######## block 1 ########
==> block_1/class_map.png <==
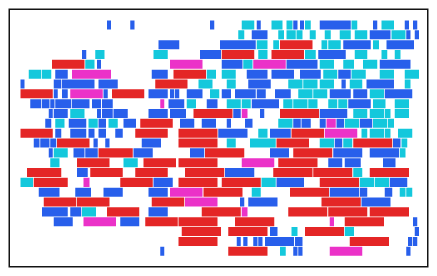
==> block_1/congestion_map.png <==
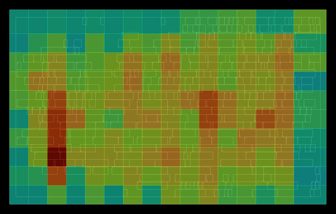
==> block_1/clock_wires.png <==
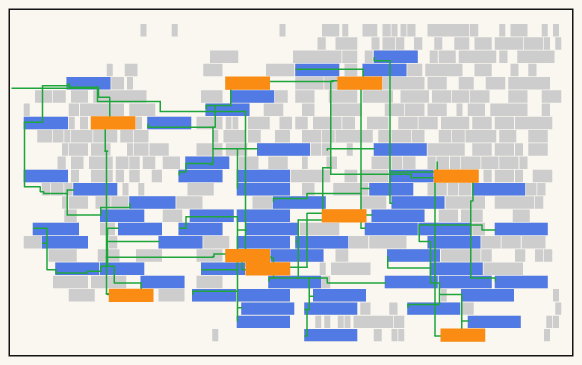
`config.mk`:
```
export PLATFORM = sky130hd
export DESIGN_NAME = uart_rx_mmio
export DESIGN_NICKNAME = d
export VERILOG_FILES = /design/src/rtl/uart_pkg.sv /design/src/rtl/sync_fifo.sv /design/src/rtl/uart_rx_mmio.sv
export SDC_FILE = /design/constraint.sdc
export NUM_CORES = 1
export LEC_CHECK = 0
export CAP_MARGIN = 25
export CELL_PAD_IN_SITES_DETAIL_PLACEMENT = 0
export CELL_PAD_IN_SITES_GLOBAL_PLACEMENT = 1
export CORE_ASPECT_RATIO = 0.6
export CORE_MARGIN = 2
export CORE_UTILIZATION = 40
export DETAILED_ROUTE_END_ITERATION = 8
export GPL_TIMING_DRIVEN = 1
export PLACE_DENSITY = 0.8
export SETUP_SLACK_MARGIN = 0.5
export SLEW_MARGIN = 20
export SYNTH_ARGS = -nofsm -noshare
export SYNTH_HDL_FRONTEND = slang
export SYNTH_SLANG_ARGS = --single-unit
```
`constraint.sdc`:
```
create_clock -name clk -period 2 [get_ports clk]
set_input_delay 0.4 -clock clk [delete_from_list [all_inputs] [get_ports clk]]
set_output_delay 0.4 -clock clk [all_outputs]
set_load 0.005 [all_outputs]
```
`src/rtl/uart_pkg.sv`:
```
`default_nettype none
// ============================================================================
//  Module   : uart_pkg
//  Purpose  : Shared definitions for the memory-mapped UART blocks:
//             CPU-visible register addresses, receive status bit positions,
//             receiver FSM state encoding and the oversampling ratio.
//  Options  : UART_RX_PARITY_EN adds the RX_PARITY state (8E1 frames).
//  Revision : 1.0  initial release
// ============================================================================
package uart_pkg;

    // CPU data-bus addresses of the UART register block
    localparam logic [31:0] UART_TX_CTRL = 32'hF000_0000;
    localparam logic [31:0] UART_TX_DATA = 32'hF000_0001;
    localparam logic [31:0] UART_RX_STAT = 32'hF000_0002;
    localparam logic [31:0] UART_RX_DATA = 32'hF000_0003;

    // Receive status register bit positions
    localparam int STAT_VALID = 0;
    localparam int STAT_OVR   = 1;
    localparam int STAT_FERR  = 2;
    localparam int STAT_FULL  = 3;
    localparam int STAT_PERR  = 4;

    // Oversample ticks per bit period
    localparam int OVERSAMPLE = 4;

    // Receiver state machine
`ifdef UART_RX_PARITY_EN
    typedef enum logic [2:0] {
        RX_IDLE   = 3'd0,
        RX_START  = 3'd1,
        RX_DATA   = 3'd2,
        RX_PARITY = 3'd3,
        RX_STOP   = 3'd4
    } rx_state_t;
`else
    typedef enum logic [2:0] {
        RX_IDLE   = 3'd0,
        RX_START  = 3'd1,
        RX_DATA   = 3'd2,
        RX_STOP   = 3'd4
    } rx_state_t;
`endif

endpackage : uart_pkg
`default_nettype wire

```
`src/rtl/sync_fifo.sv`:
```
`default_nettype none
// ============================================================================
//  Module   : sync_fifo
//  Purpose  : Small single-clock FIFO with extra-MSB pointers. A push while
//             full is ignored unless a pop happens on the same edge, in which
//             case the freed slot takes the new entry.
//  Ports    : clk, rst_n (async, active-low)
//             push / din       - write side
//             pop  / dout      - read side, dout shows the head entry
//             empty / full     - occupancy flags
//  Revision : 1.0  initial release
// ============================================================================
module sync_fifo #(
    parameter int WIDTH = 8,
    parameter int DEPTH = 4
) (
    input  logic             clk,
    input  logic             rst_n,
    input  logic             push,
    input  logic             pop,
    input  logic [WIDTH-1:0] din,
    output logic [WIDTH-1:0] dout,
    output logic             empty,
    output logic             full
);

    localparam int AW = $clog2(DEPTH);

    logic [AW:0]      r_wptr;
    logic [AW:0]      r_rptr;
    logic [WIDTH-1:0] r_mem [DEPTH];
    logic             w_do_pop;
    logic             w_do_push;

    assign empty     = (r_wptr == r_rptr);
    // Same slot index but opposite lap bit: writer is one full lap ahead
    assign full      = (r_wptr[AW] != r_rptr[AW]) &&
                       (r_wptr[AW-1:0] == r_rptr[AW-1:0]);
    assign w_do_pop  = pop && !empty;
    assign w_do_push = push && (!full || w_do_pop);
    assign dout      = r_mem[r_rptr[AW-1:0]];

    always_ff @(posedge clk or negedge rst_n) begin
        if (!rst_n) begin
            r_wptr <= '0;
            r_rptr <= '0;
        end else begin
            if (w_do_push) r_wptr <= r_wptr + 1'b1;
            if (w_do_pop)  r_rptr <= r_rptr + 1'b1;
        end
    end

    // Storage needs no reset: entries are only visible between the pointers
    always_ff @(posedge clk) begin
        if (w_do_push) r_mem[r_wptr[AW-1:0]] <= din;
    end

endmodule : sync_fifo
`default_nettype wire

```
`src/rtl/uart_rx_mmio.sv`:
```
`default_nettype none
// ============================================================================
//  Module   : uart_rx_mmio
//  Purpose  : Memory-mapped UART receiver. Deserialises 8N1 frames (8E1 with
//             UART_RX_PARITY_EN defined) from rx into a FIFO and exposes a
//             status register (0xF000_0002) and data register (0xF000_0003)
//             on the CPU load path.
//  Ports    : clk, rst_n    - clock, async active-low reset
//             rx            - serial input, idle high, asynchronous
//             read_enable   - CPU load strobe; qualifies pop / flag clear
//             addr          - CPU data address
//             read_data     - register value, combinational from addr
//             hit           - addr selects one of the two receive registers
//             rx_irq        - high while the FIFO holds data
//  Options  : UART_RX_PARITY_EN - even parity bit checked, status bit4 = perr
//  Revision : 1.0  initial release
// ============================================================================
module uart_rx_mmio
    import uart_pkg::*;
#(
    parameter int CLOCK_DIVIDE = 1,
    parameter int FIFO_DEPTH   = 4
) (
    input  logic        clk,
    input  logic        rst_n,
    input  logic        rx,
    input  logic        read_enable,
    input  logic [31:0] addr,
    output logic [31:0] read_data,
    output logic        hit,
    output logic        rx_irq
);

    localparam int DIV_W = (CLOCK_DIVIDE > 1) ? $clog2(CLOCK_DIVIDE) : 1;
    localparam logic [DIV_W-1:0] C_DIV_RELOAD = DIV_W'(CLOCK_DIVIDE - 1);
    localparam logic [1:0]       C_BIT_CNT    = 2'(OVERSAMPLE - 1);
    // Half a bit period: lands the start-bit check in its middle
    localparam logic [1:0]       C_START_CNT  = 2'(OVERSAMPLE / 2 - 1);

    // ---------------- input synchroniser and tick divider -----------------
    logic             r_sync1;
    logic             r_sync2;
    logic [DIV_W-1:0] r_div;
    logic             w_tick;

    rx_state_t        r_state;
    rx_state_t        w_state_next;

    always_ff @(posedge clk or negedge rst_n) begin
        if (!rst_n) begin
            r_sync1 <= 1'b1;
            r_sync2 <= 1'b1;
        end else begin
            r_sync1 <= rx;
            r_sync2 <= r_sync1;
        end
    end

    // Held at reload in IDLE so the first tick phase is fixed to the start edge
    always_ff @(posedge clk or negedge rst_n) begin
        if (!rst_n) begin
            r_div <= C_DIV_RELOAD;
        end else if (r_state == RX_IDLE || r_div == '0) begin
            r_div <= C_DIV_RELOAD;
        end else begin
            r_div <= r_div - 1'b1;
        end
    end

    assign w_tick = (r_state != RX_IDLE) && (r_div == '0);

    // ---------------- receive FSM -------------------------------------------
    logic [1:0] r_cnt;
    logic [1:0] w_cnt_next;
    logic [2:0] r_bit_idx;
    logic [2:0] w_bit_idx_next;
    logic [7:0] r_shift;
    logic [7:0] w_shift_next;
    logic       w_push;
    logic       w_ferr_set;
`ifdef UART_RX_PARITY_EN
    logic       r_par_bad;
    logic       w_par_bad_next;
    logic       w_perr_set;
`endif

    always_ff @(posedge clk or negedge rst_n) begin
        if (!rst_n) begin
            r_state   <= RX_IDLE;
            r_cnt     <= '0;
            r_bit_idx <= '0;
            r_shift   <= '0;
`ifdef UART_RX_PARITY_EN
            r_par_bad <= 1'b0;
`endif
        end else begin
            r_state   <= w_state_next;
            r_cnt     <= w_cnt_next;
            r_bit_idx <= w_bit_idx_next;
            r_shift   <= w_shift_next;
`ifdef UART_RX_PARITY_EN
            r_par_bad <= w_par_bad_next;
`endif
        end
    end

    always_comb begin
        w_state_next   = r_state;
        w_cnt_next     = r_cnt;
        w_bit_idx_next = r_bit_idx;
        w_shift_next   = r_shift;
        w_push         = 1'b0;
        w_ferr_set     = 1'b0;
`ifdef UART_RX_PARITY_EN
        w_par_bad_next = r_par_bad;
        w_perr_set     = 1'b0;
`endif
        case (r_state)
            RX_IDLE: begin
                if (!r_sync2) begin
                    w_state_next = RX_START;
                    w_cnt_next   = C_START_CNT;
                end
            end
            RX_START: begin
                if (w_tick) begin
                    if (r_cnt != '0) begin
                        w_cnt_next = r_cnt - 1'b1;
                    end else if (r_sync2) begin
                        // Line went back high: a glitch, not a start bit
                        w_state_next = RX_IDLE;
                    end else begin
                        w_state_next   = RX_DATA;
                        w_bit_idx_next = '0;
                        w_cnt_next     = C_BIT_CNT;
`ifdef UART_RX_PARITY_EN
                        w_par_bad_next = 1'b0;
`endif
                    end
                end
            end
            RX_DATA: begin
                if (w_tick) begin
                    if (r_cnt != '0) begin
                        w_cnt_next = r_cnt - 1'b1;
                    end else begin
                        // LSB arrives first, so shift in from the top
                        w_shift_next   = {r_sync2, r_shift[7:1]};
                        w_cnt_next     = C_BIT_CNT;
                        w_bit_idx_next = r_bit_idx + 1'b1;
                        if (r_bit_idx == 3'd7) begin
`ifdef UART_RX_PARITY_EN
                            w_state_next = RX_PARITY;
`else
                            w_state_next = RX_STOP;
`endif
                        end
                    end
                end
            end
`ifdef UART_RX_PARITY_EN
            RX_PARITY: begin
                if (w_tick) begin
                    if (r_cnt != '0) begin
                        w_cnt_next = r_cnt - 1'b1;
                    end else begin
                        // Even parity: the parity bit equals the XOR of the data
                        if (r_sync2 != ^r_shift) begin
                            w_perr_set     = 1'b1;
                            w_par_bad_next = 1'b1;
                        end
                        w_cnt_next   = C_BIT_CNT;
                        w_state_next = RX_STOP;
                    end
                end
            end
`endif
            RX_STOP: begin
                if (w_tick) begin
                    if (r_cnt != '0) begin
                        w_cnt_next = r_cnt - 1'b1;
                    end else begin
                        w_state_next = RX_IDLE;
                        if (r_sync2) begin
`ifdef UART_RX_PARITY_EN
                            w_push = !r_par_bad;
`else
                            w_push = 1'b1;
`endif
                        end else begin
                            w_ferr_set = 1'b1;
                        end
                    end
                end
            end
            default: begin
                w_state_next = RX_IDLE;
            end
        endcase
    end

    // ---------------- FIFO and CPU register interface -----------------------
    logic       w_is_stat;
    logic       w_is_data;
    logic       w_pop;
    logic       w_clr;
    logic       w_ovr_set;
    logic       w_empty;
    logic       w_full;
    logic [7:0] w_fifo_dout;
    logic       r_ovr;
    logic       r_ferr;

    assign w_is_stat = (addr == UART_RX_STAT);
    assign w_is_data = (addr == UART_RX_DATA);
    assign hit       = w_is_stat || w_is_data;
    assign w_pop     = read_enable && w_is_data && !w_empty;
    assign w_clr     = read_enable && w_is_stat;
    // A simultaneous pop frees the slot, so only a push with no pop overflows
    assign w_ovr_set = w_push && w_full && !w_pop;
    assign rx_irq    = !w_empty;

    sync_fifo #(
        .WIDTH (8),
        .DEPTH (FIFO_DEPTH)
    ) u_fifo (
        .clk   (clk),
        .rst_n (rst_n),
        .push  (w_push),
        .pop   (w_pop),
        .din   (r_shift),
        .dout  (w_fifo_dout),
        .empty (w_empty),
        .full  (w_full)
    );

    // Sticky flags: a set on the same edge as a status-read clear wins
    always_ff @(posedge clk or negedge rst_n) begin
        if (!rst_n) begin
            r_ovr  <= 1'b0;
            r_ferr <= 1'b0;
        end else begin
            r_ovr  <= w_ovr_set  || (r_ovr  && !w_clr);
            r_ferr <= w_ferr_set || (r_ferr && !w_clr);
        end
    end

`ifdef UART_RX_PARITY_EN
    logic r_perr;

    always_ff @(posedge clk or negedge rst_n) begin
        if (!rst_n) begin
            r_perr <= 1'b0;
        end else begin
            r_perr <= w_perr_set || (r_perr && !w_clr);
        end
    end
`endif

    always_comb begin
        read_data = '0;
        if (w_is_stat) begin
            read_data[STAT_VALID] = !w_empty;
            read_data[STAT_OVR]   = r_ovr;
            read_data[STAT_FERR]  = r_ferr;
            read_data[STAT_FULL]  = w_full;
`ifdef UART_RX_PARITY_EN
            read_data[STAT_PERR]  = r_perr;
`endif
        end else if (w_is_data && !w_empty) begin
            read_data[7:0] = w_fifo_dout;
        end
    end

endmodule : uart_rx_mmio
`default_nettype wire

```
==> flow_metrics.tcl <==
# yosys + openroad results
set metrics [dict create \
    postSynthAreaPerCell_um2 14.0 \
    status "finished with violations" \
    gp_congestion 0.727 \
    io-pin-count 70 \
    timing.final.ws_setup_ps -231 \
    grt.met3_usage_pct 6.43 \
    seqCellArea_mm2 0.00164 \
    logic_family_by_area "simple AND/OR/NAND/NOR gates" \
    top_cells_by_count "sky130_fd_sc_hd__edfxtp_1 (32), sky130_fd_sc_hd__buf_4 (25), sky130_fd_sc_hd__dfrtp_1 (25)" \
    failed_checks "negative setup slack" \
    dominant_cell_type_by_area_after_synthesis "sky130_fd_sc_hd__edfxtp_1" \
    placed_inst_area_mm2 0.00375 \
    setup_viol 9 \
    lay_top_count "sky130_fd_sc_hd__buf_6" \
    netlist-cell-type-count 49 \
    cts-buffers-inserted 9 \
    die_width_um 115 \
]
Notes on block_1/class_map.png above:
remaining logic cells -> blue  # cells 147
registers -> red  # cells 59
clock drivers and dummy loads -> magenta  # cells 16
remaining buffers and delay cells -> cyan  # cells 99

Notes on block_1/congestion_map.png above:
overall fraction of global-route tracks in use: 17.6%
met2 capacity usage during global routing: 26.5%
busiest layer in global routing: met2

Notes on block_1/clock_wires.png above:
clock-net drivers -> orange  # count 9
flip-flops -> blue  # count 59
clock wires -> green  # length 863 µm
routed clock nets = 10

-- registers in the layout (all words and copies together), names as in the netlist --
signal	flops
r_state	3
r_sync1	1
u_fifo.r_rptr	3
u_fifo.r_mem	32
r_div	1
r_bit_idx	3
r_sync2	1
r_shift	8
r_cnt	2
r_ferr	1
u_fifo.r_wptr	3
r_ovr	1
-- repair_timing --
item / CTS / global route
pin swaps: 22 / 16
resized: 173 / 39
buffers inserted: 20 / 7
setup endpoints to repair: 62 / 63
hold endpoints to repair: 0 / 0
gates cloned: 1 / 0

######## block 2 ########
==> block_2/pinout.png <==
Pins as bars across the die edge, other pins in gray.
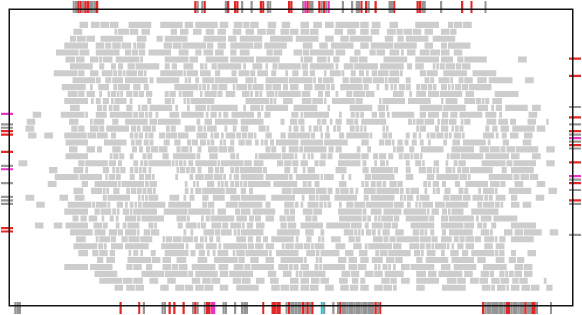
`config.mk`:
```
export PLATFORM = sky130hd
export DESIGN_NAME = ysyx_22040750_clint
export DESIGN_NICKNAME = d
export VERILOG_FILES = /design/src/rtl/ysyx_22040750_defs.sv /design/src/rtl/ysyx_22040750_clint_timer.sv /design/src/rtl/ysyx_22040750_clint.sv
export SDC_FILE = /design/constraint.sdc
export NUM_CORES = 1
export LEC_CHECK = 0
export CAP_MARGIN = 20
export CORE_AREA = 3 3 218 113
export CTS_BUF_LIST = sky130_fd_sc_hd__clkbuf_4 sky130_fd_sc_hd__clkbuf_8
export CTS_CLUSTER_DIAMETER = 150
export DETAILED_ROUTE_END_ITERATION = 8
export DIE_AREA = 0 0 221 116
export GPL_TIMING_DRIVEN = 0
export PLACE_DENSITY = 0.79
export SLEW_MARGIN = 40
export SYNTH_ARGS = -nofsm -noshare
export SYNTH_HDL_FRONTEND = slang
export SYNTH_HIERARCHICAL = 1
export SYNTH_SLANG_ARGS = --single-unit
```
`constraint.sdc`:
```
create_clock -name I_sys_clk -period 3.89 [get_ports I_sys_clk]
set_input_delay 0.5835 -clock I_sys_clk [delete_from_list [all_inputs] [get_ports I_sys_clk]]
set_output_delay 0.5835 -clock I_sys_clk [all_outputs]
set_load 0.005 [all_outputs]
```
`src/rtl/ysyx_22040750_defs.sv`:
```
// +--------------------------------------------------------------------------+
// | ysyx_22040750_defs : CLINT register offsets, bus FSM states, byte merge  |
// | Revision 1.0                                                             |
// +--------------------------------------------------------------------------+
`timescale 1ns/1ps
`default_nettype none

package ysyx_22040750_defs;

  localparam logic [15:0] MSIP_OFF     = 16'h0000;
  localparam logic [15:0] MTIMECMP_OFF = 16'h4000;
  localparam logic [15:0] MTIME_OFF    = 16'hBFF8;
  localparam logic [31:0] WINDOW_SIZE  = 32'h0001_0000;

  typedef enum logic [0:0] {
    IDLE = 1'b0,
    RESP = 1'b1
  } clint_state_e;

  function automatic logic [63:0] byte_merge(input logic [63:0] old_val,
                                             input logic [63:0] new_val,
                                             input logic [7:0]  strb);
    logic [63:0] res;
    res = old_val;
    for (int i = 0; i < 8; i++) begin
      if (strb[i]) res[i*8 +: 8] = new_val[i*8 +: 8];
    end
    return res;
  endfunction

endpackage

`default_nettype wire

```
`src/rtl/ysyx_22040750_clint_timer.sv`:
```
// +--------------------------------------------------------------------------+
// | ysyx_22040750_clint_timer : prescaled mtime, mtimecmp, registered MTIP   |
// | Revision 1.0                                                             |
// +--------------------------------------------------------------------------+
`timescale 1ns/1ps
`default_nettype none

module ysyx_22040750_clint_timer
  import ysyx_22040750_defs::*;
#(
  parameter int TICK_DIV = 1
) (
  input  logic        I_sys_clk,
  input  logic        I_rst,
  input  logic        I_wr_mtime,
  input  logic        I_wr_mtimecmp,
  input  logic [63:0] I_wdata,
  input  logic [7:0]  I_wstrb,
  output logic [63:0] O_mtime,
  output logic [63:0] O_mtimecmp,
  output logic        O_mtip
);

  localparam int PRESC_W = (TICK_DIV > 1) ? $clog2(TICK_DIV) : 1;

  logic [PRESC_W-1:0] r_presc;
  logic [63:0]        r_mtime;
  logic [63:0]        r_mtimecmp;
  logic               r_mtip;
  logic               w_tick;

  assign w_tick = (r_presc == PRESC_W'(TICK_DIV - 1));

  // The prescaler free-runs; software writes to mtime never realign it.
  always_ff @(posedge I_sys_clk or posedge I_rst) begin
    if (I_rst) begin
      r_presc    <= '0;
      r_mtime    <= 64'd0;
      r_mtimecmp <= 64'hFFFF_FFFF_FFFF_FFFF;
      r_mtip     <= 1'b0;
    end else begin
      r_presc <= w_tick ? '0 : r_presc + 1'b1;
      if (I_wr_mtime)
        r_mtime <= byte_merge(r_mtime, I_wdata, I_wstrb);
      else if (w_tick)
        r_mtime <= r_mtime + 64'd1;
      if (I_wr_mtimecmp)
        r_mtimecmp <= byte_merge(r_mtimecmp, I_wdata, I_wstrb);
      r_mtip <= (r_mtime >= r_mtimecmp);
    end
  end

  assign O_mtime    = r_mtime;
  assign O_mtimecmp = r_mtimecmp;
  assign O_mtip     = r_mtip;

endmodule

`default_nettype wire

```
`src/rtl/ysyx_22040750_clint.sv`:
```
// +--------------------------------------------------------------------------+
// | ysyx_22040750_clint : CLINT MMIO slave (bus FSM, decode, msip)           |
// | Optional msip register enabled by CLINT_MSIP_EN.  Revision 1.0           |
// +--------------------------------------------------------------------------+
`timescale 1ns/1ps
`default_nettype none

module ysyx_22040750_clint
  import ysyx_22040750_defs::*;
#(
  parameter logic [31:0] BASE_ADDR = 32'h0200_0000,
  parameter int          TICK_DIV  = 1
) (
  input  logic        I_sys_clk,
  input  logic        I_rst,
  input  logic        I_req_valid,
  output logic        O_req_ready,
  input  logic        I_req_wen,
  input  logic [31:0] I_req_addr,
  input  logic [63:0] I_req_wdata,
  input  logic [7:0]  I_req_wstrb,
  output logic        O_rsp_valid,
  input  logic        I_rsp_ready,
  output logic [63:0] O_rsp_rdata,
  output logic        O_rsp_err,
  output logic        O_mtip,
  output logic        O_msip
);

  clint_state_e r_state;
  logic         r_rsp_valid;
  logic [63:0]  r_rdata;
  logic         r_err;

  logic [31:0]  w_offset;
  logic         w_in_win;
  logic         w_hit_msip;
  logic         w_hit_cmp;
  logic         w_hit_mtime;
  logic         w_mapped;
  logic         w_accept;
  logic         w_msip;
  logic [63:0]  w_rdata;
  logic [63:0]  w_mtime;
  logic [63:0]  w_mtimecmp;

  assign w_offset    = I_req_addr - BASE_ADDR;
  assign w_in_win    = (I_req_addr >= BASE_ADDR) && (w_offset < WINDOW_SIZE);
  assign w_hit_msip  = w_in_win && (w_offset[15:3] == MSIP_OFF[15:3]);
  assign w_hit_cmp   = w_in_win && (w_offset[15:3] == MTIMECMP_OFF[15:3]);
  assign w_hit_mtime = w_in_win && (w_offset[15:3] == MTIME_OFF[15:3]);
  assign w_accept    = I_req_valid && (r_state == IDLE);

`ifdef CLINT_MSIP_EN
  localparam logic MSIP_EN = 1'b1;
  logic r_msip;

  always_ff @(posedge I_sys_clk or posedge I_rst) begin
    if (I_rst)
      r_msip <= 1'b0;
    else if (w_accept && I_req_wen && w_hit_msip && I_req_wstrb[0])
      r_msip <= I_req_wdata[0];
  end

  assign w_msip = r_msip;
`else
  localparam logic MSIP_EN = 1'b0;
  assign w_msip = 1'b0;
`endif

  assign w_mapped = w_hit_cmp || w_hit_mtime || (MSIP_EN && w_hit_msip);

  always_comb begin
    w_rdata = 64'd0;
    if (w_hit_mtime)                w_rdata = w_mtime;
    else if (w_hit_cmp)             w_rdata = w_mtimecmp;
    else if (MSIP_EN && w_hit_msip) w_rdata = {63'd0, w_msip};
  end

  ysyx_22040750_clint_timer #(
    .TICK_DIV (TICK_DIV)
  ) u_timer (
    .I_sys_clk     (I_sys_clk),
    .I_rst         (I_rst),
    .I_wr_mtime    (w_accept && I_req_wen && w_hit_mtime),
    .I_wr_mtimecmp (w_accept && I_req_wen && w_hit_cmp),
    .I_wdata       (I_req_wdata),
    .I_wstrb       (I_req_wstrb),
    .O_mtime       (w_mtime),
    .O_mtimecmp    (w_mtimecmp),
    .O_mtip        (O_mtip)
  );

  // Response payload is captured at accept and held until the LSU takes it.
  always_ff @(posedge I_sys_clk or posedge I_rst) begin
    if (I_rst) begin
      r_state     <= IDLE;
      r_rsp_valid <= 1'b0;
      r_rdata     <= 64'd0;
      r_err       <= 1'b0;
    end else begin
      case (r_state)
        IDLE: begin
          if (I_req_valid) begin
            r_state     <= RESP;
            r_rsp_valid <= 1'b1;
            r_rdata     <= I_req_wen ? 64'd0 : w_rdata;
            r_err       <= ~w_mapped;
          end
        end
        RESP: begin
          if (I_rsp_ready) begin
            r_state     <= IDLE;
            r_rsp_valid <= 1'b0;
          end
        end
      endcase
    end
  end

  assign O_req_ready = (r_state == IDLE);
  assign O_rsp_valid = r_rsp_valid;
  assign O_rsp_rdata = r_rdata;
  assign O_rsp_err   = r_err;
  assign O_msip      = w_msip;

endmodule

`default_nettype wire
```
==> flow_metrics.tcl <==
# yosys + openroad results
set metrics [dict create \
    io_buffers 172 \
    post_drt_wl_per_cell_um 21.1 \
    synthXorXnorAreaFrac_pct 0.376 \
    setup.worst_path.start_class "primary input" \
    routed-wl-met3_um 2950 \
    tritoncts "built" \
    multi_input_comb_area_mm2 0.00613 \
    tool_warning_count 29 \
    clkSinkCount 196 \
    timing.critical_path.to_type "register" \
    synth-async-reset-ratio_pct 100 \
    clk-insertion-delay-late_ps 490 \
    worst_pin_slew_ps 946 \
    critical_path_class "in2reg" \
    regToRegStartpoint "r_state" \
    worst_ep_arrival_time_ps 4170 \
    reg2reg_to "u_timer/O_mtime[60]" \
    cp_num_cells 13 \
    grt_max_degree 38 \
    enable_flop_cells 0 \
    clkTransAtPathRegs_ps 100 \
    rsz0062_at_grt "no" \
    drive_above_1_share_pct 16.3 \
    core_util_final_pct 63.6 \
    lay_top_count "sky130_fd_sc_hd__clkdlybuf4s50_1" \
    reg2reg_setup_slack_ps 790 \
    crit_fanout 10 \
    rows 39 \
    logic_family_by_area "AND-OR/OR-AND gates" \
    dominant_cell_type_by_area_after_synthesis "sky130_fd_sc_hd__dfrtp_1" \
    critical-path-max-stage-delay_ps 550 \
    top_cells_by_area "sky130_fd_sc_hd__dfrtp_1 (28%), sky130_fd_sc_hd__dfstp_2 (14%), sky130_fd_sc_hd__ha_1 (7.1%), sky130_fd_sc_hd__mux2_2 (6.3%), sky130_fd_sc_hd__a32o_1 (5.5%)" \
    worstHoldPathCells 1 \
    power.total_uw 3770 \
    status "finished clean" \
    num_vias 10500 \
    via_count_of_the_first_global_routing_pass 10600 \
]
## Picture notes: block_2/pinout.png
O_rsp_rdata -> red  # pins 64, direction output, edge 26 bottom, 25 top, 8 right, 5 left
O_rsp_err -> cyan  # pins 1, direction output, edge bottom
I_req_wstrb -> magenta  # pins 8, direction input, edge 2 bottom, 2 left, 2 top, 2 right

==> final cells by class <==
class	count	area share, %
clock buffer	20	1.82
tap	307	2.66
clock inverter	12	1.07
antenna	1	0.0173
timing repair buffer	182	13.3
sequential	196	34.5
inverter	84	2.24
multi-input combinational	835	42.4
buffer	55	2.02
==> report_power, final <==
part	switching (µW)	total [µW]	internal (µW)	leakage, µW
clock network	764	1430	667	0.000198
registers	3.90	2050	2050	0.00236
logic	152	294	142	0.00362
total	920	3770	2850	0.00618

######## block 3 ########
==> block_3/clock_wires.png <==
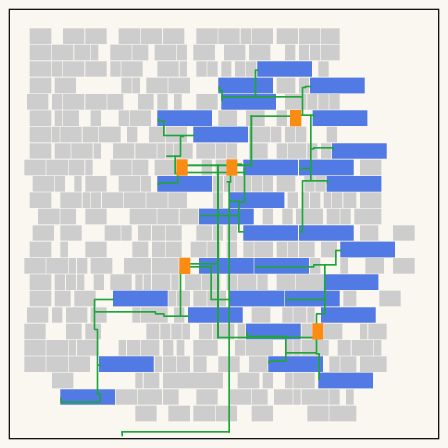
==> block_3/layers.png <==
Only two layers are drawn.
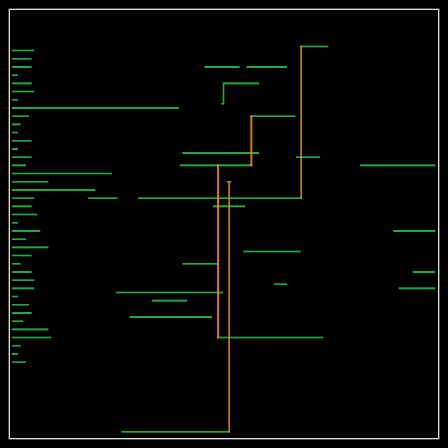
### config.mk
export PLATFORM = sky130hd
export DESIGN_NAME = sfrm_tx_sched
export DESIGN_NICKNAME = d
export VERILOG_FILES = /design/src/rtl/sfrm_tx_sched.sv
export SDC_FILE = /design/constraint.sdc
export NUM_CORES = 1
export LEC_CHECK = 0
export CAP_MARGIN = 25
export CORE_MARGIN = 2
export CORE_UTILIZATION = 51
export CTS_BUF_LIST = sky130_fd_sc_hd__clkbuf_2
export CTS_CLUSTER_SIZE = 14
export DETAILED_ROUTE_END_ITERATION = 16
export PLACE_DENSITY = 0.94
export SYNTH_ARGS = -nofsm -noshare
export SYNTH_HDL_FRONTEND = slang
export SYNTH_SLANG_ARGS = --single-unit
### constraint.sdc
create_clock -name i_clk -period 3.9 [get_ports i_clk]
set_input_delay 0.585 -clock i_clk [delete_from_list [all_inputs] [get_ports i_clk]]
set_output_delay 0.585 -clock i_clk [all_outputs]
set_load 0.005 [all_outputs]
### src/rtl/sfrm_tx_sched.sv
`default_nettype none
// ============================================================================
// Module   : sfrm_tx_sched
// Purpose  : Serial-frame transmit scheduler. Arbitrates N_REQ word
//            requesters onto one serial link (bit clock, frame sync, data)
//            and shifts each accepted word out MSB first, with frame sync
//            on the first bit and an idle gap after every word.
// Options  : SFRM_TX_PRIO_EN defined   -> fixed priority (lowest index wins)
//            SFRM_TX_PRIO_EN undefined -> round-robin arbitration
// Revision : 1.0 - initial release
// ============================================================================
module sfrm_tx_sched #(
  parameter int N_REQ    = 4,
  parameter int WORD_W   = 16,
  parameter int CLK_DIV  = 2,
  parameter int GAP_BITS = 1
) (
  input  logic                      i_clk,
  input  logic                      i_rst,
  input  logic [N_REQ-1:0]          i_req_vld,
  input  logic [N_REQ*WORD_W-1:0]   i_req_data,
  output logic [N_REQ-1:0]          o_req_rdy,
  output logic                      o_sclk,
  output logic                      o_fs,
  output logic                      o_sd,
  output logic                      o_busy,
  output logic [$clog2(N_REQ)-1:0]  o_src
);

  localparam int SRC_W = $clog2(N_REQ);
  localparam int IDX_W = $clog2(WORD_W);
  localparam int HC_W  = $clog2(CLK_DIV) + 1;
  localparam int GC_W  = $clog2(2 * GAP_BITS) + 1;

  typedef enum logic [1:0] {
    IDLE   = 2'd0,
    BIT_HI = 2'd1,
    BIT_LO = 2'd2,
    GAP    = 2'd3
  } state_t;

  state_t               state;
  state_t               state_nxt;
  logic [HC_W-1:0]      hcnt;
  logic [GC_W-1:0]      gcnt;
  logic [IDX_W-1:0]     idx;
  logic [WORD_W-1:0]    shift;
  logic [SRC_W-1:0]     src;
  logic [SRC_W-1:0]     winner;
  logic                 any_vld;
  logic [WORD_W-1:0]    win_word;
  logic                 half_done;
  logic                 load;
  logic                 shift_en;
  logic                 in_word;

  assign half_done = (hcnt == HC_W'(CLK_DIV - 1));

`ifdef SFRM_TX_PRIO_EN
  // Fixed priority: scan from the top down so the lowest valid index wins last.
  always_comb begin
    winner  = '0;
    any_vld = 1'b0;
    for (int i = N_REQ - 1; i >= 0; i--) begin
      if (i_req_vld[SRC_W'(i)]) begin
        winner  = SRC_W'(i);
        any_vld = 1'b1;
      end
    end
  end
`else
  logic [SRC_W-1:0] ptr;

  // Round-robin: first valid requester at or after the pointer, wrapping.
  always_comb begin
    int               j;
    logic [SRC_W-1:0] jj;
    winner  = '0;
    any_vld = 1'b0;
    j       = 0;
    jj      = '0;
    for (int i = 0; i < N_REQ; i++) begin
      j = int'(ptr) + i;
      if (j >= N_REQ) begin
        j = j - N_REQ;
      end
      jj = SRC_W'(j);
      if (!any_vld && i_req_vld[jj]) begin
        winner  = jj;
        any_vld = 1'b1;
      end
    end
  end

  // Pointer moves just past the requester that was granted.
  always_ff @(posedge i_clk or posedge i_rst) begin
    if (i_rst) begin
      ptr <= '0;
    end else if (load) begin
      ptr <= (winner == SRC_W'(N_REQ - 1)) ? '0 : winner + SRC_W'(1);
    end
  end
`endif

  // Pick the winning requester's word with constant slices only.
  always_comb begin
    win_word = '0;
    for (int k = 0; k < N_REQ; k++) begin
      if (winner == SRC_W'(k)) begin
        win_word = i_req_data[k*WORD_W +: WORD_W];
      end
    end
  end

  // State register; reset drops the link to idle immediately.
  always_ff @(posedge i_clk or posedge i_rst) begin
    if (i_rst) begin
      state <= IDLE;
    end else begin
      state <= state_nxt;
    end
  end

  // Next-state decode plus load/shift strobes for the datapath.
  always_comb begin
    state_nxt = state;
    load      = 1'b0;
    shift_en  = 1'b0;
    case (state)
      IDLE: begin
        if (any_vld) begin
          load      = 1'b1;
          state_nxt = BIT_HI;
        end
      end
      BIT_HI: begin
        if (half_done) begin
          state_nxt = BIT_LO;
        end
      end
      BIT_LO: begin
        if (half_done) begin
          if (idx == '0) begin
            state_nxt = GAP;
          end else begin
            shift_en  = 1'b1;
            state_nxt = BIT_HI;
          end
        end
      end
      GAP: begin
        if (half_done && (gcnt == GC_W'(2 * GAP_BITS - 1))) begin
          state_nxt = IDLE;
        end
      end
      default: state_nxt = IDLE;
    endcase
  end

  // Half-period counter restarts at every half boundary and while idle.
  always_ff @(posedge i_clk or posedge i_rst) begin
    if (i_rst) begin
      hcnt <= '0;
    end else if ((state == IDLE) || half_done) begin
      hcnt <= '0;
    end else begin
      hcnt <= hcnt + HC_W'(1);
    end
  end

  // Gap length is counted in half-periods so it reuses the divider.
  always_ff @(posedge i_clk or posedge i_rst) begin
    if (i_rst) begin
      gcnt <= '0;
    end else if (state != GAP) begin
      gcnt <= '0;
    end else if (half_done) begin
      gcnt <= gcnt + GC_W'(1);
    end
  end

  // Word shifter, bit index and source index; shifting happens on the
  // BIT_LO -> BIT_HI edge so data only moves with the rising bit clock.
  always_ff @(posedge i_clk or posedge i_rst) begin
    if (i_rst) begin
      shift <= '0;
      idx   <= '0;
      src   <= '0;
    end else if (load) begin
      shift <= win_word;
      idx   <= IDX_W'(WORD_W - 1);
      src   <= winner;
    end else if (shift_en) begin
      shift <= {shift[WORD_W-2:0], 1'b0};
      idx   <= idx - IDX_W'(1);
    end
  end

  // Accept strobe only in IDLE; masked while reset is applied.
  always_comb begin
    o_req_rdy = '0;
    if ((state == IDLE) && any_vld && !i_rst) begin
      o_req_rdy[winner] = 1'b1;
    end
  end

  assign in_word = (state == BIT_HI) || (state == BIT_LO);
  assign o_sclk  = (state == BIT_HI);
  assign o_sd    = in_word && shift[WORD_W-1];
  assign o_fs    = in_word && (idx == IDX_W'(WORD_W - 1));
  assign o_busy  = (state != IDLE);
  assign o_src   = src;

endmodule
`default_nettype wire
==> flow_metrics.tcl <==
# yosys + openroad results
set metrics [dict create \
    status "finished clean" \
    buf_share_pct 27.2 \
    worst_hold_path_type "reg2reg" \
    final_min_period_over_clock_period_pct 86.7 \
    p_clk_share_pct 8.1 \
    detail_route.drc_violations 0 \
    gp_congestion 0.767 \
    inv_count 25 \
    num_antenna_cells 0 \
    power.internal_uw 1070 \
    top_cells_by_count "sky130_fd_sc_hd__a21oi_1 (35), sky130_fd_sc_hd__dfrtp_1 (30), sky130_fd_sc_hd__inv_1 (25)" \
    pwr.group.sequential_uw 540 \
    crit_fanout 6 \
    comb_cells 186 \
    register_fraction_of_the_total_cell_area_pct 24.2 \
    finalHoldWorstSlack_ps 455 \
    worstHoldPathCells 1 \
    synth-async-reset-ratio_pct 100 \
    powerDensity_mw_per_mm2 605 \
    n_fill_cell 350 \
    io-pin-count 80 \
    die_y_extent_um 71.0 \
    setup_viol 0 \
    critical-path-max-stage-delay_ps 540 \
    synthXorXnorAreaFrac_pct 0.383 \
    post_cts_hold_fix_buffer_tally 0 \
    core_region_area_mm2 0.00432 \
    layout.clock.cell_area_share_pct 1.25 \
    dominant_cell_type_by_area_after_synthesis "sky130_fd_sc_hd__dfrtp_1" \
    clock_tree.buffer_depth 2 \
    post-place-ws_ps 529 \
    hold_violations 0 \
    via_count_of_the_first_global_routing_pass 2329 \
    tool_warning_count 34 \
]
About block_3/clock_wires.png:
clock-net drivers -> orange  # count 5
flip-flops -> blue  # count 30
clock wires -> green  # length 391 µm
routed clock nets = 6

About block_3/layers.png:
M4 -> orange  # wire length 103 µm
M3 -> green  # wire length 368 µm

## routing by layer
| layer | track usage, % | share of wire, % | up-vias |
|---|---|---|---|
| met5 | 0 | 0 | - |
| met4 | 8.39 | 1.6 | 0 |
| met3 | 5.27 | 5.7 | 9 |
| met2 | 43.7 | 51 | 80 |
| met1 | 34.2 | 41 | 1149 |
| li1 | - | - | 1137 |
## through the flow
stage	area, µm²	utilization, %
finish	3100	71.6
global route	3100	71.6
CTS	3100	71.6
detailed placement	3060	70.7
global placement	3060	70.7
floorplan	2290	-

######## block 4 ########
==> block_4/layers.png <==
Only two layers are drawn.
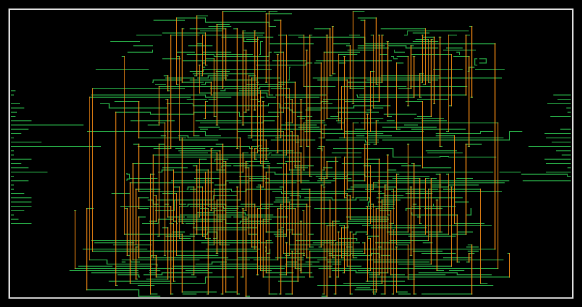
--- config.mk ---
export PLATFORM = sky130hd
export DESIGN_NAME = imem_arbiter
export DESIGN_NICKNAME = d
export VERILOG_FILES = /design/src/rtl/imem_arbiter.sv
export SDC_FILE = /design/constraint.sdc
export NUM_CORES = 1
export LEC_CHECK = 0
export ABC_AREA = 1
export CORE_ASPECT_RATIO = 0.5
export CORE_MARGIN = 2
export CORE_UTILIZATION = 38
export CTS_CLUSTER_DIAMETER = 200
export DETAILED_ROUTE_END_ITERATION = 6
export GPL_TIMING_DRIVEN = 0
export MAX_ROUTING_LAYER = met4
export PLACE_DENSITY = 0.89
export SLEW_MARGIN = 30
export SYNTH_ARGS = -nofsm -noshare
export SYNTH_HDL_FRONTEND = slang
export SYNTH_SLANG_ARGS = --single-unit
--- constraint.sdc ---
create_clock -name clk -period 1.7 [get_ports clk]
set_input_delay 0.34 -clock clk [delete_from_list [all_inputs] [get_ports clk]]
set_output_delay 0.34 -clock clk [all_outputs]
set_load 0.01 [all_outputs]
--- src/rtl/imem_arbiter.sv ---
// -----------------------------------------------------------------------------
// imem_arbiter
//   Two-master arbiter in front of a single-port instruction memory with a
//   combinational read path. A fetch port (read only) and a loader port
//   (read/write) compete for the memory; responses come back exactly one cycle
//   after the grant as a single-cycle rvalid pulse.
//
//   Arbitration when both request:
//     default                  : loader wins (fixed priority)
//     IMEM_ARB_ROUND_ROBIN_EN  : the requester not granted last time wins,
//                                fetch wins when there is no history
//   In both modes fetch is forced once the loader has taken MAX_BURST
//   consecutive grants while fetch was waiting.
//
// Parameters
//   MAX_BURST  max consecutive loader grants while fetch requests (1..15)
//
// Ports
//   clk, rst_n                   clock, asynchronous active-low reset
//   f_req, f_addr                fetch request / byte address
//   f_gnt, f_rvalid, f_rdata     fetch grant, response valid, instruction
//   l_req, l_we, l_addr, l_wdata loader request, write enable, address, data
//   l_gnt, l_rvalid, l_rdata     loader grant, response/ack valid, read data
//   m_addr, m_we, m_wdata        memory address, write enable, write data
//   m_rdata                      memory read data (combinational on m_addr)
// -----------------------------------------------------------------------------
module imem_arbiter #(
   parameter int unsigned MAX_BURST = 4
) (
   input  logic        clk,
   input  logic        rst_n,
   input  logic        f_req,
   input  logic [31:0] f_addr,
   output logic        f_gnt,
   output logic        f_rvalid,
   output logic [31:0] f_rdata,
   input  logic        l_req,
   input  logic        l_we,
   input  logic [31:0] l_addr,
   input  logic [31:0] l_wdata,
   output logic        l_gnt,
   output logic        l_rvalid,
   output logic [31:0] l_rdata,
   output logic [31:0] m_addr,
   output logic        m_we,
   output logic [31:0] m_wdata,
   input  logic [31:0] m_rdata
);

   localparam logic [1:0] ST_IDLE  = 2'd0;
   localparam logic [1:0] ST_FETCH = 2'd1;
   localparam logic [1:0] ST_LOAD  = 2'd2;

   localparam logic [3:0] BURST_LIMIT = 4'(MAX_BURST);

   logic [1:0]  state_q, state_d;
   logic [3:0]  burst_cnt_q, burst_cnt_d;
   logic [31:0] f_rdata_q, f_rdata_d;
   logic [31:0] l_rdata_q, l_rdata_d;
   logic [31:0] m_addr_q;
   logic [31:0] m_wdata_q;
   logic        both_req;
   logic        burst_full;
   logic        load_wins;

   assign both_req   = f_req & l_req;
   assign burst_full = (burst_cnt_q == BURST_LIMIT);

`ifdef IMEM_ARB_ROUND_ROBIN_EN
   // Winner of the most recent grant; unlike state_q it survives idle cycles.
   // ST_IDLE here means no grant since reset.
   logic [1:0] last_gnt_q, last_gnt_d;

   assign load_wins = both_req ? (!burst_full && (last_gnt_q == ST_FETCH)) : l_req;
   assign last_gnt_d = (state_d != ST_IDLE) ? state_d : last_gnt_q;

   always_ff @(posedge clk or negedge rst_n) begin
      if (!rst_n) last_gnt_q <= ST_IDLE;
      else        last_gnt_q <= last_gnt_d;
   end
`else
   assign load_wins = both_req ? !burst_full : l_req;
`endif

   // Grants are gated by rst_n so nothing is granted while reset is held.
   assign l_gnt = rst_n & load_wins;
   assign f_gnt = rst_n & f_req & ~load_wins;

   // Memory side follows the granted port; hold the last values otherwise.
   assign m_addr  = f_gnt ? f_addr : (l_gnt ? l_addr : m_addr_q);
   assign m_we    = l_gnt & l_we;
   assign m_wdata = m_we ? l_wdata : m_wdata_q;

   always_comb begin
      state_d     = ST_IDLE;
      burst_cnt_d = burst_cnt_q;
      f_rdata_d   = f_rdata_q;
      l_rdata_d   = l_rdata_q;
      if (f_gnt) begin
         state_d     = ST_FETCH;
         burst_cnt_d = '0;
         f_rdata_d   = m_rdata;
      end else if (l_gnt) begin
         state_d   = ST_LOAD;
         l_rdata_d = l_we ? '0 : m_rdata;
         if (f_req) burst_cnt_d = burst_cnt_q + 4'd1;
      end
   end

   always_ff @(posedge clk or negedge rst_n) begin
      if (!rst_n) begin
         state_q     <= ST_IDLE;
         burst_cnt_q <= '0;
         f_rdata_q   <= '0;
         l_rdata_q   <= '0;
         m_addr_q    <= '0;
         m_wdata_q   <= '0;
      end else begin
         state_q     <= state_d;
         burst_cnt_q <= burst_cnt_d;
         f_rdata_q   <= f_rdata_d;
         l_rdata_q   <= l_rdata_d;
         m_addr_q    <= m_addr;
         m_wdata_q   <= m_wdata;
      end
   end

   // The state records who was granted last cycle, which is exactly who
   // owes a response this cycle.
   assign f_rvalid = (state_q == ST_FETCH);
   assign l_rvalid = (state_q == ST_LOAD);
   assign f_rdata  = f_rdata_q;
   assign l_rdata  = l_rdata_q;

endmodule

==> flow_metrics.tcl <==
# yosys + openroad results
set metrics [dict create \
    drt_iter0_drc 1376 \
    via_count_of_the_first_global_routing_pass 7851 \
    final_design_area_no_fill_mm2 0.0124 \
    flow.area_growth_from_synthesis_pct 114 \
    tritoncts "built" \
    hold_violations 39 \
    seq_cells_post_synth 134 \
    status "finished with violations" \
    timing.final.ws_setup_ps -1140 \
    failed_checks "negative hold slack, negative setup slack" \
    finalSetupTns_ps -97600 \
    multi_input_comb_area_mm2 0.00297 \
    io_buffers 264 \
    setup_viol 233 \
    cells_on_worst_reg2reg_path 14 \
    finalHoldWorstSlack_ps -18.8 \
]
About block_4/layers.png:
M4 -> orange  # wire length 4560 µm
M3 -> green  # wire length 5950 µm

metal layers:
layer  vias up  routed length [µm]
li1       3107                   -
met1      3950               13400
met2      1012               16300
met3       441                5950
met4         0                4560
met5         -                   0
sequential cells by signal, summed over array words and instances (netlist names):
signal / cells
f_rdata: 32
l_rdata: 32
m_addr_q: 32
m_wdata_q: 32
burst_cnt_q: 4
state_q: 2
report_power, final:
| part | switching [µW] | internal [µW] | leakage, µW |
|---|---|---|---|
| combinational | 2710 | 2880 | 0.00415 |
| sequential | 473 | 3770 | 0.00169 |
| clock | 1740 | 1970 | 0.000265 |

######## block 5 ########
==> block_5/congestion_map.png <==
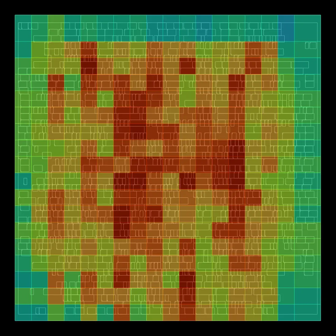
==> block_5/class_map.png <==
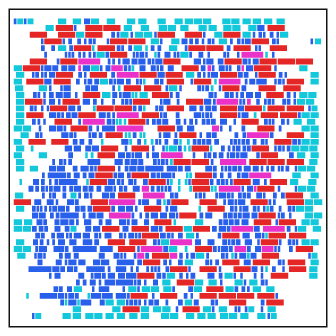
==> block_5/clock_wires.png <==
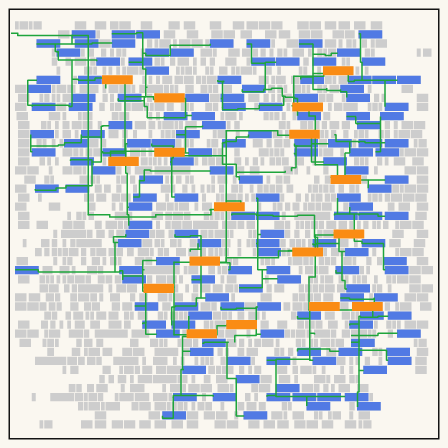
--- src/rtl/capi_get_cmd_split_pkg.sv ---
// Shared constants and FSM state type for the CAPI get-command path.
package capi_get_cmd_split_pkg;
  localparam int CL_BYTES = 128;
  localparam int CL_OFS_W = 7;

  typedef enum logic {IDLE, RUN} state_t;
endpackage

--- src/rtl/base_alatch.sv ---
// One-entry valid/ready holding register; load and drain in the same cycle.
// Latency 1 cycle; accepts new data whenever empty or being drained.
module base_alatch #(
  parameter int width = 8
) (
  input  logic             clk,
  input  logic             reset,
  input  logic             i_v,
  output logic             o_r,
  input  logic [width-1:0] i_d,
  output logic             o_v,
  input  logic             i_r,
  output logic [width-1:0] o_d
);
  assign o_r = ~o_v | i_r;

  always_ff @(posedge clk) begin
    if (reset) begin
      o_v <= 1'b0;
      o_d <= '0;
    end else if (i_v & o_r) begin
      o_v <= 1'b1;
      o_d <= i_d;
    end else if (i_r) begin
      o_v <= 1'b0;
    end
  end
endmodule

--- src/rtl/capi_cl_count.sv ---
// Combinational: byte offset in first line + length -> 128B line count and end offset.
// Shared with the put path.
module capi_cl_count
  import capi_get_cmd_split_pkg::*;
#(
  parameter int len_width = 24,
  parameter int cnt_width = len_width - 5
) (
  input  logic [CL_OFS_W-1:0]  ofs,
  input  logic [len_width-1:0] len,
  output logic [cnt_width-1:0] cnt,
  output logic [CL_OFS_W-1:0]  end_ofs
);
  localparam int SUM_W = len_width + 2;

  logic [SUM_W-1:0] sum;

  // Round the touched byte span up to whole lines.
  assign sum     = SUM_W'(ofs) + SUM_W'(len) + SUM_W'(CL_BYTES - 1);
  assign cnt     = cnt_width'(sum >> CL_OFS_W);
  assign end_ofs = ofs + len[CL_OFS_W-1:0];
endmodule

--- src/rtl/capi_get_cmd_split.sv ---
// Splits a get request {ea, len} into 128B read-line commands, one buffer tag per line.
// Accept N -> first take N+1 -> o_cmd_v N+2; takes stall while the single command slot is held.
module capi_get_cmd_split
  import capi_get_cmd_split_pkg::*;
#(
  parameter int                   ea_width      = 64,
  parameter int                   len_width     = 24,
  parameter int                   uid_width     = 1,
  parameter logic [uid_width-1:0] uid           = '0,
  parameter int                   lcl_tag_width = 4,
  parameter int                   cnt_width     = len_width - 5
) (
  input  logic                               clk,
  input  logic                               reset,
  input  logic                               i_disable,
  input  logic                               i_req_v,
  output logic                               i_req_r,
  input  logic [ea_width-1:0]                i_req_ea,
  input  logic [len_width-1:0]               i_req_len,
  input  logic                               i_tag_v,
  output logic                               o_tag_r,
  input  logic [lcl_tag_width-1:0]           i_tag_d,
  input  logic                               i_tag_f,
  output logic                               o_tag_e,
  output logic [CL_OFS_W-1:0]                o_tag_ea_lsb,
  output logic [CL_OFS_W-1:0]                o_tag_ea_lsb_nxt,
  output logic                               o_cmd_v,
  input  logic                               i_cmd_r,
  output logic [uid_width+lcl_tag_width-1:0] o_cmd_tag,
  output logic [ea_width-1:0]                o_cmd_ea,
  output logic                               o_busy,
  output logic                               o_len_err,
  output logic                               o_seq_err
);
  localparam int LINE_W = ea_width - CL_OFS_W;
  localparam int TAG_W  = uid_width + lcl_tag_width;
  localparam int CMD_W  = TAG_W + ea_width;

  state_t               state, state_nxt;
  logic [LINE_W-1:0]    line;
  logic                 first;
  logic [cnt_width-1:0] rem;
  logic [CL_OFS_W-1:0]  st, nd;

  logic                 req_acc, req_zero, take, cmd_rdy;
  logic [cnt_width-1:0] req_cnt;
  logic [CL_OFS_W-1:0]  req_nd;
  logic [CMD_W-1:0]     cmd_d, cmd_q;

  capi_cl_count #(
    .len_width (len_width),
    .cnt_width (cnt_width)
  ) u_cl_count (
    .ofs     (i_req_ea[CL_OFS_W-1:0]),
    .len     (i_req_len),
    .cnt     (req_cnt),
    .end_ofs (req_nd)
  );

  assign i_req_r  = (state == IDLE) & ~i_disable;
  assign req_acc  = i_req_v & i_req_r;
  assign req_zero = (i_req_len == '0);

  assign take             = (state == RUN) & i_tag_v & cmd_rdy;
  assign o_tag_r          = take;
  assign o_tag_e          = (rem == cnt_width'(1));
  assign o_tag_ea_lsb     = first ? st : '0;
  assign o_tag_ea_lsb_nxt = o_tag_e ? nd : '0;
  assign o_busy           = (state == RUN) | o_cmd_v;

  always_comb begin
    state_nxt = state;
    case (state)
      IDLE: if (req_acc & ~req_zero) state_nxt = RUN;
      RUN:  if (take & o_tag_e)      state_nxt = IDLE;
      default: state_nxt = IDLE;
    endcase
  end

  always_ff @(posedge clk) begin
    if (reset) state <= IDLE;
    else       state <= state_nxt;
  end

  always_ff @(posedge clk) begin
    if (reset) begin
      line      <= '0;
      first     <= 1'b0;
      rem       <= '0;
      st        <= '0;
      nd        <= '0;
      o_len_err <= 1'b0;
      o_seq_err <= 1'b0;
    end else begin
      o_len_err <= req_acc & req_zero;
      o_seq_err <= take & (i_tag_f != first);
      if (req_acc & ~req_zero) begin
        line  <= i_req_ea[ea_width-1:CL_OFS_W];
        first <= 1'b1;
        rem   <= req_cnt;
        st    <= i_req_ea[CL_OFS_W-1:0];
        nd    <= req_nd;
      end else if (take) begin
        // Line address wraps past the top of the address space by design.
        line  <= line + LINE_W'(1);
        rem   <= rem - cnt_width'(1);
        first <= 1'b0;
      end
    end
  end

  assign cmd_d = {uid, i_tag_d, line, {CL_OFS_W{1'b0}}};

  base_alatch #(
    .width (CMD_W)
  ) u_cmd_latch (
    .clk   (clk),
    .reset (reset),
    .i_v   (take),
    .o_r   (cmd_rdy),
    .i_d   (cmd_d),
    .o_v   (o_cmd_v),
    .i_r   (i_cmd_r),
    .o_d   (cmd_q)
  );

  assign o_cmd_tag = cmd_q[CMD_W-1:ea_width];
  assign o_cmd_ea  = cmd_q[ea_width-1:0];
endmodule

--- config.mk ---
export PLATFORM = sky130hd
export DESIGN_NAME = capi_get_cmd_split
export DESIGN_NICKNAME = d
export VERILOG_FILES = /design/src/rtl/capi_get_cmd_split_pkg.sv /design/src/rtl/base_alatch.sv /design/src/rtl/capi_cl_count.sv /design/src/rtl/capi_get_cmd_split.sv
export SDC_FILE = /design/constraint.sdc
export NUM_CORES = 1
export LEC_CHECK = 0
export CORE_UTILIZATION = 50
export DETAILED_ROUTE_END_ITERATION = 8
export GPL_TIMING_DRIVEN = 0
export PLACE_DENSITY_LB_ADDON = 0.2
export SLEW_MARGIN = 20
export SYNTH_ARGS = -nofsm -noshare
export SYNTH_HDL_FRONTEND = slang
export SYNTH_SLANG_ARGS = --single-unit
--- constraint.sdc ---
create_clock -name clk -period 4.1 [get_ports clk]
set_clock_uncertainty 0.1 [all_clocks]
set_input_delay 0.41 -clock clk [delete_from_list [all_inputs] [get_ports clk]]
set_output_delay 0.41 -clock clk [all_outputs]
set_load 0.05 [all_outputs]
==> flow_metrics.tcl <==
# yosys + openroad results
set metrics [dict create \
    clkSinkCount 156 \
    layout.clock.cell_area_share_pct 5.74 \
    seq_area_frac_synth_pct 39.1 \
    core_region_area_mm2 0.0154 \
    routed-wl-met3_um 1880 \
    synth.cell_area_mm2 0.00798 \
    cp_num_cells 5 \
    cells_on_worst_reg2reg_path 10 \
    share_of_synthesized_area_spent_on_multiplexers_pct 0.501 \
    reg2reg_setup_slack_ps 820 \
    post-dp-hpwl_um 17800 \
    worstHoldPathCells 3 \
    setup.worst_path.start_class "register" \
    critical_path_class "reg2out" \
    via_count_of_the_first_global_routing_pass 7659 \
    timing.final.ws_setup_ps 168 \
    io_buffers 177 \
    floorplan.die_area_mm2 0.0165 \
    hp-start "i_req_len[22]" \
    timing.hold.worst_endpoint "rem[16]" \
    postSynthAreaPerCell_um2 7.81 \
    tool_warning_count 27 \
    netlist-cell-type-count 68 \
    yosys_cell_count 1022 \
    buf_inv_stages_crit_path 1 \
    tritoncts "built" \
    post_synth_top_area_share_pct 39.1 \
    finalSetupTns_ps 0 \
    layout.cells.most_common_list "sky130_fd_sc_hd__nand2_1 (195), sky130_fd_sc_hd__clkdlybuf4s50_1 (176), sky130_fd_sc_hd__dfxtp_1 (156)" \
    yosys_most_used_dff "sky130_fd_sc_hd__dfxtp_1" \
    worst_pin_slew_ps 807 \
    cts_repair_resize_count 2 \
    met1_length_um 10800 \
    status "finished clean" \
    setup_viol 0 \
    grt_remaining_overflow 0 \
    timing.critical_path.to_type "output pin" \
    placedCellCount 1417 \
    die_y_extent_um 128 \
    post-place-ws_ps -176 \
    clk-insertion-delay-late_ps 430 \
    post_cts_hold_fix_buffer_tally 0 \
    power.total_uw 3930 \
    number_of_antenna_violations_at_the_first_check_in_global_routing 0 \
]
## Picture notes: block_5/congestion_map.png
Core Util, Final: 69.5%
overall fraction of global-route tracks in use: 29.9%
final routed wire length divided by cell count: 16.8 µm
met3 Usage GRT: 5.53%

## Picture notes: block_5/class_map.png
registers -> red  # cells 156
remaining logic cells -> blue  # cells 805
clock drivers and dummy loads -> magenta  # cells 32
remaining buffers and delay cells -> cyan  # cells 247

## Picture notes: block_5/clock_wires.png
clock wires -> green  # length 1840 µm
flip-flops -> blue  # count 156
clock-net drivers -> orange  # count 17
routed clock nets = 18

==> registers in the layout (all words and copies together), names as in the netlist <==
signal / flops
u_cmd_latch.o_v: 1
o_seq_err: 1
rem: 19
u_cmd_latch.o_d: 61
o_len_err: 1
st: 7
state: 1
nd: 7
first: 1
line: 57
==> report_power, final <==
group / switching [µW] / leakage [µW] / total [µW] / internal, µW
Sequential: 72.5 / 0.00127 / 1660 / 1590
Combinational: 372 / 0.00206 / 629 / 257
Clock: 632 / 0.000302 / 1640 / 1010
Total: 1080 / 0.00363 / 3930 / 2850

######## block 6 ########
<file path="src/rtl/button_repeat.sv">
// button_repeat: classifies a debounced button into press/auto-repeat/release events with a saturating repeat count
module button_repeat #(
  parameter int HOLD_TICKS = 200,
  parameter int REPEAT_TICKS = 40,
  parameter int CNT_W = 8
) (
  input  logic       clk,
  input  logic       rst_n,
  input  logic       btn,
  input  logic       tick,
  output logic       press,
  output logic       rep,
  output logic       rel,
  output logic       held,
  output logic [7:0] rep_count
);
  typedef enum logic [1:0] {IDLE, WAIT, REPEAT} state_t;
  localparam logic [CNT_W-1:0] hold_lim = CNT_W'(HOLD_TICKS - 1);
  localparam logic [CNT_W-1:0] rep_lim = CNT_W'(REPEAT_TICKS - 1);
  state_t state, state_d;
  logic [CNT_W-1:0] cnt, cnt_d;
  logic press_d, rep_d, rel_d, hit;
  logic [7:0] rep_count_d;
  always_comb begin
    state_d = state;
    cnt_d = cnt;
    press_d = 1'b0;
    rep_d = 1'b0;
    rel_d = 1'b0;
    rep_count_d = rep_count;
    hit = cnt == (state == WAIT ? hold_lim : rep_lim);
    if (state == IDLE) begin
      if (btn) begin
        state_d = WAIT;
        cnt_d = '0;
        press_d = 1'b1;
        rep_count_d = '0;
      end
    end else if (!btn) begin
      state_d = IDLE;
      cnt_d = '0;
      rel_d = 1'b1;
    end else if (tick) begin
      if (hit) begin
        state_d = REPEAT;
        cnt_d = '0;
        rep_d = 1'b1;
        rep_count_d = &rep_count ? rep_count : rep_count + 8'd1;
      end else begin
        cnt_d = cnt + 1'b1;
      end
    end
  end
  always_ff @(posedge clk) begin
    if (!rst_n) begin
      state <= IDLE;
      cnt <= '0;
      press <= 1'b0;
      rep <= 1'b0;
      rel <= 1'b0;
      held <= 1'b0;
      rep_count <= '0;
    end else begin
      state <= state_d;
      cnt <= cnt_d;
      press <= press_d;
      rep <= rep_d;
      rel <= rel_d;
      held <= state_d != IDLE;
      rep_count <= rep_count_d;
    end
  end
endmodule

</file>
<file path="config.mk">
export PLATFORM = sky130hd
export DESIGN_NAME = button_repeat
export DESIGN_NICKNAME = d
export VERILOG_FILES = /design/src/rtl/button_repeat.sv
export SDC_FILE = /design/constraint.sdc
export NUM_CORES = 1
export LEC_CHECK = 0
export CORE_MARGIN = 5
export CORE_UTILIZATION = 50
export DETAILED_ROUTE_END_ITERATION = 6
export PLACE_DENSITY = 0.74
export REMOVE_ABC_BUFFERS = 1
export SYNTH_ARGS = -nofsm -noshare
export SYNTH_HDL_FRONTEND = slang
export SYNTH_SLANG_ARGS = --single-unit
</file>
<file path="constraint.sdc">
create_clock -name clk -period 1.85 [get_ports clk]
set_input_delay 0.37 -clock clk [delete_from_list [all_inputs] [get_ports clk]]
set_output_delay 0.37 -clock clk [all_outputs]
set_load 0.05 [all_outputs]
</file>
==> flow_metrics.tcl <==
# yosys + openroad results
set metrics [dict create \
    post-dp-hpwl_um 1970 \
    compound_area_share_pct 22.6 \
    status "finished clean" \
    worst_pin_slew_ps 497 \
    critical_path_class "in2reg" \
    postSynthAreaPerCell_um2 8.96 \
    post-cts-setup-buffer-count 0 \
    detail_route.wirelength_um 2630 \
    core_region_area_mm2 0.00219 \
    layout.cells.most_common_list "sky130_fd_sc_hd__buf_4 (29), sky130_fd_sc_hd__dfxtp_1 (20), sky130_fd_sc_hd__nand2_1 (8)" \
    power.internal_uw 637 \
    achievable-frequency_mhz 560 \
    number_of_antenna_violations_at_the_first_check_in_global_routing 0 \
    p_clk_share_pct 31.7 \
    n_fill_cell 183 \
    final_min_period_over_clock_period_pct 96.6 \
    drive_above_1_share_pct 26.4 \
    via_count_of_the_first_global_routing_pass 1053 \
    biggestCellCategory "logic gates" \
    clkTransAtPathRegs_ps 130 \
    layout.sequential_cells 22 \
    reg.largest.list "cnt x8, rep_count x8, state x2" \
    power_clock_uw 264 \
    hold_violations 0 \
    register_fraction_of_the_total_cell_area_pct 30.1 \
]
metal layers:
layer	wire, µm	global-route usage, %
met5	0	0
met4	25	5.96
met3	198	2.26
met2	1240	27.7
met1	1170	20.7
path summary, 6_finish.rpt:
| kind | startpoint | endpoint | slack (ps) | depth (start not counted) |
|---|---|---|---|---|
| worst min register to register | cnt[1] | cnt[1] | 470 | 2 |
| worst max register to register | cnt[0] | rep_count[4] | 140 | 5 |
| worst min-delay path | cnt[1] | cnt[1] | 470 | 2 |
| worst max-delay path | btn | cnt[5] | 60 | 5 |
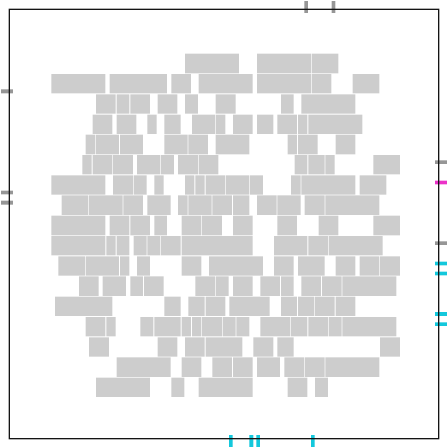
(block_6/pinout.png)
Pins as bars across the die edge, other pins in gray.
rel -> magenta  # pins 1, direction output, edge right
rep_count -> cyan  # pins 8, direction output, edge 4 right, 4 bottom
all pins by edge = 7 right, 4 bottom, 3 left, 2 top

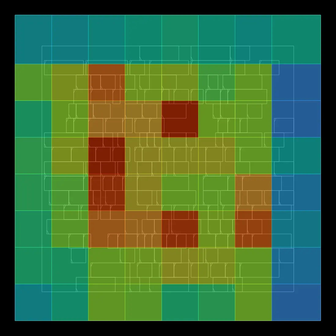
(block_6/congestion_map.png)
met2 capacity usage during global routing: 27.7%
overall fraction of global-route tracks in use: 16.3%
final routed wire length divided by cell count: 14.0 µm


######## block 7 ########
==> block_7/class_map.png <==
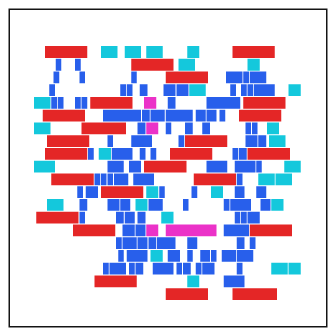
File: config.mk
export PLATFORM = sky130hd
export DESIGN_NAME = gate_sweep_ctrl
export DESIGN_NICKNAME = d
export VERILOG_FILES = /design/src/rtl/gate_sweep_ctrl.sv
export SDC_FILE = /design/constraint.sdc
export NUM_CORES = 1
export LEC_CHECK = 0
export CORE_MARGIN = 5
export CORE_UTILIZATION = 40
export CTS_CLUSTER_DIAMETER = 120
export DETAILED_ROUTE_END_ITERATION = 7
export PLACE_DENSITY_LB_ADDON = 0.05
export SLEW_MARGIN = 20
export SYNTH_ARGS = -nofsm -noshare
export SYNTH_HDL_FRONTEND = slang
export SYNTH_SLANG_ARGS = --single-unit
File: constraint.sdc
create_clock -name clk -period 1.84 [get_ports clk]
set_input_delay 0.276 -clock clk [delete_from_list [all_inputs] [get_ports clk]]
set_output_delay 0.276 -clock clk [all_outputs]
set_load 0.05 [all_outputs]
File: src/rtl/gate_sweep_ctrl.sv
// Sweeps a small combinational gate through every input vector, compares its output to a
// captured truth table and reports mismatches. Optional build macro: SWEEP_STOP_ON_FAIL_EN.
module gate_sweep_ctrl #(
    parameter int N_IN   = 2,
    parameter int SETTLE = 1
) (
    input  logic                  clk,
    input  logic                  rst_n,
    input  logic                  start_i,
    input  logic [(1<<N_IN)-1:0]  exp_tt_i,
    output logic [N_IN-1:0]       dut_in_o,
    input  logic                  dut_out_i,
    output logic                  busy_o,
    output logic                  done_o,
    output logic                  pass_o,
    output logic [N_IN:0]         err_cnt_o,
    output logic [N_IN-1:0]       fail_vec_o,
    output logic                  fail_vld_o
);

    localparam int              NV        = 1 << N_IN;
    localparam logic [N_IN:0]   LAST_VEC  = (N_IN+1)'(NV - 1);
    localparam logic [N_IN:0]   ERR_MAX   = (N_IN+1)'(NV);
    localparam logic [3:0]      SETTLE_LD = 4'(SETTLE - 1);

    typedef enum logic [1:0] {
        S_IDLE   = 2'd0,
        S_DRIVE  = 2'd1,
        S_SAMPLE = 2'd2,
        S_DONE   = 2'd3
    } state_t;

    state_t              state_q, state_d;
    logic [N_IN:0]       vec_q, vec_d;
    logic [3:0]          cnt_q, cnt_d;
    logic [NV-1:0]       exp_q, exp_d;
    logic [N_IN:0]       err_cnt_q, err_cnt_d;
    logic [N_IN-1:0]     fail_vec_q, fail_vec_d;
    logic                fail_vld_q, fail_vld_d;
    logic                pass_q, pass_d;
    logic                done_q, done_d;
    logic                busy_q, busy_d;
    logic [N_IN-1:0]     dut_in_q, dut_in_d;

    logic                accept_s;
    logic                mismatch_s;
    logic                last_s;
    logic                stop_s;
    logic [N_IN:0]       vec_next_s;

    // Sweep decode: start acceptance, compare result and exit conditions.
    always_comb begin
        // The DONE cycle's exit edge is the earliest point a new sweep may begin.
        accept_s   = start_i && ((state_q == S_IDLE) || (state_q == S_DONE));
        mismatch_s = dut_out_i ^ exp_q[vec_q[N_IN-1:0]];
        last_s     = (vec_q == LAST_VEC);
        vec_next_s = vec_q + (N_IN+1)'(1);
`ifdef SWEEP_STOP_ON_FAIL_EN
        stop_s     = (err_cnt_q != (N_IN+1)'(0));
`else
        stop_s     = 1'b0;
`endif
    end

    // Next-state and result-register logic.
    always_comb begin
        state_d    = state_q;
        vec_d      = vec_q;
        cnt_d      = cnt_q;
        exp_d      = exp_q;
        err_cnt_d  = err_cnt_q;
        fail_vec_d = fail_vec_q;
        fail_vld_d = fail_vld_q;
        pass_d     = pass_q;
        done_d     = 1'b0;
        busy_d     = busy_q;
        dut_in_d   = dut_in_q;

        if (accept_s) begin
            state_d    = S_DRIVE;
            exp_d      = exp_tt_i;
            err_cnt_d  = (N_IN+1)'(0);
            fail_vec_d = N_IN'(0);
            fail_vld_d = 1'b0;
            pass_d     = 1'b0;
            vec_d      = (N_IN+1)'(0);
            cnt_d      = SETTLE_LD;
            busy_d     = 1'b1;
            dut_in_d   = N_IN'(0);
        end else begin
            case (state_q)
                S_IDLE: begin
                    busy_d   = 1'b0;
                    dut_in_d = N_IN'(0);
                end
                S_DRIVE: begin
                    // The compare happens on the last settle cycle, as DRIVE hands over to SAMPLE.
                    if (cnt_q == 4'd0) begin
                        state_d = S_SAMPLE;
                        if (mismatch_s) begin
                            if (err_cnt_q != ERR_MAX) begin
                                err_cnt_d = err_cnt_q + (N_IN+1)'(1);
                            end else begin
                                err_cnt_d = err_cnt_q;
                            end
                            if (!fail_vld_q) begin
                                fail_vec_d = vec_q[N_IN-1:0];
                                fail_vld_d = 1'b1;
                            end else begin
                                fail_vec_d = fail_vec_q;
                            end
                        end else begin
                            err_cnt_d = err_cnt_q;
                        end
                    end else begin
                        cnt_d = cnt_q - 4'd1;
                    end
                end
                S_SAMPLE: begin
                    if (last_s || stop_s) begin
                        state_d  = S_DONE;
                        done_d   = 1'b1;
                        busy_d   = 1'b0;
                        pass_d   = (err_cnt_q == (N_IN+1)'(0));
                        dut_in_d = N_IN'(0);
                    end else begin
                        state_d  = S_DRIVE;
                        vec_d    = vec_next_s;
                        cnt_d    = SETTLE_LD;
                        dut_in_d = vec_next_s[N_IN-1:0];
                    end
                end
                S_DONE: begin
                    state_d = S_IDLE;
                end
                default: begin
                    state_d  = S_IDLE;
                    busy_d   = 1'b0;
                    dut_in_d = N_IN'(0);
                end
            endcase
        end
    end

    // State and output registers; reset aborts any sweep without a done pulse.
    always_ff @(posedge clk or negedge rst_n) begin
        if (!rst_n) begin
            state_q    <= S_IDLE;
            vec_q      <= (N_IN+1)'(0);
            cnt_q      <= 4'd0;
            exp_q      <= NV'(0);
            err_cnt_q  <= (N_IN+1)'(0);
            fail_vec_q <= N_IN'(0);
            fail_vld_q <= 1'b0;
            pass_q     <= 1'b0;
            done_q     <= 1'b0;
            busy_q     <= 1'b0;
            dut_in_q   <= N_IN'(0);
        end else begin
            state_q    <= state_d;
            vec_q      <= vec_d;
            cnt_q      <= cnt_d;
            exp_q      <= exp_d;
            err_cnt_q  <= err_cnt_d;
            fail_vec_q <= fail_vec_d;
            fail_vld_q <= fail_vld_d;
            pass_q     <= pass_d;
            done_q     <= done_d;
            busy_q     <= busy_d;
            dut_in_q   <= dut_in_d;
        end
    end

    assign dut_in_o   = dut_in_q;
    assign busy_o     = busy_q;
    assign done_o     = done_q;
    assign pass_o     = pass_q;
    assign err_cnt_o  = err_cnt_q;
    assign fail_vec_o = fail_vec_q;
    assign fail_vld_o = fail_vld_q;

endmodule

==> flow_metrics.tcl <==
# yosys + openroad results
set metrics [dict create \
    status "finished clean" \
    number_of_antenna_violations_at_the_first_check_in_global_routing 0 \
    power_clock_uw 399 \
    seqCellArea_um2 603 \
    post-cts-setup-buffer-count 0 \
    wire_length_on_met2_um 1270 \
    die_y_extent_um 67.4 \
    num_vias 1022 \
    groute.layer.met2.usage_pct 22.1 \
    synth_simple_gate_area_share_pct 20.3 \
    drt_pre_antenna_iters 4 \
    comb-cell-share_pct 40.8 \
    pwr.group.combinational_uw 1690 \
    setup_viol 0 \
    cells_on_worst_reg2reg_path 7 \
    detail_route.wirelength_um 2750 \
    net-switching-power_uw 1300 \
    met1_length_um 1350 \
    synthXorXnorAreaFrac_pct 2.56 \
    enable_flop_cells 0 \
    detail-route-antenna-nets 0 \
    required_ps 1560 \
    logic_family_by_area "simple AND/OR/NAND/NOR gates" \
]
Notes on block_7/class_map.png above:
remaining logic cells -> blue  # cells 110
clock drivers and dummy loads -> magenta  # cells 4
remaining buffers and delay cells -> cyan  # cells 27
registers -> red  # cells 24

==> flip-flops by register name, indices dropped and copies added (netlist names) <==
signal      flops
vec_q           3
fail_vld_o      1
busy_o          1
dut_in_o        2
cnt_q           4
err_cnt_o       3
state_q         2
fail_vec_o      2
pass_o          1
exp_q           4
done_o          1
==> metrics by stage <==
stage	utilization, %	setup WS (ps)	area (µm²)	total power, µW
2_1_floorplan	-	58.1	1320	2070
3_3_place_gp	50.9	110	1580	2510
3_5_place_dp	50.9	80.5	1580	2530
4_1_cts	52.6	34.1	1630	2940
5_1_grt	53.4	-11.9	1660	3220
6_report	53.4	48.6	1660	2950

######## block 8 ########
==> block_8/pinout.png <==
Pins as bars across the die edge, other pins in gray.
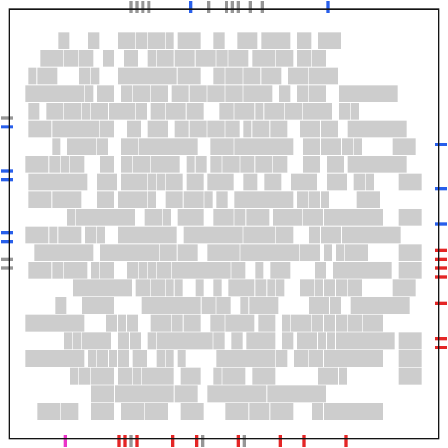
==> block_8/congestion_map.png <==
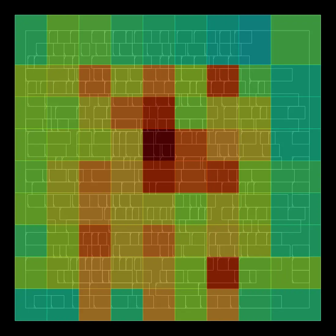
$ cat src/rtl/pc_fetch_unit.sv
// Program-counter and fetch sequencing for the single-cycle 8-bit core.
// Owns the IDLE/RUN/HALTED state machine, next-PC selection and the run-cycle counter.
module pc_fetch_unit #(
  parameter int PC_W       = 10,
  parameter int START_ADDR = 0,
  parameter int CNT_W      = 16
) (
  input  logic             clk,
  input  logic             reset_n,
  input  logic             start,
  input  logic             branch,
  input  logic [7:0]       boffset,
  input  logic             bsign,
  input  logic             soft_reset,
  input  logic             halt_req,
  output logic [PC_W-1:0]  pc,
  output logic             running,
  output logic             done,
  output logic [CNT_W-1:0] cycle_cnt
);

  // Branch arithmetic runs at max(8, PC_W) so a wide offset is never clipped before the add.
  localparam int AW = (PC_W > 8) ? PC_W : 8;

  localparam logic [PC_W-1:0]  START_PC = PC_W'(START_ADDR);
  localparam logic [CNT_W-1:0] CNT_MAX  = {CNT_W{1'b1}};

  typedef enum logic [1:0] {
    IDLE   = 2'd0,
    RUN    = 2'd1,
    HALTED = 2'd2
  } state_t;

  state_t           state, stateNext;
  logic [PC_W-1:0]  pcNext;
  logic [CNT_W-1:0] cntNext;

  logic [AW-1:0]    pcExt;
  logic [AW-1:0]    offExt;
  logic [AW-1:0]    targetExt;
  logic [PC_W-1:0]  branchTarget;
  logic [PC_W-1:0]  seqTarget;
  logic [CNT_W-1:0] cntInc;

  always_comb begin
    pcExt        = AW'(pc);
    offExt       = AW'(boffset);
    targetExt    = bsign ? (pcExt - offExt) : (pcExt + offExt);
    branchTarget = targetExt[PC_W-1:0];
    seqTarget    = pc + PC_W'(1);
    cntInc       = (cycle_cnt == CNT_MAX) ? cycle_cnt : (cycle_cnt + CNT_W'(1));
  end

  always_ff @(posedge clk or negedge reset_n) begin
    if (!reset_n) begin
      state     <= IDLE;
      pc        <= START_PC;
      cycle_cnt <= '0;
    end else begin
      state     <= stateNext;
      pc        <= pcNext;
      cycle_cnt <= cntNext;
    end
  end

  // A halting RST leaves PC on the RST address so it can be inspected afterwards.
  always_comb begin
    stateNext = state;
    pcNext    = pc;
    cntNext   = cycle_cnt;
    case (state)
      IDLE, HALTED: begin
        if (start) begin
          stateNext = RUN;
          pcNext    = START_PC;
          cntNext   = '0;
        end
      end
      RUN: begin
        cntNext = cntInc;
        if (soft_reset && halt_req) begin
          stateNext = HALTED;
        end else if (soft_reset) begin
          pcNext = START_PC;
        end else if (branch) begin
          pcNext = branchTarget;
        end else begin
          pcNext = seqTarget;
        end
      end
      default: begin
        stateNext = IDLE;
        pcNext    = START_PC;
        cntNext   = '0;
      end
    endcase
  end

  assign running = (state == RUN);
  assign done    = (state == HALTED);

endmodule

$ cat config.mk
export PLATFORM = sky130hd
export DESIGN_NAME = pc_fetch_unit
export DESIGN_NICKNAME = d
export VERILOG_FILES = /design/src/rtl/pc_fetch_unit.sv
export SDC_FILE = /design/constraint.sdc
export NUM_CORES = 1
export LEC_CHECK = 0
export CAP_MARGIN = 20
export CORE_MARGIN = 2
export CORE_UTILIZATION = 50
export CTS_CLUSTER_DIAMETER = 50
export DETAILED_ROUTE_END_ITERATION = 10
export PLACE_DENSITY = 0.79
export REMOVE_ABC_BUFFERS = 1
export SYNTH_ARGS = -nofsm -noshare
export SYNTH_HDL_FRONTEND = slang
export SYNTH_SLANG_ARGS = --single-unit
$ cat constraint.sdc
create_clock -name clk -period 3.15 [get_ports clk]
set_clock_uncertainty 0.2 [all_clocks]
set_input_delay 0.63 -clock clk [delete_from_list [all_inputs] [get_ports clk]]
set_output_delay 0.63 -clock clk [all_outputs]
set_load 0.05 [all_outputs]
==> flow_metrics.tcl <==
# yosys + openroad results
set metrics [dict create \
    detail_route.wirelength_um 4870 \
    cells_on_worst_reg2reg_path 7 \
    required_ps 3120 \
    postSynthAreaPerCell_um2 8.64 \
    grt_remaining_overflow 0 \
    rows 22 \
    reg.largest.list "cycle_cnt x16, pc x10, state x2" \
    core_region_area_mm2 0.00366 \
    power.group.top "combinational logic" \
    tool_warning_count 25 \
    final_period_minus_worst_setup_slack_ps 3090 \
    flow.area_growth_from_synthesis_pct 44.3 \
    adder_share_pct 8.22 \
    post-place-ws_ps -651 \
    worst_hold_path_type "reg2reg" \
    reg2reg_to "pc[9]" \
    status "finished clean" \
    register_fraction_of_the_total_cell_area_pct 25.3 \
    hp-start "pc[8]" \
    layout.cells.most_common_list "sky130_fd_sc_hd__buf_4 (36), sky130_fd_sc_hd__clkdlybuf4s50_1 (33), sky130_fd_sc_hd__nand2_1 (29)" \
    clkSinkCount 28 \
    seqCellArea_um2 701 \
    comb_cells 182 \
    achievable-frequency_mhz 323 \
    drt_pre_antenna_iters 4 \
    p_clk_share_pct 12.5 \
    buf_share_pct 24.0 \
    grt_pass1_wl_um 7780 \
    net-switching-power_uw 813 \
    wire_length_on_met2_um 2360 \
    nonClockBufferCount 78 \
    yosys.stat.chipArea_mm2 0.00192 \
    routed-wl-met3_um 189 \
    reg2reg_setup_slack_ps 780 \
    grt-busiest-layer "met2" \
    worstHoldPathCells 2 \
    die_width_um 65.9 \
]
## Picture notes: block_8/pinout.png
cycle_cnt -> red  # pins 16, direction output, edge 9 bottom, 7 right
pc -> blue  # pins 10, direction output, edge 5 left, 3 right, 2 top
reset_n -> magenta  # pins 1, direction input, edge bottom

## Picture notes: block_8/congestion_map.png
met2 capacity usage during global routing: 36.5%
final routed wire length divided by cell count: 14.0 µm
met3 Usage GRT: 5.11%
overall fraction of global-route tracks in use: 22.9%
routing usage on met1: 30.4%

## through the flow
stage / area [µm²] / total power (µW) / TNS [ps] / hold slack (ps) / utilization, %
6_report: 2770 / 1770 / 0 / 328 / 75.6
5_1_grt: 2770 / 1880 / -20.4 / 358 / 75.6
4_1_cts: 2730 / 1750 / 0 / 336 / 74.6
3_5_place_dp: 2600 / 1510 / -2300 / 306 / 71.1
3_3_place_gp: 2600 / 1490 / -2000 / 299 / 71.1
2_1_floorplan: 1910 / 1130 / -96.7 / 134 / -

######## block 9 ########
===== config.mk =====
export PLATFORM = sky130hd
export DESIGN_NAME = data_mem_lsu
export DESIGN_NICKNAME = d
export VERILOG_FILES = /design/src/rtl/data_mem_lsu.sv
export SDC_FILE = /design/constraint.sdc
export NUM_CORES = 1
export LEC_CHECK = 0
export CORE_ASPECT_RATIO = 0.7
export CORE_MARGIN = 2
export CORE_UTILIZATION = 41
export DETAILED_ROUTE_END_ITERATION = 12
export PLACE_DENSITY_LB_ADDON = 0.08
export SETUP_SLACK_MARGIN = 0.2
export SYNTH_ARGS = -nofsm -noshare
export SYNTH_HDL_FRONTEND = slang
export SYNTH_SLANG_ARGS = --single-unit

===== constraint.sdc =====
create_clock -name clk -period 2.6 [get_ports clk]
set_input_delay 0.52 -clock clk [delete_from_list [all_inputs] [get_ports clk]]
set_output_delay 0.52 -clock clk [all_outputs]
set_load 0.05 [all_outputs]

===== src/rtl/data_mem_lsu.sv =====
// Load/store unit for the memory controller data port. It takes one request at a time,
// range-checks the address, issues a single-cycle strobe and returns a held response.
//
//  state   | meaning
//  IDLE    | ready for a request; req_ready high
//  ISSUE   | strobe cycle: rd_data_en or wr_data_en high for exactly one cycle
//  WAIT_RD | load only: down-count read latency, capture mem_rdata on terminal count
//  RESP    | response held stable until resp_ready
module data_mem_lsu #(
  parameter int                ADDR_W     = 12,
  parameter int                DATA_W     = 32,
  parameter logic [ADDR_W-1:0] DATA_BASE  = 12'h400,
  parameter logic [ADDR_W-1:0] DATA_TOP   = 12'hFFF,
  parameter int                RD_LATENCY = 1
) (
  input  logic              clk,
  input  logic              rst,
  input  logic              req_valid,
  output logic              req_ready,
  input  logic              req_we,
  input  logic [ADDR_W-1:0] req_addr,
  input  logic [DATA_W-1:0] req_wdata,
  output logic              resp_valid,
  input  logic              resp_ready,
  output logic [DATA_W-1:0] resp_rdata,
  output logic              resp_fault,
  output logic [ADDR_W-1:0] data_addr,
  output logic              rd_data_en,
  output logic              wr_data_en,
  output logic [DATA_W-1:0] wrt_data,
  input  logic [DATA_W-1:0] mem_rdata
);

  localparam int CNT_W = (RD_LATENCY > 1) ? $clog2(RD_LATENCY) : 1;

  typedef enum logic [1:0] {IDLE, ISSUE, WAIT_RD, RESP} state_t;

  state_t            state_q, state_d;
  logic              we_q, we_d;
  logic [CNT_W-1:0]  wait_cnt_q, wait_cnt_d;
  logic              resp_valid_q, resp_valid_d;
  logic [DATA_W-1:0] resp_rdata_q, resp_rdata_d;
  logic              resp_fault_q, resp_fault_d;
  logic [ADDR_W-1:0] data_addr_q, data_addr_d;
  logic              rd_data_en_q, rd_data_en_d;
  logic              wr_data_en_q, wr_data_en_d;
  logic [DATA_W-1:0] wrt_data_q, wrt_data_d;
  logic              addr_fault;

  // One extra bit keeps the compare meaningful even when a bound sits at the range limit.
  assign addr_fault = ({1'b0, req_addr} < {1'b0, DATA_BASE}) ||
                      ({1'b0, req_addr} > {1'b0, DATA_TOP});

  assign req_ready  = (state_q == IDLE) && !rst;
  assign resp_valid = resp_valid_q;
  assign resp_rdata = resp_rdata_q;
  assign resp_fault = resp_fault_q;
  assign data_addr  = data_addr_q;
  assign rd_data_en = rd_data_en_q;
  assign wr_data_en = wr_data_en_q;
  assign wrt_data   = wrt_data_q;

  always_comb begin
    state_d      = state_q;
    we_d         = we_q;
    wait_cnt_d   = wait_cnt_q;
    resp_valid_d = resp_valid_q;
    resp_rdata_d = resp_rdata_q;
    resp_fault_d = resp_fault_q;
    data_addr_d  = data_addr_q;
    wrt_data_d   = wrt_data_q;
    rd_data_en_d = 1'b0;
    wr_data_en_d = 1'b0;
    case (state_q)
      IDLE: begin
        if (req_valid && req_ready) begin
          we_d = req_we;
          if (addr_fault) begin
            state_d      = RESP;
            resp_valid_d = 1'b1;
            resp_fault_d = 1'b1;
            resp_rdata_d = '0;
          end else begin
            state_d     = ISSUE;
            data_addr_d = req_addr;
            if (req_we) begin
              wr_data_en_d = 1'b1;
              wrt_data_d   = req_wdata;
            end else begin
              rd_data_en_d = 1'b1;
            end
          end
        end
      end
      ISSUE: begin
        if (we_q) begin
          state_d      = RESP;
          resp_valid_d = 1'b1;
          resp_fault_d = 1'b0;
          resp_rdata_d = '0;
        end else begin
          state_d    = WAIT_RD;
          wait_cnt_d = CNT_W'(RD_LATENCY - 1);
        end
      end
      WAIT_RD: begin
        if (wait_cnt_q == '0) begin
          state_d      = RESP;
          resp_valid_d = 1'b1;
          resp_fault_d = 1'b0;
          resp_rdata_d = mem_rdata;
        end else begin
          wait_cnt_d = wait_cnt_q - CNT_W'(1);
        end
      end
      RESP: begin
        if (resp_ready) begin
          state_d      = IDLE;
          resp_valid_d = 1'b0;
          resp_fault_d = 1'b0;
          resp_rdata_d = '0;
        end
      end
      default: state_d = IDLE;
    endcase
  end

  always_ff @(posedge clk) begin
    if (rst) begin
      state_q      <= IDLE;
      we_q         <= 1'b0;
      wait_cnt_q   <= '0;
      resp_valid_q <= 1'b0;
      resp_rdata_q <= '0;
      resp_fault_q <= 1'b0;
      data_addr_q  <= '0;
      rd_data_en_q <= 1'b0;
      wr_data_en_q <= 1'b0;
      wrt_data_q   <= '0;
    end else begin
      state_q      <= state_d;
      we_q         <= we_d;
      wait_cnt_q   <= wait_cnt_d;
      resp_valid_q <= resp_valid_d;
      resp_rdata_q <= resp_rdata_d;
      resp_fault_q <= resp_fault_d;
      data_addr_q  <= data_addr_d;
      rd_data_en_q <= rd_data_en_d;
      wr_data_en_q <= wr_data_en_d;
      wrt_data_q   <= wrt_data_d;
    end
  end

endmodule

==> flow_metrics.tcl <==
# yosys + openroad results
set metrics [dict create \
    status "finished with violations" \
    failed_checks "design-rule violations" \
    grt_max_degree 60 \
    core_region_area_mm2 0.00797 \
    net-switching-power_uw 1530 \
    top_cells_by_area "sky130_fd_sc_hd__dfxtp_1 (49%), sky130_fd_sc_hd__mux2_2 (11%), sky130_fd_sc_hd__mux2i_1 (9.7%), sky130_fd_sc_hd__nor2b_1 (6.9%), sky130_fd_sc_hd__nand2_1 (6.0%)" \
    gp_congestion 0.818 \
    dominant_cell_type_by_area_after_synthesis "sky130_fd_sc_hd__dfxtp_1" \
    worst_hold_path_type "reg2reg" \
    setup_viol 0 \
    final_period_minus_worst_setup_slack_ps 2230 \
    skew_ps 3.32 \
    timing.critical_path.to_type "output pin" \
    final_design_area_no_fill_mm2 0.00542 \
    htreeDepth 3 \
    tool_warning_count 30 \
    compound_area_share_pct 6.54 \
    power_frac_comb_pct 38.4 \
    floorplan.initialDensity_pct 42.9 \
    clkTransAtPathRegs_ps 60 \
    maxSlewHeadroom_pct 24.2 \
    num_antenna_cells 0 \
    detail_route.wirelength_um 8440 \
    powerDensity_mw_per_mm2 814 \
    multi_input_comb_area_mm2 0.00162 \
    achievable-frequency_mhz 448 \
    timing.max_cap.violations 0 \
    via_count_of_the_first_global_routing_pass 2843 \
    grt_pass1_wl_um 13800 \
    detail_route.drc_violations 10 \
    flow.area_growth_from_synthesis_pct 58.5 \
    hp-start "resp_rdata[24]" \
    power_clock_uw 1220 \
    worst_ep_arrival_time_ps 1710 \
    seq_area_frac_synth_pct 48.6 \
    finalHoldWorstSlack_ps 455 \
    pwr-share-seq_pct 33.9 \
    yosys.cell_count.top_type "sky130_fd_sc_hd__dfxtp_1" \
    placedCellCount 588 \
]
==> sequential cells by signal, summed over array words and instances, names as in the netlist <==
register and flops:
resp_fault 1, rd_data_en 1, wr_data_en 1, state_q 2, we_q 1, resp_valid 1, wrt_data 32, data_addr 12
resp_rdata 32
==> layout make-up <==
type,instances,area share [%]
Inverter,3,0.208
Timing Repair Buffer,169,31.6
Sequential cell,83,30.6
Clock inverter,1,0.0923
Tap cell,101,2.33
Clock buffer,15,5.31
Multi-Input combinational cell,232,29.8
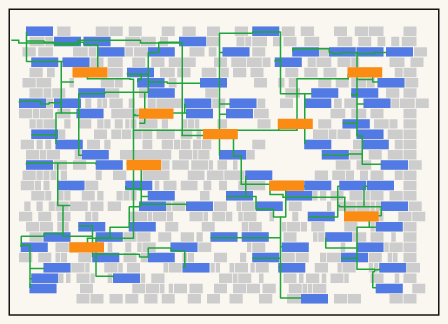
(block_9/clock_wires.png)
clock wires -> green  # length 1030 µm
clock-net drivers -> orange  # count 9
flip-flops -> blue  # count 83
routed clock nets = 10

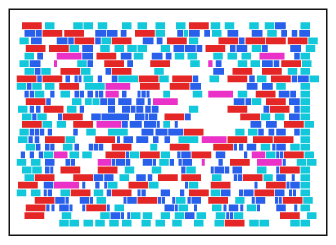
(block_9/class_map.png)
remaining buffers and delay cells -> cyan  # cells 169
registers -> red  # cells 83
remaining logic cells -> blue  # cells 235
clock drivers and dummy loads -> magenta  # cells 16


######## block 10 ########
==> block_10/pinout.png <==
Pins as bars across the die edge, other pins in gray.
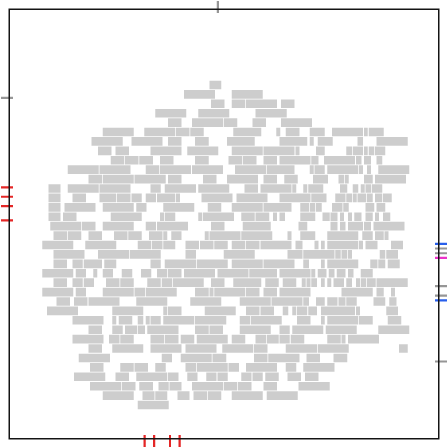
==> block_10/clock_wires.png <==
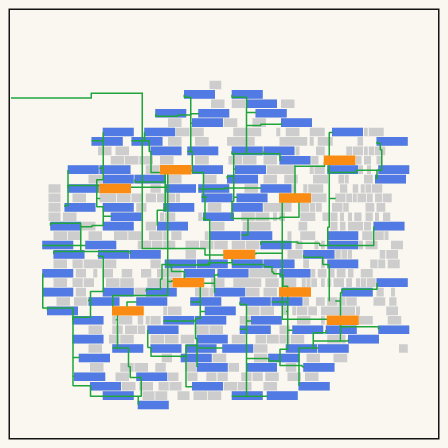
--- src/rtl/observe_trigger_pkg.sv ---
// Shared types and config-field layout helpers for the observe-point sequence trigger.
// The config word is packed from the LSB: sticky, last_stage, then one record per stage.
package observe_trigger_pkg;

    typedef enum logic [1:0] {
        IDLE  = 2'd0,
        ARMED = 2'd1,
        FIRED = 2'd2
    } state_e;

    localparam int STICKY_OFS = 0;
    localparam int LAST_OFS   = 1;
    // Offsets inside one stage record {hold, value, mask}, mask lowest.
    localparam int MASK_REL   = 0;

    function automatic int cfg_len(input int obs_w, input int n_stages, input int cnt_w);
        return n_stages * (2 * obs_w + cnt_w) + $clog2(n_stages) + 1;
    endfunction

    function automatic int stage_base(input int k, input int obs_w, input int n_stages,
                                      input int cnt_w);
        return LAST_OFS + $clog2(n_stages) + k * (2 * obs_w + cnt_w);
    endfunction

endpackage

--- src/rtl/observe_trigger_cfg_chain.sv ---
// Serial config shift register; shifts left while cfg_en is high, MSB exits on cfg_out
// so several trigger blocks can be daisy-chained on one config line.
module trigger_cfg_chain
    import observe_trigger_pkg::*;
#(
    parameter int CFG_LEN = 99
) (
    input  logic               clk,
    input  logic               rst_n,
    input  logic               cfg_en,
    input  logic               cfg_bit,
    output logic               cfg_out,
    output logic [CFG_LEN-1:0] cfg_q
);

    always_ff @(posedge clk or negedge rst_n) begin
        if (!rst_n) begin
            cfg_q <= '0;
        end else if (cfg_en) begin
            cfg_q <= {cfg_q[CFG_LEN-2:0], cfg_bit};
        end
    end

    assign cfg_out = cfg_q[CFG_LEN-1];

endmodule

--- src/rtl/observe_trigger.sv ---
// Programmable sequence trigger: walks a chain of mask/value stages over the observe bus,
// each stage needing hold+1 consecutive matches, and raises a registered trigger at the end.
module observe_trigger
    import observe_trigger_pkg::*;
#(
    parameter int OBS_W    = 8,
    parameter int N_STAGES = 4,
    parameter int CNT_W    = 8
) (
    input  logic                        clk,
    input  logic                        rst_n,
    input  logic [OBS_W-1:0]            obs,
    input  logic                        cfg_en,
    input  logic                        cfg_bit,
    output logic                        cfg_out,
    input  logic                        arm,
    output logic                        trigger,
    output logic [$clog2(N_STAGES)-1:0] stage,
    output logic                        busy
);

    localparam int SEL_W   = $clog2(N_STAGES);
    localparam int CFG_LEN = cfg_len(OBS_W, N_STAGES, CNT_W);

    logic [CFG_LEN-1:0] cfg_q;
    logic               sticky;
    logic [SEL_W-1:0]   last_stage;
    logic [N_STAGES-1:0] match_k;
    logic [CNT_W-1:0]   hold_k [N_STAGES];
    logic               match_sel;
    logic [CNT_W-1:0]   hold_sel;

    state_e             state_q, state_d;
    logic [SEL_W-1:0]   stage_q, stage_d;
    logic [CNT_W-1:0]   cnt_q, cnt_d;

    trigger_cfg_chain #(
        .CFG_LEN(CFG_LEN)
    ) u_cfg_chain (
        .clk    (clk),
        .rst_n  (rst_n),
        .cfg_en (cfg_en),
        .cfg_bit(cfg_bit),
        .cfg_out(cfg_out),
        .cfg_q  (cfg_q)
    );

    assign sticky     = cfg_q[STICKY_OFS];
    assign last_stage = cfg_q[LAST_OFS +: SEL_W];

    // Config is read live, so a freshly shifted word applies on the next ARMED cycle.
    for (genvar k = 0; k < N_STAGES; k++) begin : g_stage
        localparam int BASE = stage_base(k, OBS_W, N_STAGES, CNT_W);
        logic [OBS_W-1:0] mask;
        logic [OBS_W-1:0] value;
        assign mask       = cfg_q[BASE + MASK_REL +: OBS_W];
        assign value      = cfg_q[BASE + OBS_W +: OBS_W];
        assign hold_k[k]  = cfg_q[BASE + 2 * OBS_W +: CNT_W];
        assign match_k[k] = ((obs ^ value) & mask) == '0;
    end

    assign match_sel = match_k[stage_q];
    assign hold_sel  = hold_k[stage_q];

    always_ff @(posedge clk or negedge rst_n) begin
        if (!rst_n) begin
            state_q <= IDLE;
            stage_q <= '0;
            cnt_q   <= '0;
        end else begin
            state_q <= state_d;
            stage_q <= stage_d;
            cnt_q   <= cnt_d;
        end
    end

    always_comb begin
        state_d = state_q;
        stage_d = stage_q;
        cnt_d   = cnt_q;
        if (cfg_en || !arm) begin
            state_d = IDLE;
            stage_d = '0;
            cnt_d   = '0;
        end else begin
            case (state_q)
                IDLE: begin
                    state_d = ARMED;
                    stage_d = '0;
                    cnt_d   = '0;
                end
                ARMED: begin
                    // cnt_q counts earlier matches, so this match is number cnt_q+1.
                    if (!match_sel) begin
                        cnt_d = '0;
                    end else if (cnt_q >= hold_sel) begin
                        cnt_d = '0;
                        if (stage_q == last_stage) begin
                            state_d = FIRED;
                        end else begin
                            stage_d = stage_q + 1'b1;
                        end
                    end else if (cnt_q != '1) begin
                        cnt_d = cnt_q + 1'b1;
                    end
                end
                FIRED: begin
                    if (!sticky) begin
                        state_d = ARMED;
                        stage_d = '0;
                        cnt_d   = '0;
                    end
                end
                default: begin
                    state_d = IDLE;
                    stage_d = '0;
                    cnt_d   = '0;
                end
            endcase
        end
    end

    assign trigger = (state_q == FIRED);
    assign busy    = (state_q == ARMED);
    assign stage   = stage_q;

endmodule
--- config.mk ---
export PLATFORM = sky130hd
export DESIGN_NAME = observe_trigger
export DESIGN_NICKNAME = d
export VERILOG_FILES = /design/src/rtl/observe_trigger_pkg.sv /design/src/rtl/observe_trigger_cfg_chain.sv /design/src/rtl/observe_trigger.sv
export SDC_FILE = /design/constraint.sdc
export NUM_CORES = 1
export LEC_CHECK = 0
export CAP_MARGIN = 10
export CORE_MARGIN = 8
export CORE_UTILIZATION = 45
export CTS_CLUSTER_SIZE = 24
export DETAILED_ROUTE_END_ITERATION = 8
export GPL_TIMING_DRIVEN = 0
export PLACE_DENSITY = 0.74
export SLEW_MARGIN = 0
export SYNTH_ARGS = -nofsm -noshare
export SYNTH_HDL_FRONTEND = slang
export SYNTH_SLANG_ARGS = --single-unit
--- constraint.sdc ---
create_clock -name clk -period 6.76 [get_ports clk]
set_input_delay 1.014 -clock clk [delete_from_list [all_inputs] [get_ports clk]]
set_output_delay 1.014 -clock clk [all_outputs]
set_load 0.01 [all_outputs]
==> flow_metrics.tcl <==
# yosys + openroad results
set metrics [dict create \
    final_design_area_no_fill_mm2 0.00585 \
    setup_viol 0 \
    powerDensity_mw_per_mm2 269 \
    cts-buffers-inserted 9 \
    post-dp-hpwl_um 7080 \
    rsz0062_at_grt "no" \
    regToRegStartpoint "stage[0]" \
    cts.root.buffer_cell "sky130_fd_sc_hd__clkbuf_16" \
    crit_path_start "stage[0]" \
    hold_violations 0 \
    layout.clock.cell_area_share_pct 4.62 \
    tool_warning_count 26 \
    maxUsedRoutingLayer "met4" \
    detail-route-antenna-nets 0 \
    power.internal_uw 1150 \
    status "finished clean" \
    grt_pass1_wl_um 16500 \
    multi_input_comb_area_mm2 0.00233 \
    floorplan.die_area_mm2 0.0153 \
    synthXorXnorAreaFrac_pct 5.71 \
    wire_length_on_met2_um 4820 \
    pwr.group.sequential_uw 803 \
    floorplan.initialDensity_pct 45.9 \
    peakVddDrop_mv 0.160 \
    final_min_period_over_clock_period_pct 58.3 \
    num_antenna_cells 0 \
    post_cts_hold_fix_buffer_tally 0 \
]
About block_10/pinout.png:
obs -> red  # pins 8, direction input, edge 4 left, 4 bottom
arm -> magenta  # pins 1, direction input, edge right
stage -> blue  # pins 2, direction output, edge right
all pins by edge = 8 right, 5 left, 4 bottom, 1 top

About block_10/clock_wires.png:
clock wires -> green  # length 1280 µm
clock-net drivers -> orange  # count 9
flip-flops -> blue  # count 111
routed clock nets = 10

==> registers in the layout, indices dropped and copies added (netlist names) <==
signal,cells
cnt_q,8
stage,2
state_q,2
u_cfg_chain.cfg_q,99
==> layer usage <==
layer,up-vias,global-route usage [%]
met2,27,22.7
met3,13,3.22
met5,-,0
met1,1584,17.8
met4,0,4.67
li1,1465,-
==> worst max-delay path, delay by kind of cell, from the launching register on <==
family,cells,cell delay [ps]
simple gates,3,450
buf+inv,3,1350
flops,1,340
fa+ha+maj,1,280
compound gates,4,860
mux,1,600

######## block 11 ########
==> block_11/clock_wires.png <==
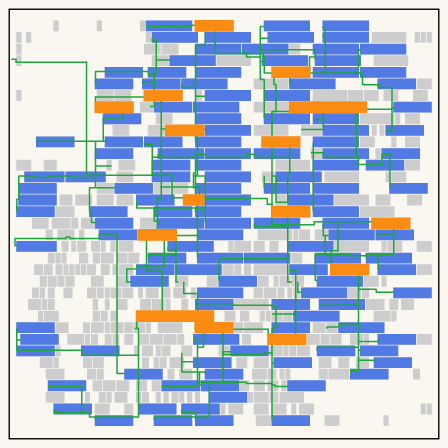
==> block_11/congestion_map.png <==
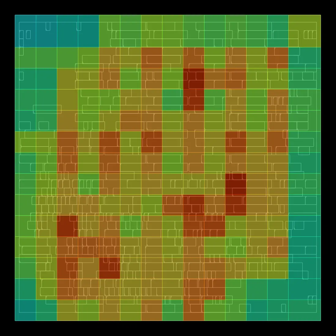
==> block_11/pinout.png <==
Pins as bars across the die edge, other pins in gray.
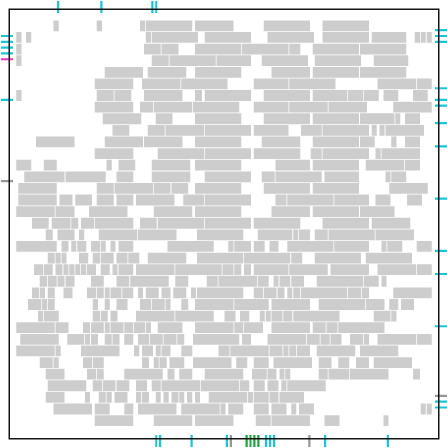
===== config.mk =====
export PLATFORM = sky130hd
export DESIGN_NAME = uart_rx_flat
export DESIGN_NICKNAME = d
export VERILOG_FILES = /design/src/rtl/uart_rx_if.sv /design/src/rtl/uart_rx.sv /design/src/flat_wrapper.sv
export SDC_FILE = /design/constraint.sdc
export NUM_CORES = 1
export LEC_CHECK = 0
export CAP_MARGIN = 15
export CORE_UTILIZATION = 58
export CTS_CLUSTER_DIAMETER = 80
export DETAILED_ROUTE_END_ITERATION = 8
export PLACE_DENSITY = 0.79
export SLEW_MARGIN = 20
export SYNTH_ARGS = -nofsm -noshare
export SYNTH_HDL_FRONTEND = slang
export SYNTH_SLANG_ARGS = --single-unit

===== constraint.sdc =====
create_clock -name clock -period 3.2 [get_ports clock]
set_input_delay 0.64 -clock clock [delete_from_list [all_inputs] [get_ports clock]]
set_output_delay 0.64 -clock clock [all_outputs]
set_load 0.005 [all_outputs]

===== src/rtl/uart_rx_if.sv =====
// Register-bus port group for uart_rx: one-cycle access request and one-cycle completion.
// The slave side is the receiver; the master side is the bus host.
interface uart_rx_if;
   logic        uart_valid;
   logic [3:0]  uart_wstrb;
   logic [31:0] uart_rdata;
   logic        uart_ready;

   modport master (
      output uart_valid,
      output uart_wstrb,
      input  uart_rdata,
      input  uart_ready
   );

   modport slave (
      input  uart_valid,
      input  uart_wstrb,
      output uart_rdata,
      output uart_ready
   );
endinterface


===== src/rtl/uart_rx.sv =====
// UART receiver (8N1, or 8E1 when UART_RX_PARITY_EN is defined) with a receive FIFO and
// a single status/data register on a one-cycle request/ready bus.
module uart_rx #(
   parameter int CLK_DIVIDER = 868,
   parameter int FIFO_DEPTH  = 8
) (
   input  logic     clock,
   input  logic     reset,
   input  logic     rx,
   uart_rx_if.slave bus
);

   localparam int          AW        = $clog2(FIFO_DEPTH);
   localparam logic [15:0] HALF_LOAD = 16'(CLK_DIVIDER / 2 - 1);
   localparam logic [15:0] FULL_LOAD = 16'(CLK_DIVIDER - 1);

`ifdef UART_RX_PARITY_EN
   typedef enum logic [2:0] {
      ST_IDLE   = 3'd0,
      ST_START  = 3'd1,
      ST_DATA   = 3'd2,
      ST_PARITY = 3'd3,
      ST_STOP   = 3'd4
   } state_t;

   // True when the eight data bits plus the parity bit hold an even number of ones.
   function automatic logic even_parity_ok(input logic [7:0] data, input logic par);
      return ~(^data ^ par);
   endfunction
`else
   typedef enum logic [2:0] {
      ST_IDLE  = 3'd0,
      ST_START = 3'd1,
      ST_DATA  = 3'd2,
      ST_STOP  = 3'd4
   } state_t;
`endif

   logic         r_rx_meta;
   logic         r_rx_sync;
   logic         r_rx_prev;
   logic         w_fall;

   state_t       r_state;
   logic [15:0]  r_cnt;
   logic [2:0]   r_bit_idx;
   logic [7:0]   r_shift;
   logic         r_push;
   logic [7:0]   r_push_data;
   logic         r_ferr_set;
   logic         w_perr_set;

   logic [7:0]   r_mem [FIFO_DEPTH];
   logic [AW:0]  r_wptr;
   logic [AW:0]  r_rptr;
   logic         r_ovf;
   logic         r_perr;
   logic         r_ferr;
   logic         r_ready;
   logic [31:0]  r_rdata;

   logic         w_empty;
   logic         w_full;
   logic         w_rd;
   logic         w_pop;
   logic         w_push_ok;
   logic         w_ovf_set;
   logic [7:0]   w_head;

   // Two-flop synchronizer plus one history flop for falling-edge detection.
   always_ff @(posedge clock or negedge reset) begin
      if (!reset) begin
         r_rx_meta <= 1'b1;
         r_rx_sync <= 1'b1;
         r_rx_prev <= 1'b1;
      end else begin
         r_rx_meta <= rx;
         r_rx_sync <= r_rx_meta;
         r_rx_prev <= r_rx_sync;
      end
   end

   assign w_fall = r_rx_prev & ~r_rx_sync;

`ifdef UART_RX_PARITY_EN
   logic r_par_bad;
   logic r_perr_set;
   assign w_perr_set = r_perr_set;
`else
   assign w_perr_set = 1'b0;
`endif

   // Frame FSM: half-bit wait to the start-bit centre, then one sample per bit period.
   always_ff @(posedge clock or negedge reset) begin
      if (!reset) begin
         r_state     <= ST_IDLE;
         r_cnt       <= 16'd0;
         r_bit_idx   <= 3'd0;
         r_shift     <= 8'd0;
         r_push      <= 1'b0;
         r_push_data <= 8'd0;
         r_ferr_set  <= 1'b0;
`ifdef UART_RX_PARITY_EN
         r_par_bad   <= 1'b0;
         r_perr_set  <= 1'b0;
`endif
      end else begin
         r_push     <= 1'b0;
         r_ferr_set <= 1'b0;
`ifdef UART_RX_PARITY_EN
         r_perr_set <= 1'b0;
`endif
         case (r_state)
            ST_IDLE: begin
               if (w_fall) begin
                  r_state <= ST_START;
                  r_cnt   <= HALF_LOAD;
               end else begin
                  r_cnt   <= 16'd0;
               end
            end
            ST_START: begin
               if (r_cnt == 16'd0) begin
                  // A line that is high again at the start-bit centre was only a glitch.
                  if (!r_rx_sync) begin
                     r_state   <= ST_DATA;
                     r_cnt     <= FULL_LOAD;
                     r_bit_idx <= 3'd0;
                  end else begin
                     r_state   <= ST_IDLE;
                  end
               end else begin
                  r_cnt <= r_cnt - 16'd1;
               end
            end
            ST_DATA: begin
               if (r_cnt == 16'd0) begin
                  r_shift <= {r_rx_sync, r_shift[7:1]};
                  r_cnt   <= FULL_LOAD;
                  if (r_bit_idx == 3'd7) begin
`ifdef UART_RX_PARITY_EN
                     r_state <= ST_PARITY;
`else
                     r_state <= ST_STOP;
`endif
                  end else begin
                     r_bit_idx <= r_bit_idx + 3'd1;
                  end
               end else begin
                  r_cnt <= r_cnt - 16'd1;
               end
            end
`ifdef UART_RX_PARITY_EN
            ST_PARITY: begin
               if (r_cnt == 16'd0) begin
                  r_par_bad <= ~even_parity_ok(r_shift, r_rx_sync);
                  r_cnt     <= FULL_LOAD;
                  r_state   <= ST_STOP;
               end else begin
                  r_cnt <= r_cnt - 16'd1;
               end
            end
`endif
            ST_STOP: begin
               if (r_cnt == 16'd0) begin
                  r_state <= ST_IDLE;
                  if (!r_rx_sync) begin
                     r_ferr_set <= 1'b1;
`ifdef UART_RX_PARITY_EN
                  end else if (r_par_bad) begin
                     r_perr_set <= 1'b1;
`endif
                  end else begin
                     r_push      <= 1'b1;
                     r_push_data <= r_shift;
                  end
               end else begin
                  r_cnt <= r_cnt - 16'd1;
               end
            end
            default: begin
               r_state <= ST_IDLE;
               r_cnt   <= 16'd0;
            end
         endcase
      end
   end

   assign w_empty   = (r_wptr == r_rptr);
   assign w_full    = (r_wptr[AW] != r_rptr[AW]) && (r_wptr[AW-1:0] == r_rptr[AW-1:0]);
   assign w_rd      = bus.uart_valid && (bus.uart_wstrb == 4'd0);
   assign w_pop     = w_rd && !w_empty;
   // A simultaneous pop frees the slot, so a push into a full FIFO still lands.
   assign w_push_ok = r_push && (!w_full || w_pop);
   assign w_ovf_set = r_push && w_full && !w_pop;
   assign w_head    = r_mem[r_rptr[AW-1:0]];

   // FIFO storage; contents are don't-care until written.
   always_ff @(posedge clock) begin
      if (w_push_ok) begin
         r_mem[r_wptr[AW-1:0]] <= r_push_data;
      end else begin
         r_mem[r_wptr[AW-1:0]] <= r_mem[r_wptr[AW-1:0]];
      end
   end

   // Pointers, sticky error flags and the registered bus response.
   always_ff @(posedge clock or negedge reset) begin
      if (!reset) begin
         r_wptr  <= '0;
         r_rptr  <= '0;
         r_ovf   <= 1'b0;
         r_perr  <= 1'b0;
         r_ferr  <= 1'b0;
         r_ready <= 1'b0;
         r_rdata <= 32'd0;
      end else begin
         if (w_push_ok) begin
            r_wptr <= r_wptr + 1'b1;
         end else begin
            r_wptr <= r_wptr;
         end
         if (w_pop) begin
            r_rptr <= r_rptr + 1'b1;
         end else begin
            r_rptr <= r_rptr;
         end
         r_ovf   <= w_ovf_set  | (r_ovf  & ~w_rd);
         r_perr  <= w_perr_set | (r_perr & ~w_rd);
         r_ferr  <= r_ferr_set | (r_ferr & ~w_rd);
         r_ready <= bus.uart_valid;
         if (w_rd) begin
            r_rdata <= {~w_empty, r_ovf, r_perr, r_ferr, 20'd0, (w_empty ? 8'd0 : w_head)};
         end else begin
            r_rdata <= 32'd0;
         end
      end
   end

   assign bus.uart_ready = r_ready;
   assign bus.uart_rdata = r_rdata;

endmodule


===== src/flat_wrapper.sv =====
// flat-port wrapper written by rule: the top's interface ports become plain ports
module uart_rx_flat 
#(
   parameter int CLK_DIVIDER = 868,
   parameter int FIFO_DEPTH  = 8
)
  (clock, reset, rx, bus_uart_valid, bus_uart_wstrb, bus_uart_rdata, bus_uart_ready);
  uart_rx_if bus_i ();
  input  logic clock;
  input  logic reset;
  input  logic rx;
  input wire logic [$bits(bus_i.uart_valid)-1:0] bus_uart_valid;
  input wire logic [$bits(bus_i.uart_wstrb)-1:0] bus_uart_wstrb;
  output wire logic [$bits(bus_i.uart_rdata)-1:0] bus_uart_rdata;
  output wire logic [$bits(bus_i.uart_ready)-1:0] bus_uart_ready;
  assign bus_i.uart_valid = bus_uart_valid;
  assign bus_i.uart_wstrb = bus_uart_wstrb;
  assign bus_uart_rdata = bus_i.uart_rdata;
  assign bus_uart_ready = bus_i.uart_ready;
  uart_rx #(.CLK_DIVIDER(CLK_DIVIDER), .FIFO_DEPTH(FIFO_DEPTH)) u_core (.clock(clock), .reset(reset), .rx(rx), .bus(bus_i));
endmodule

==> flow_metrics.tcl <==
# yosys + openroad results
set metrics [dict create \
    status "finished clean" \
    drt_iter0_drc 166 \
    required_ps 3470 \
    share_of_synthesized_area_spent_on_multiplexers_pct 11.9 \
    cts-buffers-inserted 17 \
    clkSinkCount 131 \
    finalSetupTns_ps 0 \
    reg2reg_to "u_core.r_mem[1][1]" \
    seq_cells_post_synth 131 \
    seqCellArea_mm2 0.00360 \
    num_antenna_cells 0 \
    clkTransAtPathRegs_ps 60 \
    worst_hold_path_type "in2async" \
    layoutNonFillerInstCount 566 \
    pwr.group.sequential_uw 1990 \
    cell_count_after_synthesis 386 \
    achievable-frequency_mhz 419 \
    finalHoldWorstSlack_ps 37.8 \
    power.total_uw 4470 \
    detail_route.wirelength_um 9880 \
    comb-cell-share_pct 28.2 \
    floorplan.initialDensity_pct 60.3 \
    number_of_antenna_violations_at_the_first_check_in_global_routing 0 \
    synth.cell_area_mm2 0.00560 \
    tool_warning_count 27 \
    p_clk_share_pct 38.2 \
    critical_path_class "reg2reg" \
    regToRegStartpoint "u_core.r_rptr[2]" \
    post_cts_hold_fix_buffer_tally 0 \
    buf_share_pct 4.66 \
    met1_length_um 4150 \
    crit_path_start "u_core.r_rptr[2]" \
    yosys_most_used_dff "sky130_fd_sc_hd__edfxtp_1" \
    power_leakage_uw 0.00277 \
    post-place-ws_ps 493 \
    layout.clock.cell_area_share_pct 8.29 \
    slew_viol_final 0 \
    drt_pre_antenna_iters 4 \
    core_region_area_mm2 0.00928 \
    placed_inst_area_mm2 0.00591 \
    htreeDepth 4 \
    power_frac_comb_pct 17.2 \
]
Notes on block_11/clock_wires.png above:
flip-flops -> blue  # count 131
clock wires -> green  # length 1460 µm
clock-net drivers -> orange  # count 17
flops lie = all over the die

Notes on block_11/congestion_map.png above:
met2 capacity usage during global routing: 37.5%
busiest layer in global routing: met2
final routed wire length divided by cell count: 17.4 µm
routing usage on met1: 27.6%
Core Util, Final: 69.4%

Notes on block_11/pinout.png above:
bus_uart_rdata -> cyan  # pins 32, direction output, edge 14 right, 9 bottom, 5 left, 4 top
clock -> magenta  # pins 1, direction input, edge left
bus_uart_wstrb -> green  # pins 4, direction input, edge bottom
all pins by edge = 15 right, 15 bottom, 7 left, 4 top

-- critical path: stages (launching register included) --
cell	delay [ps]
sky130_fd_sc_hd__dfrtp_1	710
sky130_fd_sc_hd__xor2_1	180
sky130_fd_sc_hd__or4b_4	540
sky130_fd_sc_hd__o21ai_4	270
sky130_fd_sc_hd__or2_2	200
sky130_fd_sc_hd__nor3_1	50
sky130_fd_sc_hd__buf_4	180

######## block 12 ########
==> block_12/pinout.png <==
Pins as bars across the die edge, other pins in gray.
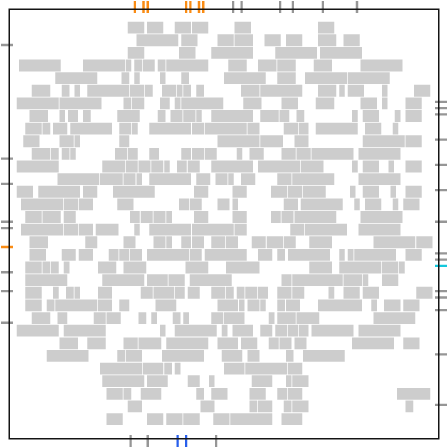
$ cat src/rtl/alu_pkg.sv
// Shared encodings for the bit-serial ALU sequencer: opcodes, FSM states and default width.
package alu_pkg;

  localparam int WIDTH_DEF = 8;

  typedef enum logic [1:0] {
    OP_ADD = 2'b00,
    OP_SUB = 2'b01,
    OP_ADC = 2'b10,
    OP_MUL = 2'b11
  } op_e;

  typedef enum logic [1:0] {
    ST_IDLE   = 2'b00,
    ST_SER    = 2'b01,
    ST_MSHIFT = 2'b10,
    ST_DONE   = 2'b11
  } state_e;

endpackage

$ cat src/rtl/full_adder.sv
// Single-bit full adder cell; the only arithmetic element of the serial ALU.
module full_adder (
  input  logic X,
  input  logic Y,
  input  logic Cin,
  output logic Z,
  output logic Cout
);

  assign Z    = X ^ Y ^ Cin;
  assign Cout = (X & Y) | (X & Cin) | (Y & Cin);

endmodule

$ cat src/rtl/serial_alu_ctrl.sv
// Bit-serial ADD/SUB/ADC/MUL sequencer time-multiplexing one full_adder, LSB first.
// MUL is shift-and-add: the low accumulator half starts as the multiplier and shifts out.
module serial_alu_ctrl
  import alu_pkg::*;
#(
  parameter int WIDTH = WIDTH_DEF
) (
  input  logic                 clk,
  input  logic                 rst_n,
  input  logic                 start,
  input  logic [1:0]           op,
  input  logic [WIDTH-1:0]     a,
  input  logic [WIDTH-1:0]     b,
  input  logic                 cin,
  output logic                 busy,
  output logic                 done,
  output logic [2*WIDTH-1:0]   result,
  output logic                 cout,
  output logic                 zero
);

  localparam int CW = (WIDTH > 1) ? $clog2(WIDTH) : 1;
  localparam logic [CW-1:0] CNT_LAST = CW'(WIDTH - 1);

  state_e               state_r;
  state_e               state_nxt_s;
  op_e                  op_r;
  logic [CW-1:0]        bit_cnt_r;
  logic [CW-1:0]        iter_cnt_r;
  logic                 carry_r;
  logic [WIDTH-1:0]     a_r;
  logic [WIDTH-1:0]     x_sh_r;
  logic [WIDTH-1:0]     y_sh_r;
  logic [WIDTH-1:0]     acc_hi_r;
  logic [WIDTH-1:0]     acc_lo_r;

  logic                 fa_z_s;
  logic                 fa_cout_s;
  logic                 last_bit_s;
  logic                 last_iter_s;
  logic [WIDTH-1:0]     hi_shift_s;
  logic [WIDTH-1:0]     ms_hi_s;
  logic [WIDTH-1:0]     ms_lo_s;

  logic                 busy_nxt_s;
  logic                 done_nxt_s;
  logic                 load_res_s;
  logic [2*WIDTH-1:0]   res_nxt_s;
  logic                 cout_nxt_s;

  logic                 busy_r;
  logic                 done_r;
  logic [2*WIDTH-1:0]   result_r;
  logic                 cout_r;
  logic                 zero_r;

  full_adder u_fa (
    .X    (x_sh_r[0]),
    .Y    (y_sh_r[0]),
    .Cin  (carry_r),
    .Z    (fa_z_s),
    .Cout (fa_cout_s)
  );

  assign last_bit_s  = (bit_cnt_r == CNT_LAST);
  assign last_iter_s = (iter_cnt_r == CNT_LAST);
  assign hi_shift_s  = {fa_z_s, acc_hi_r[WIDTH-1:1]};
  // Multiply shift: {carry, high, low} >> 1.
  assign ms_hi_s     = {carry_r, acc_hi_r[WIDTH-1:1]};
  assign ms_lo_s     = {acc_hi_r[0], acc_lo_r[WIDTH-1:1]};

  // FSM state register.
  always_ff @(posedge clk or negedge rst_n) begin
    if (!rst_n) begin
      state_r <= ST_IDLE;
    end else begin
      state_r <= state_nxt_s;
    end
  end

  // FSM next-state logic.
  always_comb begin
    state_nxt_s = state_r;
    case (state_r)
      ST_IDLE: begin
        if (start) state_nxt_s = ST_SER;
        else       state_nxt_s = ST_IDLE;
      end
      ST_SER: begin
        if (last_bit_s) state_nxt_s = (op_r == OP_MUL) ? ST_MSHIFT : ST_DONE;
        else            state_nxt_s = ST_SER;
      end
      ST_MSHIFT: begin
        if (last_iter_s) state_nxt_s = ST_DONE;
        else             state_nxt_s = ST_SER;
      end
      ST_DONE: state_nxt_s = ST_IDLE;
      default: state_nxt_s = ST_IDLE;
    endcase
  end

  // FSM output decode; values are registered in the output stage below.
  always_comb begin
    busy_nxt_s = (state_nxt_s != ST_IDLE);
    done_nxt_s = (state_nxt_s == ST_DONE);
    load_res_s = done_nxt_s;
    if (state_r == ST_MSHIFT) begin
      res_nxt_s  = {ms_hi_s, ms_lo_s};
      cout_nxt_s = 1'b0;
    end else begin
      res_nxt_s  = {{WIDTH{1'b0}}, hi_shift_s};
      cout_nxt_s = fa_cout_s;
    end
  end

  // Datapath: operand capture, serial shift registers, counters and carry.
  always_ff @(posedge clk or negedge rst_n) begin
    if (!rst_n) begin
      op_r       <= OP_ADD;
      bit_cnt_r  <= {CW{1'b0}};
      iter_cnt_r <= {CW{1'b0}};
      carry_r    <= 1'b0;
      a_r        <= {WIDTH{1'b0}};
      x_sh_r     <= {WIDTH{1'b0}};
      y_sh_r     <= {WIDTH{1'b0}};
      acc_hi_r   <= {WIDTH{1'b0}};
      acc_lo_r   <= {WIDTH{1'b0}};
    end else begin
      case (state_r)
        ST_IDLE: begin
          if (start) begin
            op_r       <= op_e'(op);
            a_r        <= a;
            bit_cnt_r  <= {CW{1'b0}};
            iter_cnt_r <= {CW{1'b0}};
            acc_hi_r   <= {WIDTH{1'b0}};
            case (op_e'(op))
              OP_ADD: begin
                carry_r  <= 1'b0;
                x_sh_r   <= a;
                y_sh_r   <= b;
                acc_lo_r <= {WIDTH{1'b0}};
              end
              OP_SUB: begin
                carry_r  <= 1'b1;
                x_sh_r   <= a;
                y_sh_r   <= ~b;
                acc_lo_r <= {WIDTH{1'b0}};
              end
              OP_ADC: begin
                carry_r  <= cin;
                x_sh_r   <= a;
                y_sh_r   <= b;
                acc_lo_r <= {WIDTH{1'b0}};
              end
              OP_MUL: begin
                carry_r  <= 1'b0;
                x_sh_r   <= b[0] ? a : {WIDTH{1'b0}};
                y_sh_r   <= {WIDTH{1'b0}};
                acc_lo_r <= b;
              end
              default: begin
                carry_r  <= 1'b0;
                x_sh_r   <= {WIDTH{1'b0}};
                y_sh_r   <= {WIDTH{1'b0}};
                acc_lo_r <= {WIDTH{1'b0}};
              end
            endcase
          end
        end
        ST_SER: begin
          x_sh_r    <= {1'b0, x_sh_r[WIDTH-1:1]};
          y_sh_r    <= {1'b0, y_sh_r[WIDTH-1:1]};
          acc_hi_r  <= hi_shift_s;
          carry_r   <= fa_cout_s;
          bit_cnt_r <= last_bit_s ? {CW{1'b0}} : bit_cnt_r + CW'(1);
        end
        ST_MSHIFT: begin
          acc_hi_r   <= ms_hi_s;
          acc_lo_r   <= ms_lo_s;
          carry_r    <= 1'b0;
          iter_cnt_r <= last_iter_s ? {CW{1'b0}} : iter_cnt_r + CW'(1);
          // Preload the next pass: gated A against the new high half.
          x_sh_r     <= ms_lo_s[0] ? a_r : {WIDTH{1'b0}};
          y_sh_r     <= ms_hi_s;
        end
        ST_DONE: begin
          carry_r <= carry_r;
        end
        default: begin
          carry_r <= 1'b0;
        end
      endcase
    end
  end

  // Registered outputs; result and flags hold until the next completion.
  always_ff @(posedge clk or negedge rst_n) begin
    if (!rst_n) begin
      busy_r   <= 1'b0;
      done_r   <= 1'b0;
      result_r <= {(2*WIDTH){1'b0}};
      cout_r   <= 1'b0;
      zero_r   <= 1'b1;
    end else begin
      busy_r <= busy_nxt_s;
      done_r <= done_nxt_s;
      if (load_res_s) begin
        result_r <= res_nxt_s;
        cout_r   <= cout_nxt_s;
        zero_r   <= (res_nxt_s == {(2*WIDTH){1'b0}});
      end
    end
  end

  assign busy   = busy_r;
  assign done   = done_r;
  assign result = result_r;
  assign cout   = cout_r;
  assign zero   = zero_r;

endmodule
$ cat config.mk
export PLATFORM = sky130hd
export DESIGN_NAME = serial_alu_ctrl
export DESIGN_NICKNAME = d
export VERILOG_FILES = /design/src/rtl/alu_pkg.sv /design/src/rtl/full_adder.sv /design/src/rtl/serial_alu_ctrl.sv
export SDC_FILE = /design/constraint.sdc
export NUM_CORES = 1
export LEC_CHECK = 0
export CAP_MARGIN = 10
export CORE_UTILIZATION = 45
export DETAILED_ROUTE_END_ITERATION = 8
export PLACE_DENSITY = 0.64
export SLEW_MARGIN = 10
export SYNTH_ARGS = -nofsm -noshare
export SYNTH_HDL_FRONTEND = slang
export SYNTH_HIERARCHICAL = 1
export SYNTH_SLANG_ARGS = --single-unit
$ cat constraint.sdc
create_clock -name clk -period 2.8 [get_ports clk]
set_input_delay 0.56 -clock clk [delete_from_list [all_inputs] [get_ports clk]]
set_output_delay 0.56 -clock clk [all_outputs]
set_load 0.01 [all_outputs]
==> flow_metrics.tcl <==
# yosys + openroad results
set metrics [dict create \
    crit_fanout 18 \
    largest_reg_flops 16 \
    cts_repair_resize_count 0 \
    cts-buffers-inserted 9 \
    status "finished clean" \
    switching_share_pct 37.4 \
    yosys_cell_count 335 \
    num_antenna_cells 0 \
    layout.cells.most_common_list "sky130_fd_sc_hd__dfrtp_1 (69), sky130_fd_sc_hd__clkdlybuf4s50_1 (40), sky130_fd_sc_hd__nand2_1 (28)" \
    top_cells_by_count "sky130_fd_sc_hd__dfrtp_1 (69), sky130_fd_sc_hd__nand2_1 (28), sky130_fd_sc_hd__mux2i_1 (21)" \
    crit_path_start "state_r[1]" \
    flow.area_growth_from_synthesis_pct 19.5 \
    clkbuf_count 12 \
    nNetsFinal 410 \
    required_ps 3030 \
    grt_pass1_wl_um 13600 \
    number_of_antenna_violations_at_the_first_check_in_global_routing 0 \
    synthesis.nets 372 \
    enable_flop_cells 0 \
    inv_count 16 \
    cells_on_worst_reg2reg_path 6 \
    netlist-cell-type-count 46 \
    power_frac_comb_pct 41.2 \
    share_of_synthesized_area_spent_on_multiplexers_pct 12.5 \
    rows 32 \
    placed_inst_area_mm2 0.00417 \
    num_vias 2708 \
    pwr-share-seq_pct 39.0 \
    die_width_um 92.2 \
    clk-insertion-delay-late_ps 340 \
    layoutNonFillerInstCount 479 \
    crit_path_top_delay_cell "sky130_fd_sc_hd__or4_4" \
    power.group.top "combinational logic" \
    net-switching-power_uw 1580 \
    core_region_area_mm2 0.00781 \
    post-dp-hpwl_um 5660 \
]
## Picture notes: block_12/pinout.png
op -> blue  # pins 2, direction input, edge bottom
b -> orange  # pins 8, direction input, edge 7 top, 1 left
cout -> cyan  # pins 1, direction output, edge right
all pins by edge = 15 right, 13 top, 9 left, 5 bottom

==> logic make-up (layout without fill, tap and decap cells) <==
family / Yosys count / in the layout
fa+ha+maj: 15 / 15
flops: 70 / 70
compound gates: 98 / 98
simple gates: 68 / 68
buf+inv: 41 / 83
mux: 43 / 43
==> layer usage <==
layer  up-vias  GRT usage (%)  wire [µm]  part of all wire (%)
li1       1326              -          -                     -
met1      1320           27.3       3810                    47
met2        51           33.4       3910                    48
met3        11           4.23        231                   2.9
met4         0           9.11        117                   1.5
met5         -              0          0                     0


==> notes/layouts.md <==
Pictures saved along the way, in no particular order.

Placed cells, one color a class.
shot_01.png
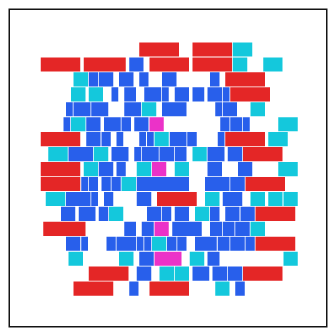
shot_02.png
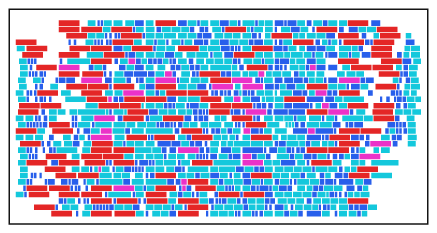
shot_03.png
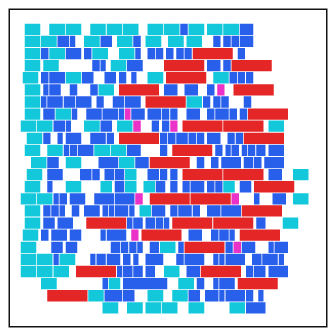
shot_04.png
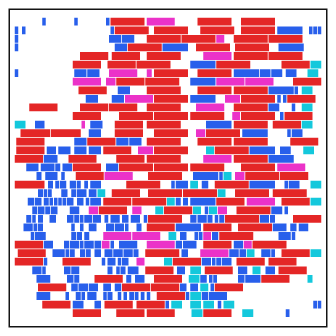
shot_05.png
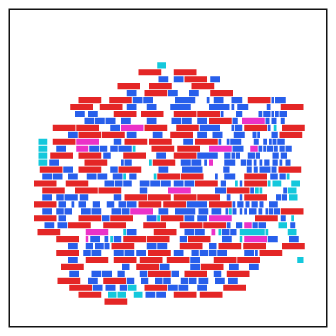
shot_06.png
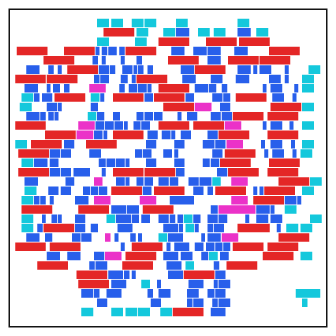
block 11: shot_04.png
block 4: shot_02.png
block 3: shot_03.png
block 6: shot_01.png
block 10: shot_05.png
block 12: shot_06.png
Of these, fewest sequential cells: shot_01.png
Of these, highest utilization: shot_02.png

Key to shot_02.png:
registers -> red  # cells 134
remaining buffers and delay cells -> cyan  # cells 467
clock drivers and dummy loads -> magenta  # cells 32
remaining logic cells -> blue  # cells 517


==> screenshots <==
Pin placement.
Pins as bars across the die edge, other pins in gray.
Plate I
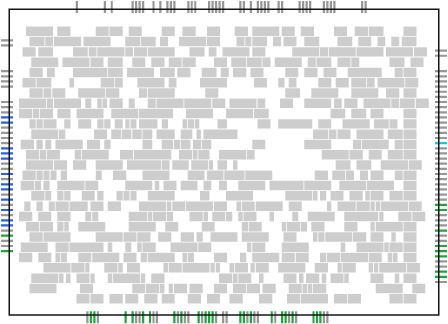
Plate II
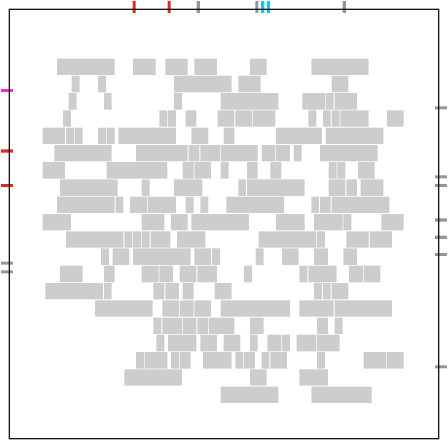
Plate III
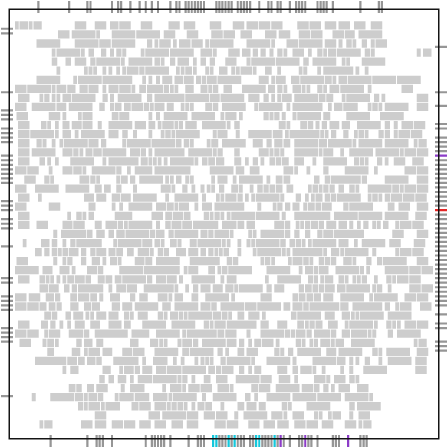
Plate IV
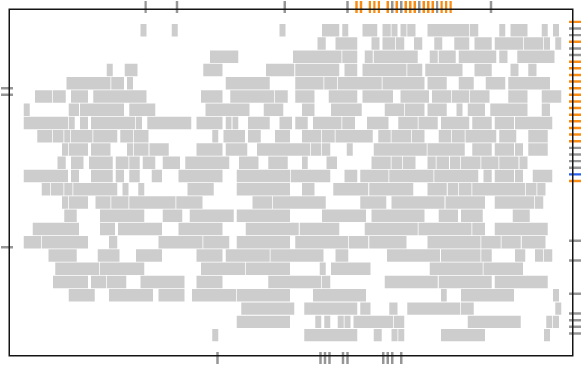
Plate V
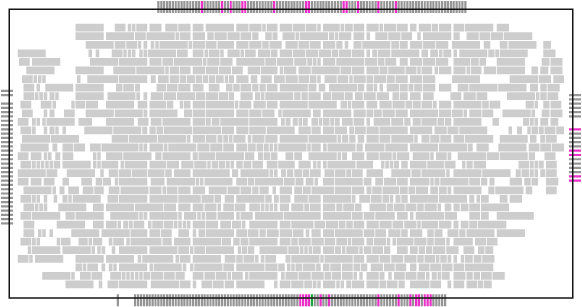
Plate VI
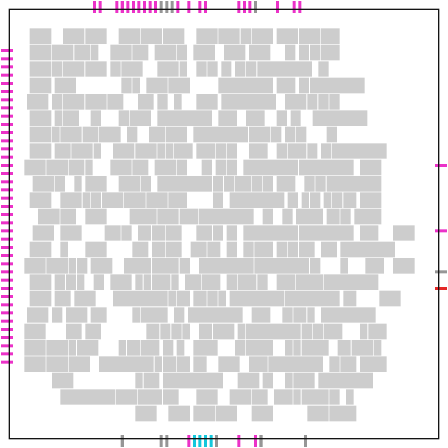
- most pins: Plate V
Plate IV is block 1.
Plate I is block 9.
Plate II is block 7.
Plate VI is block 3.
Plate V is block 4.
Plate III is block 5.

Power and IR drop assume default switching activity.
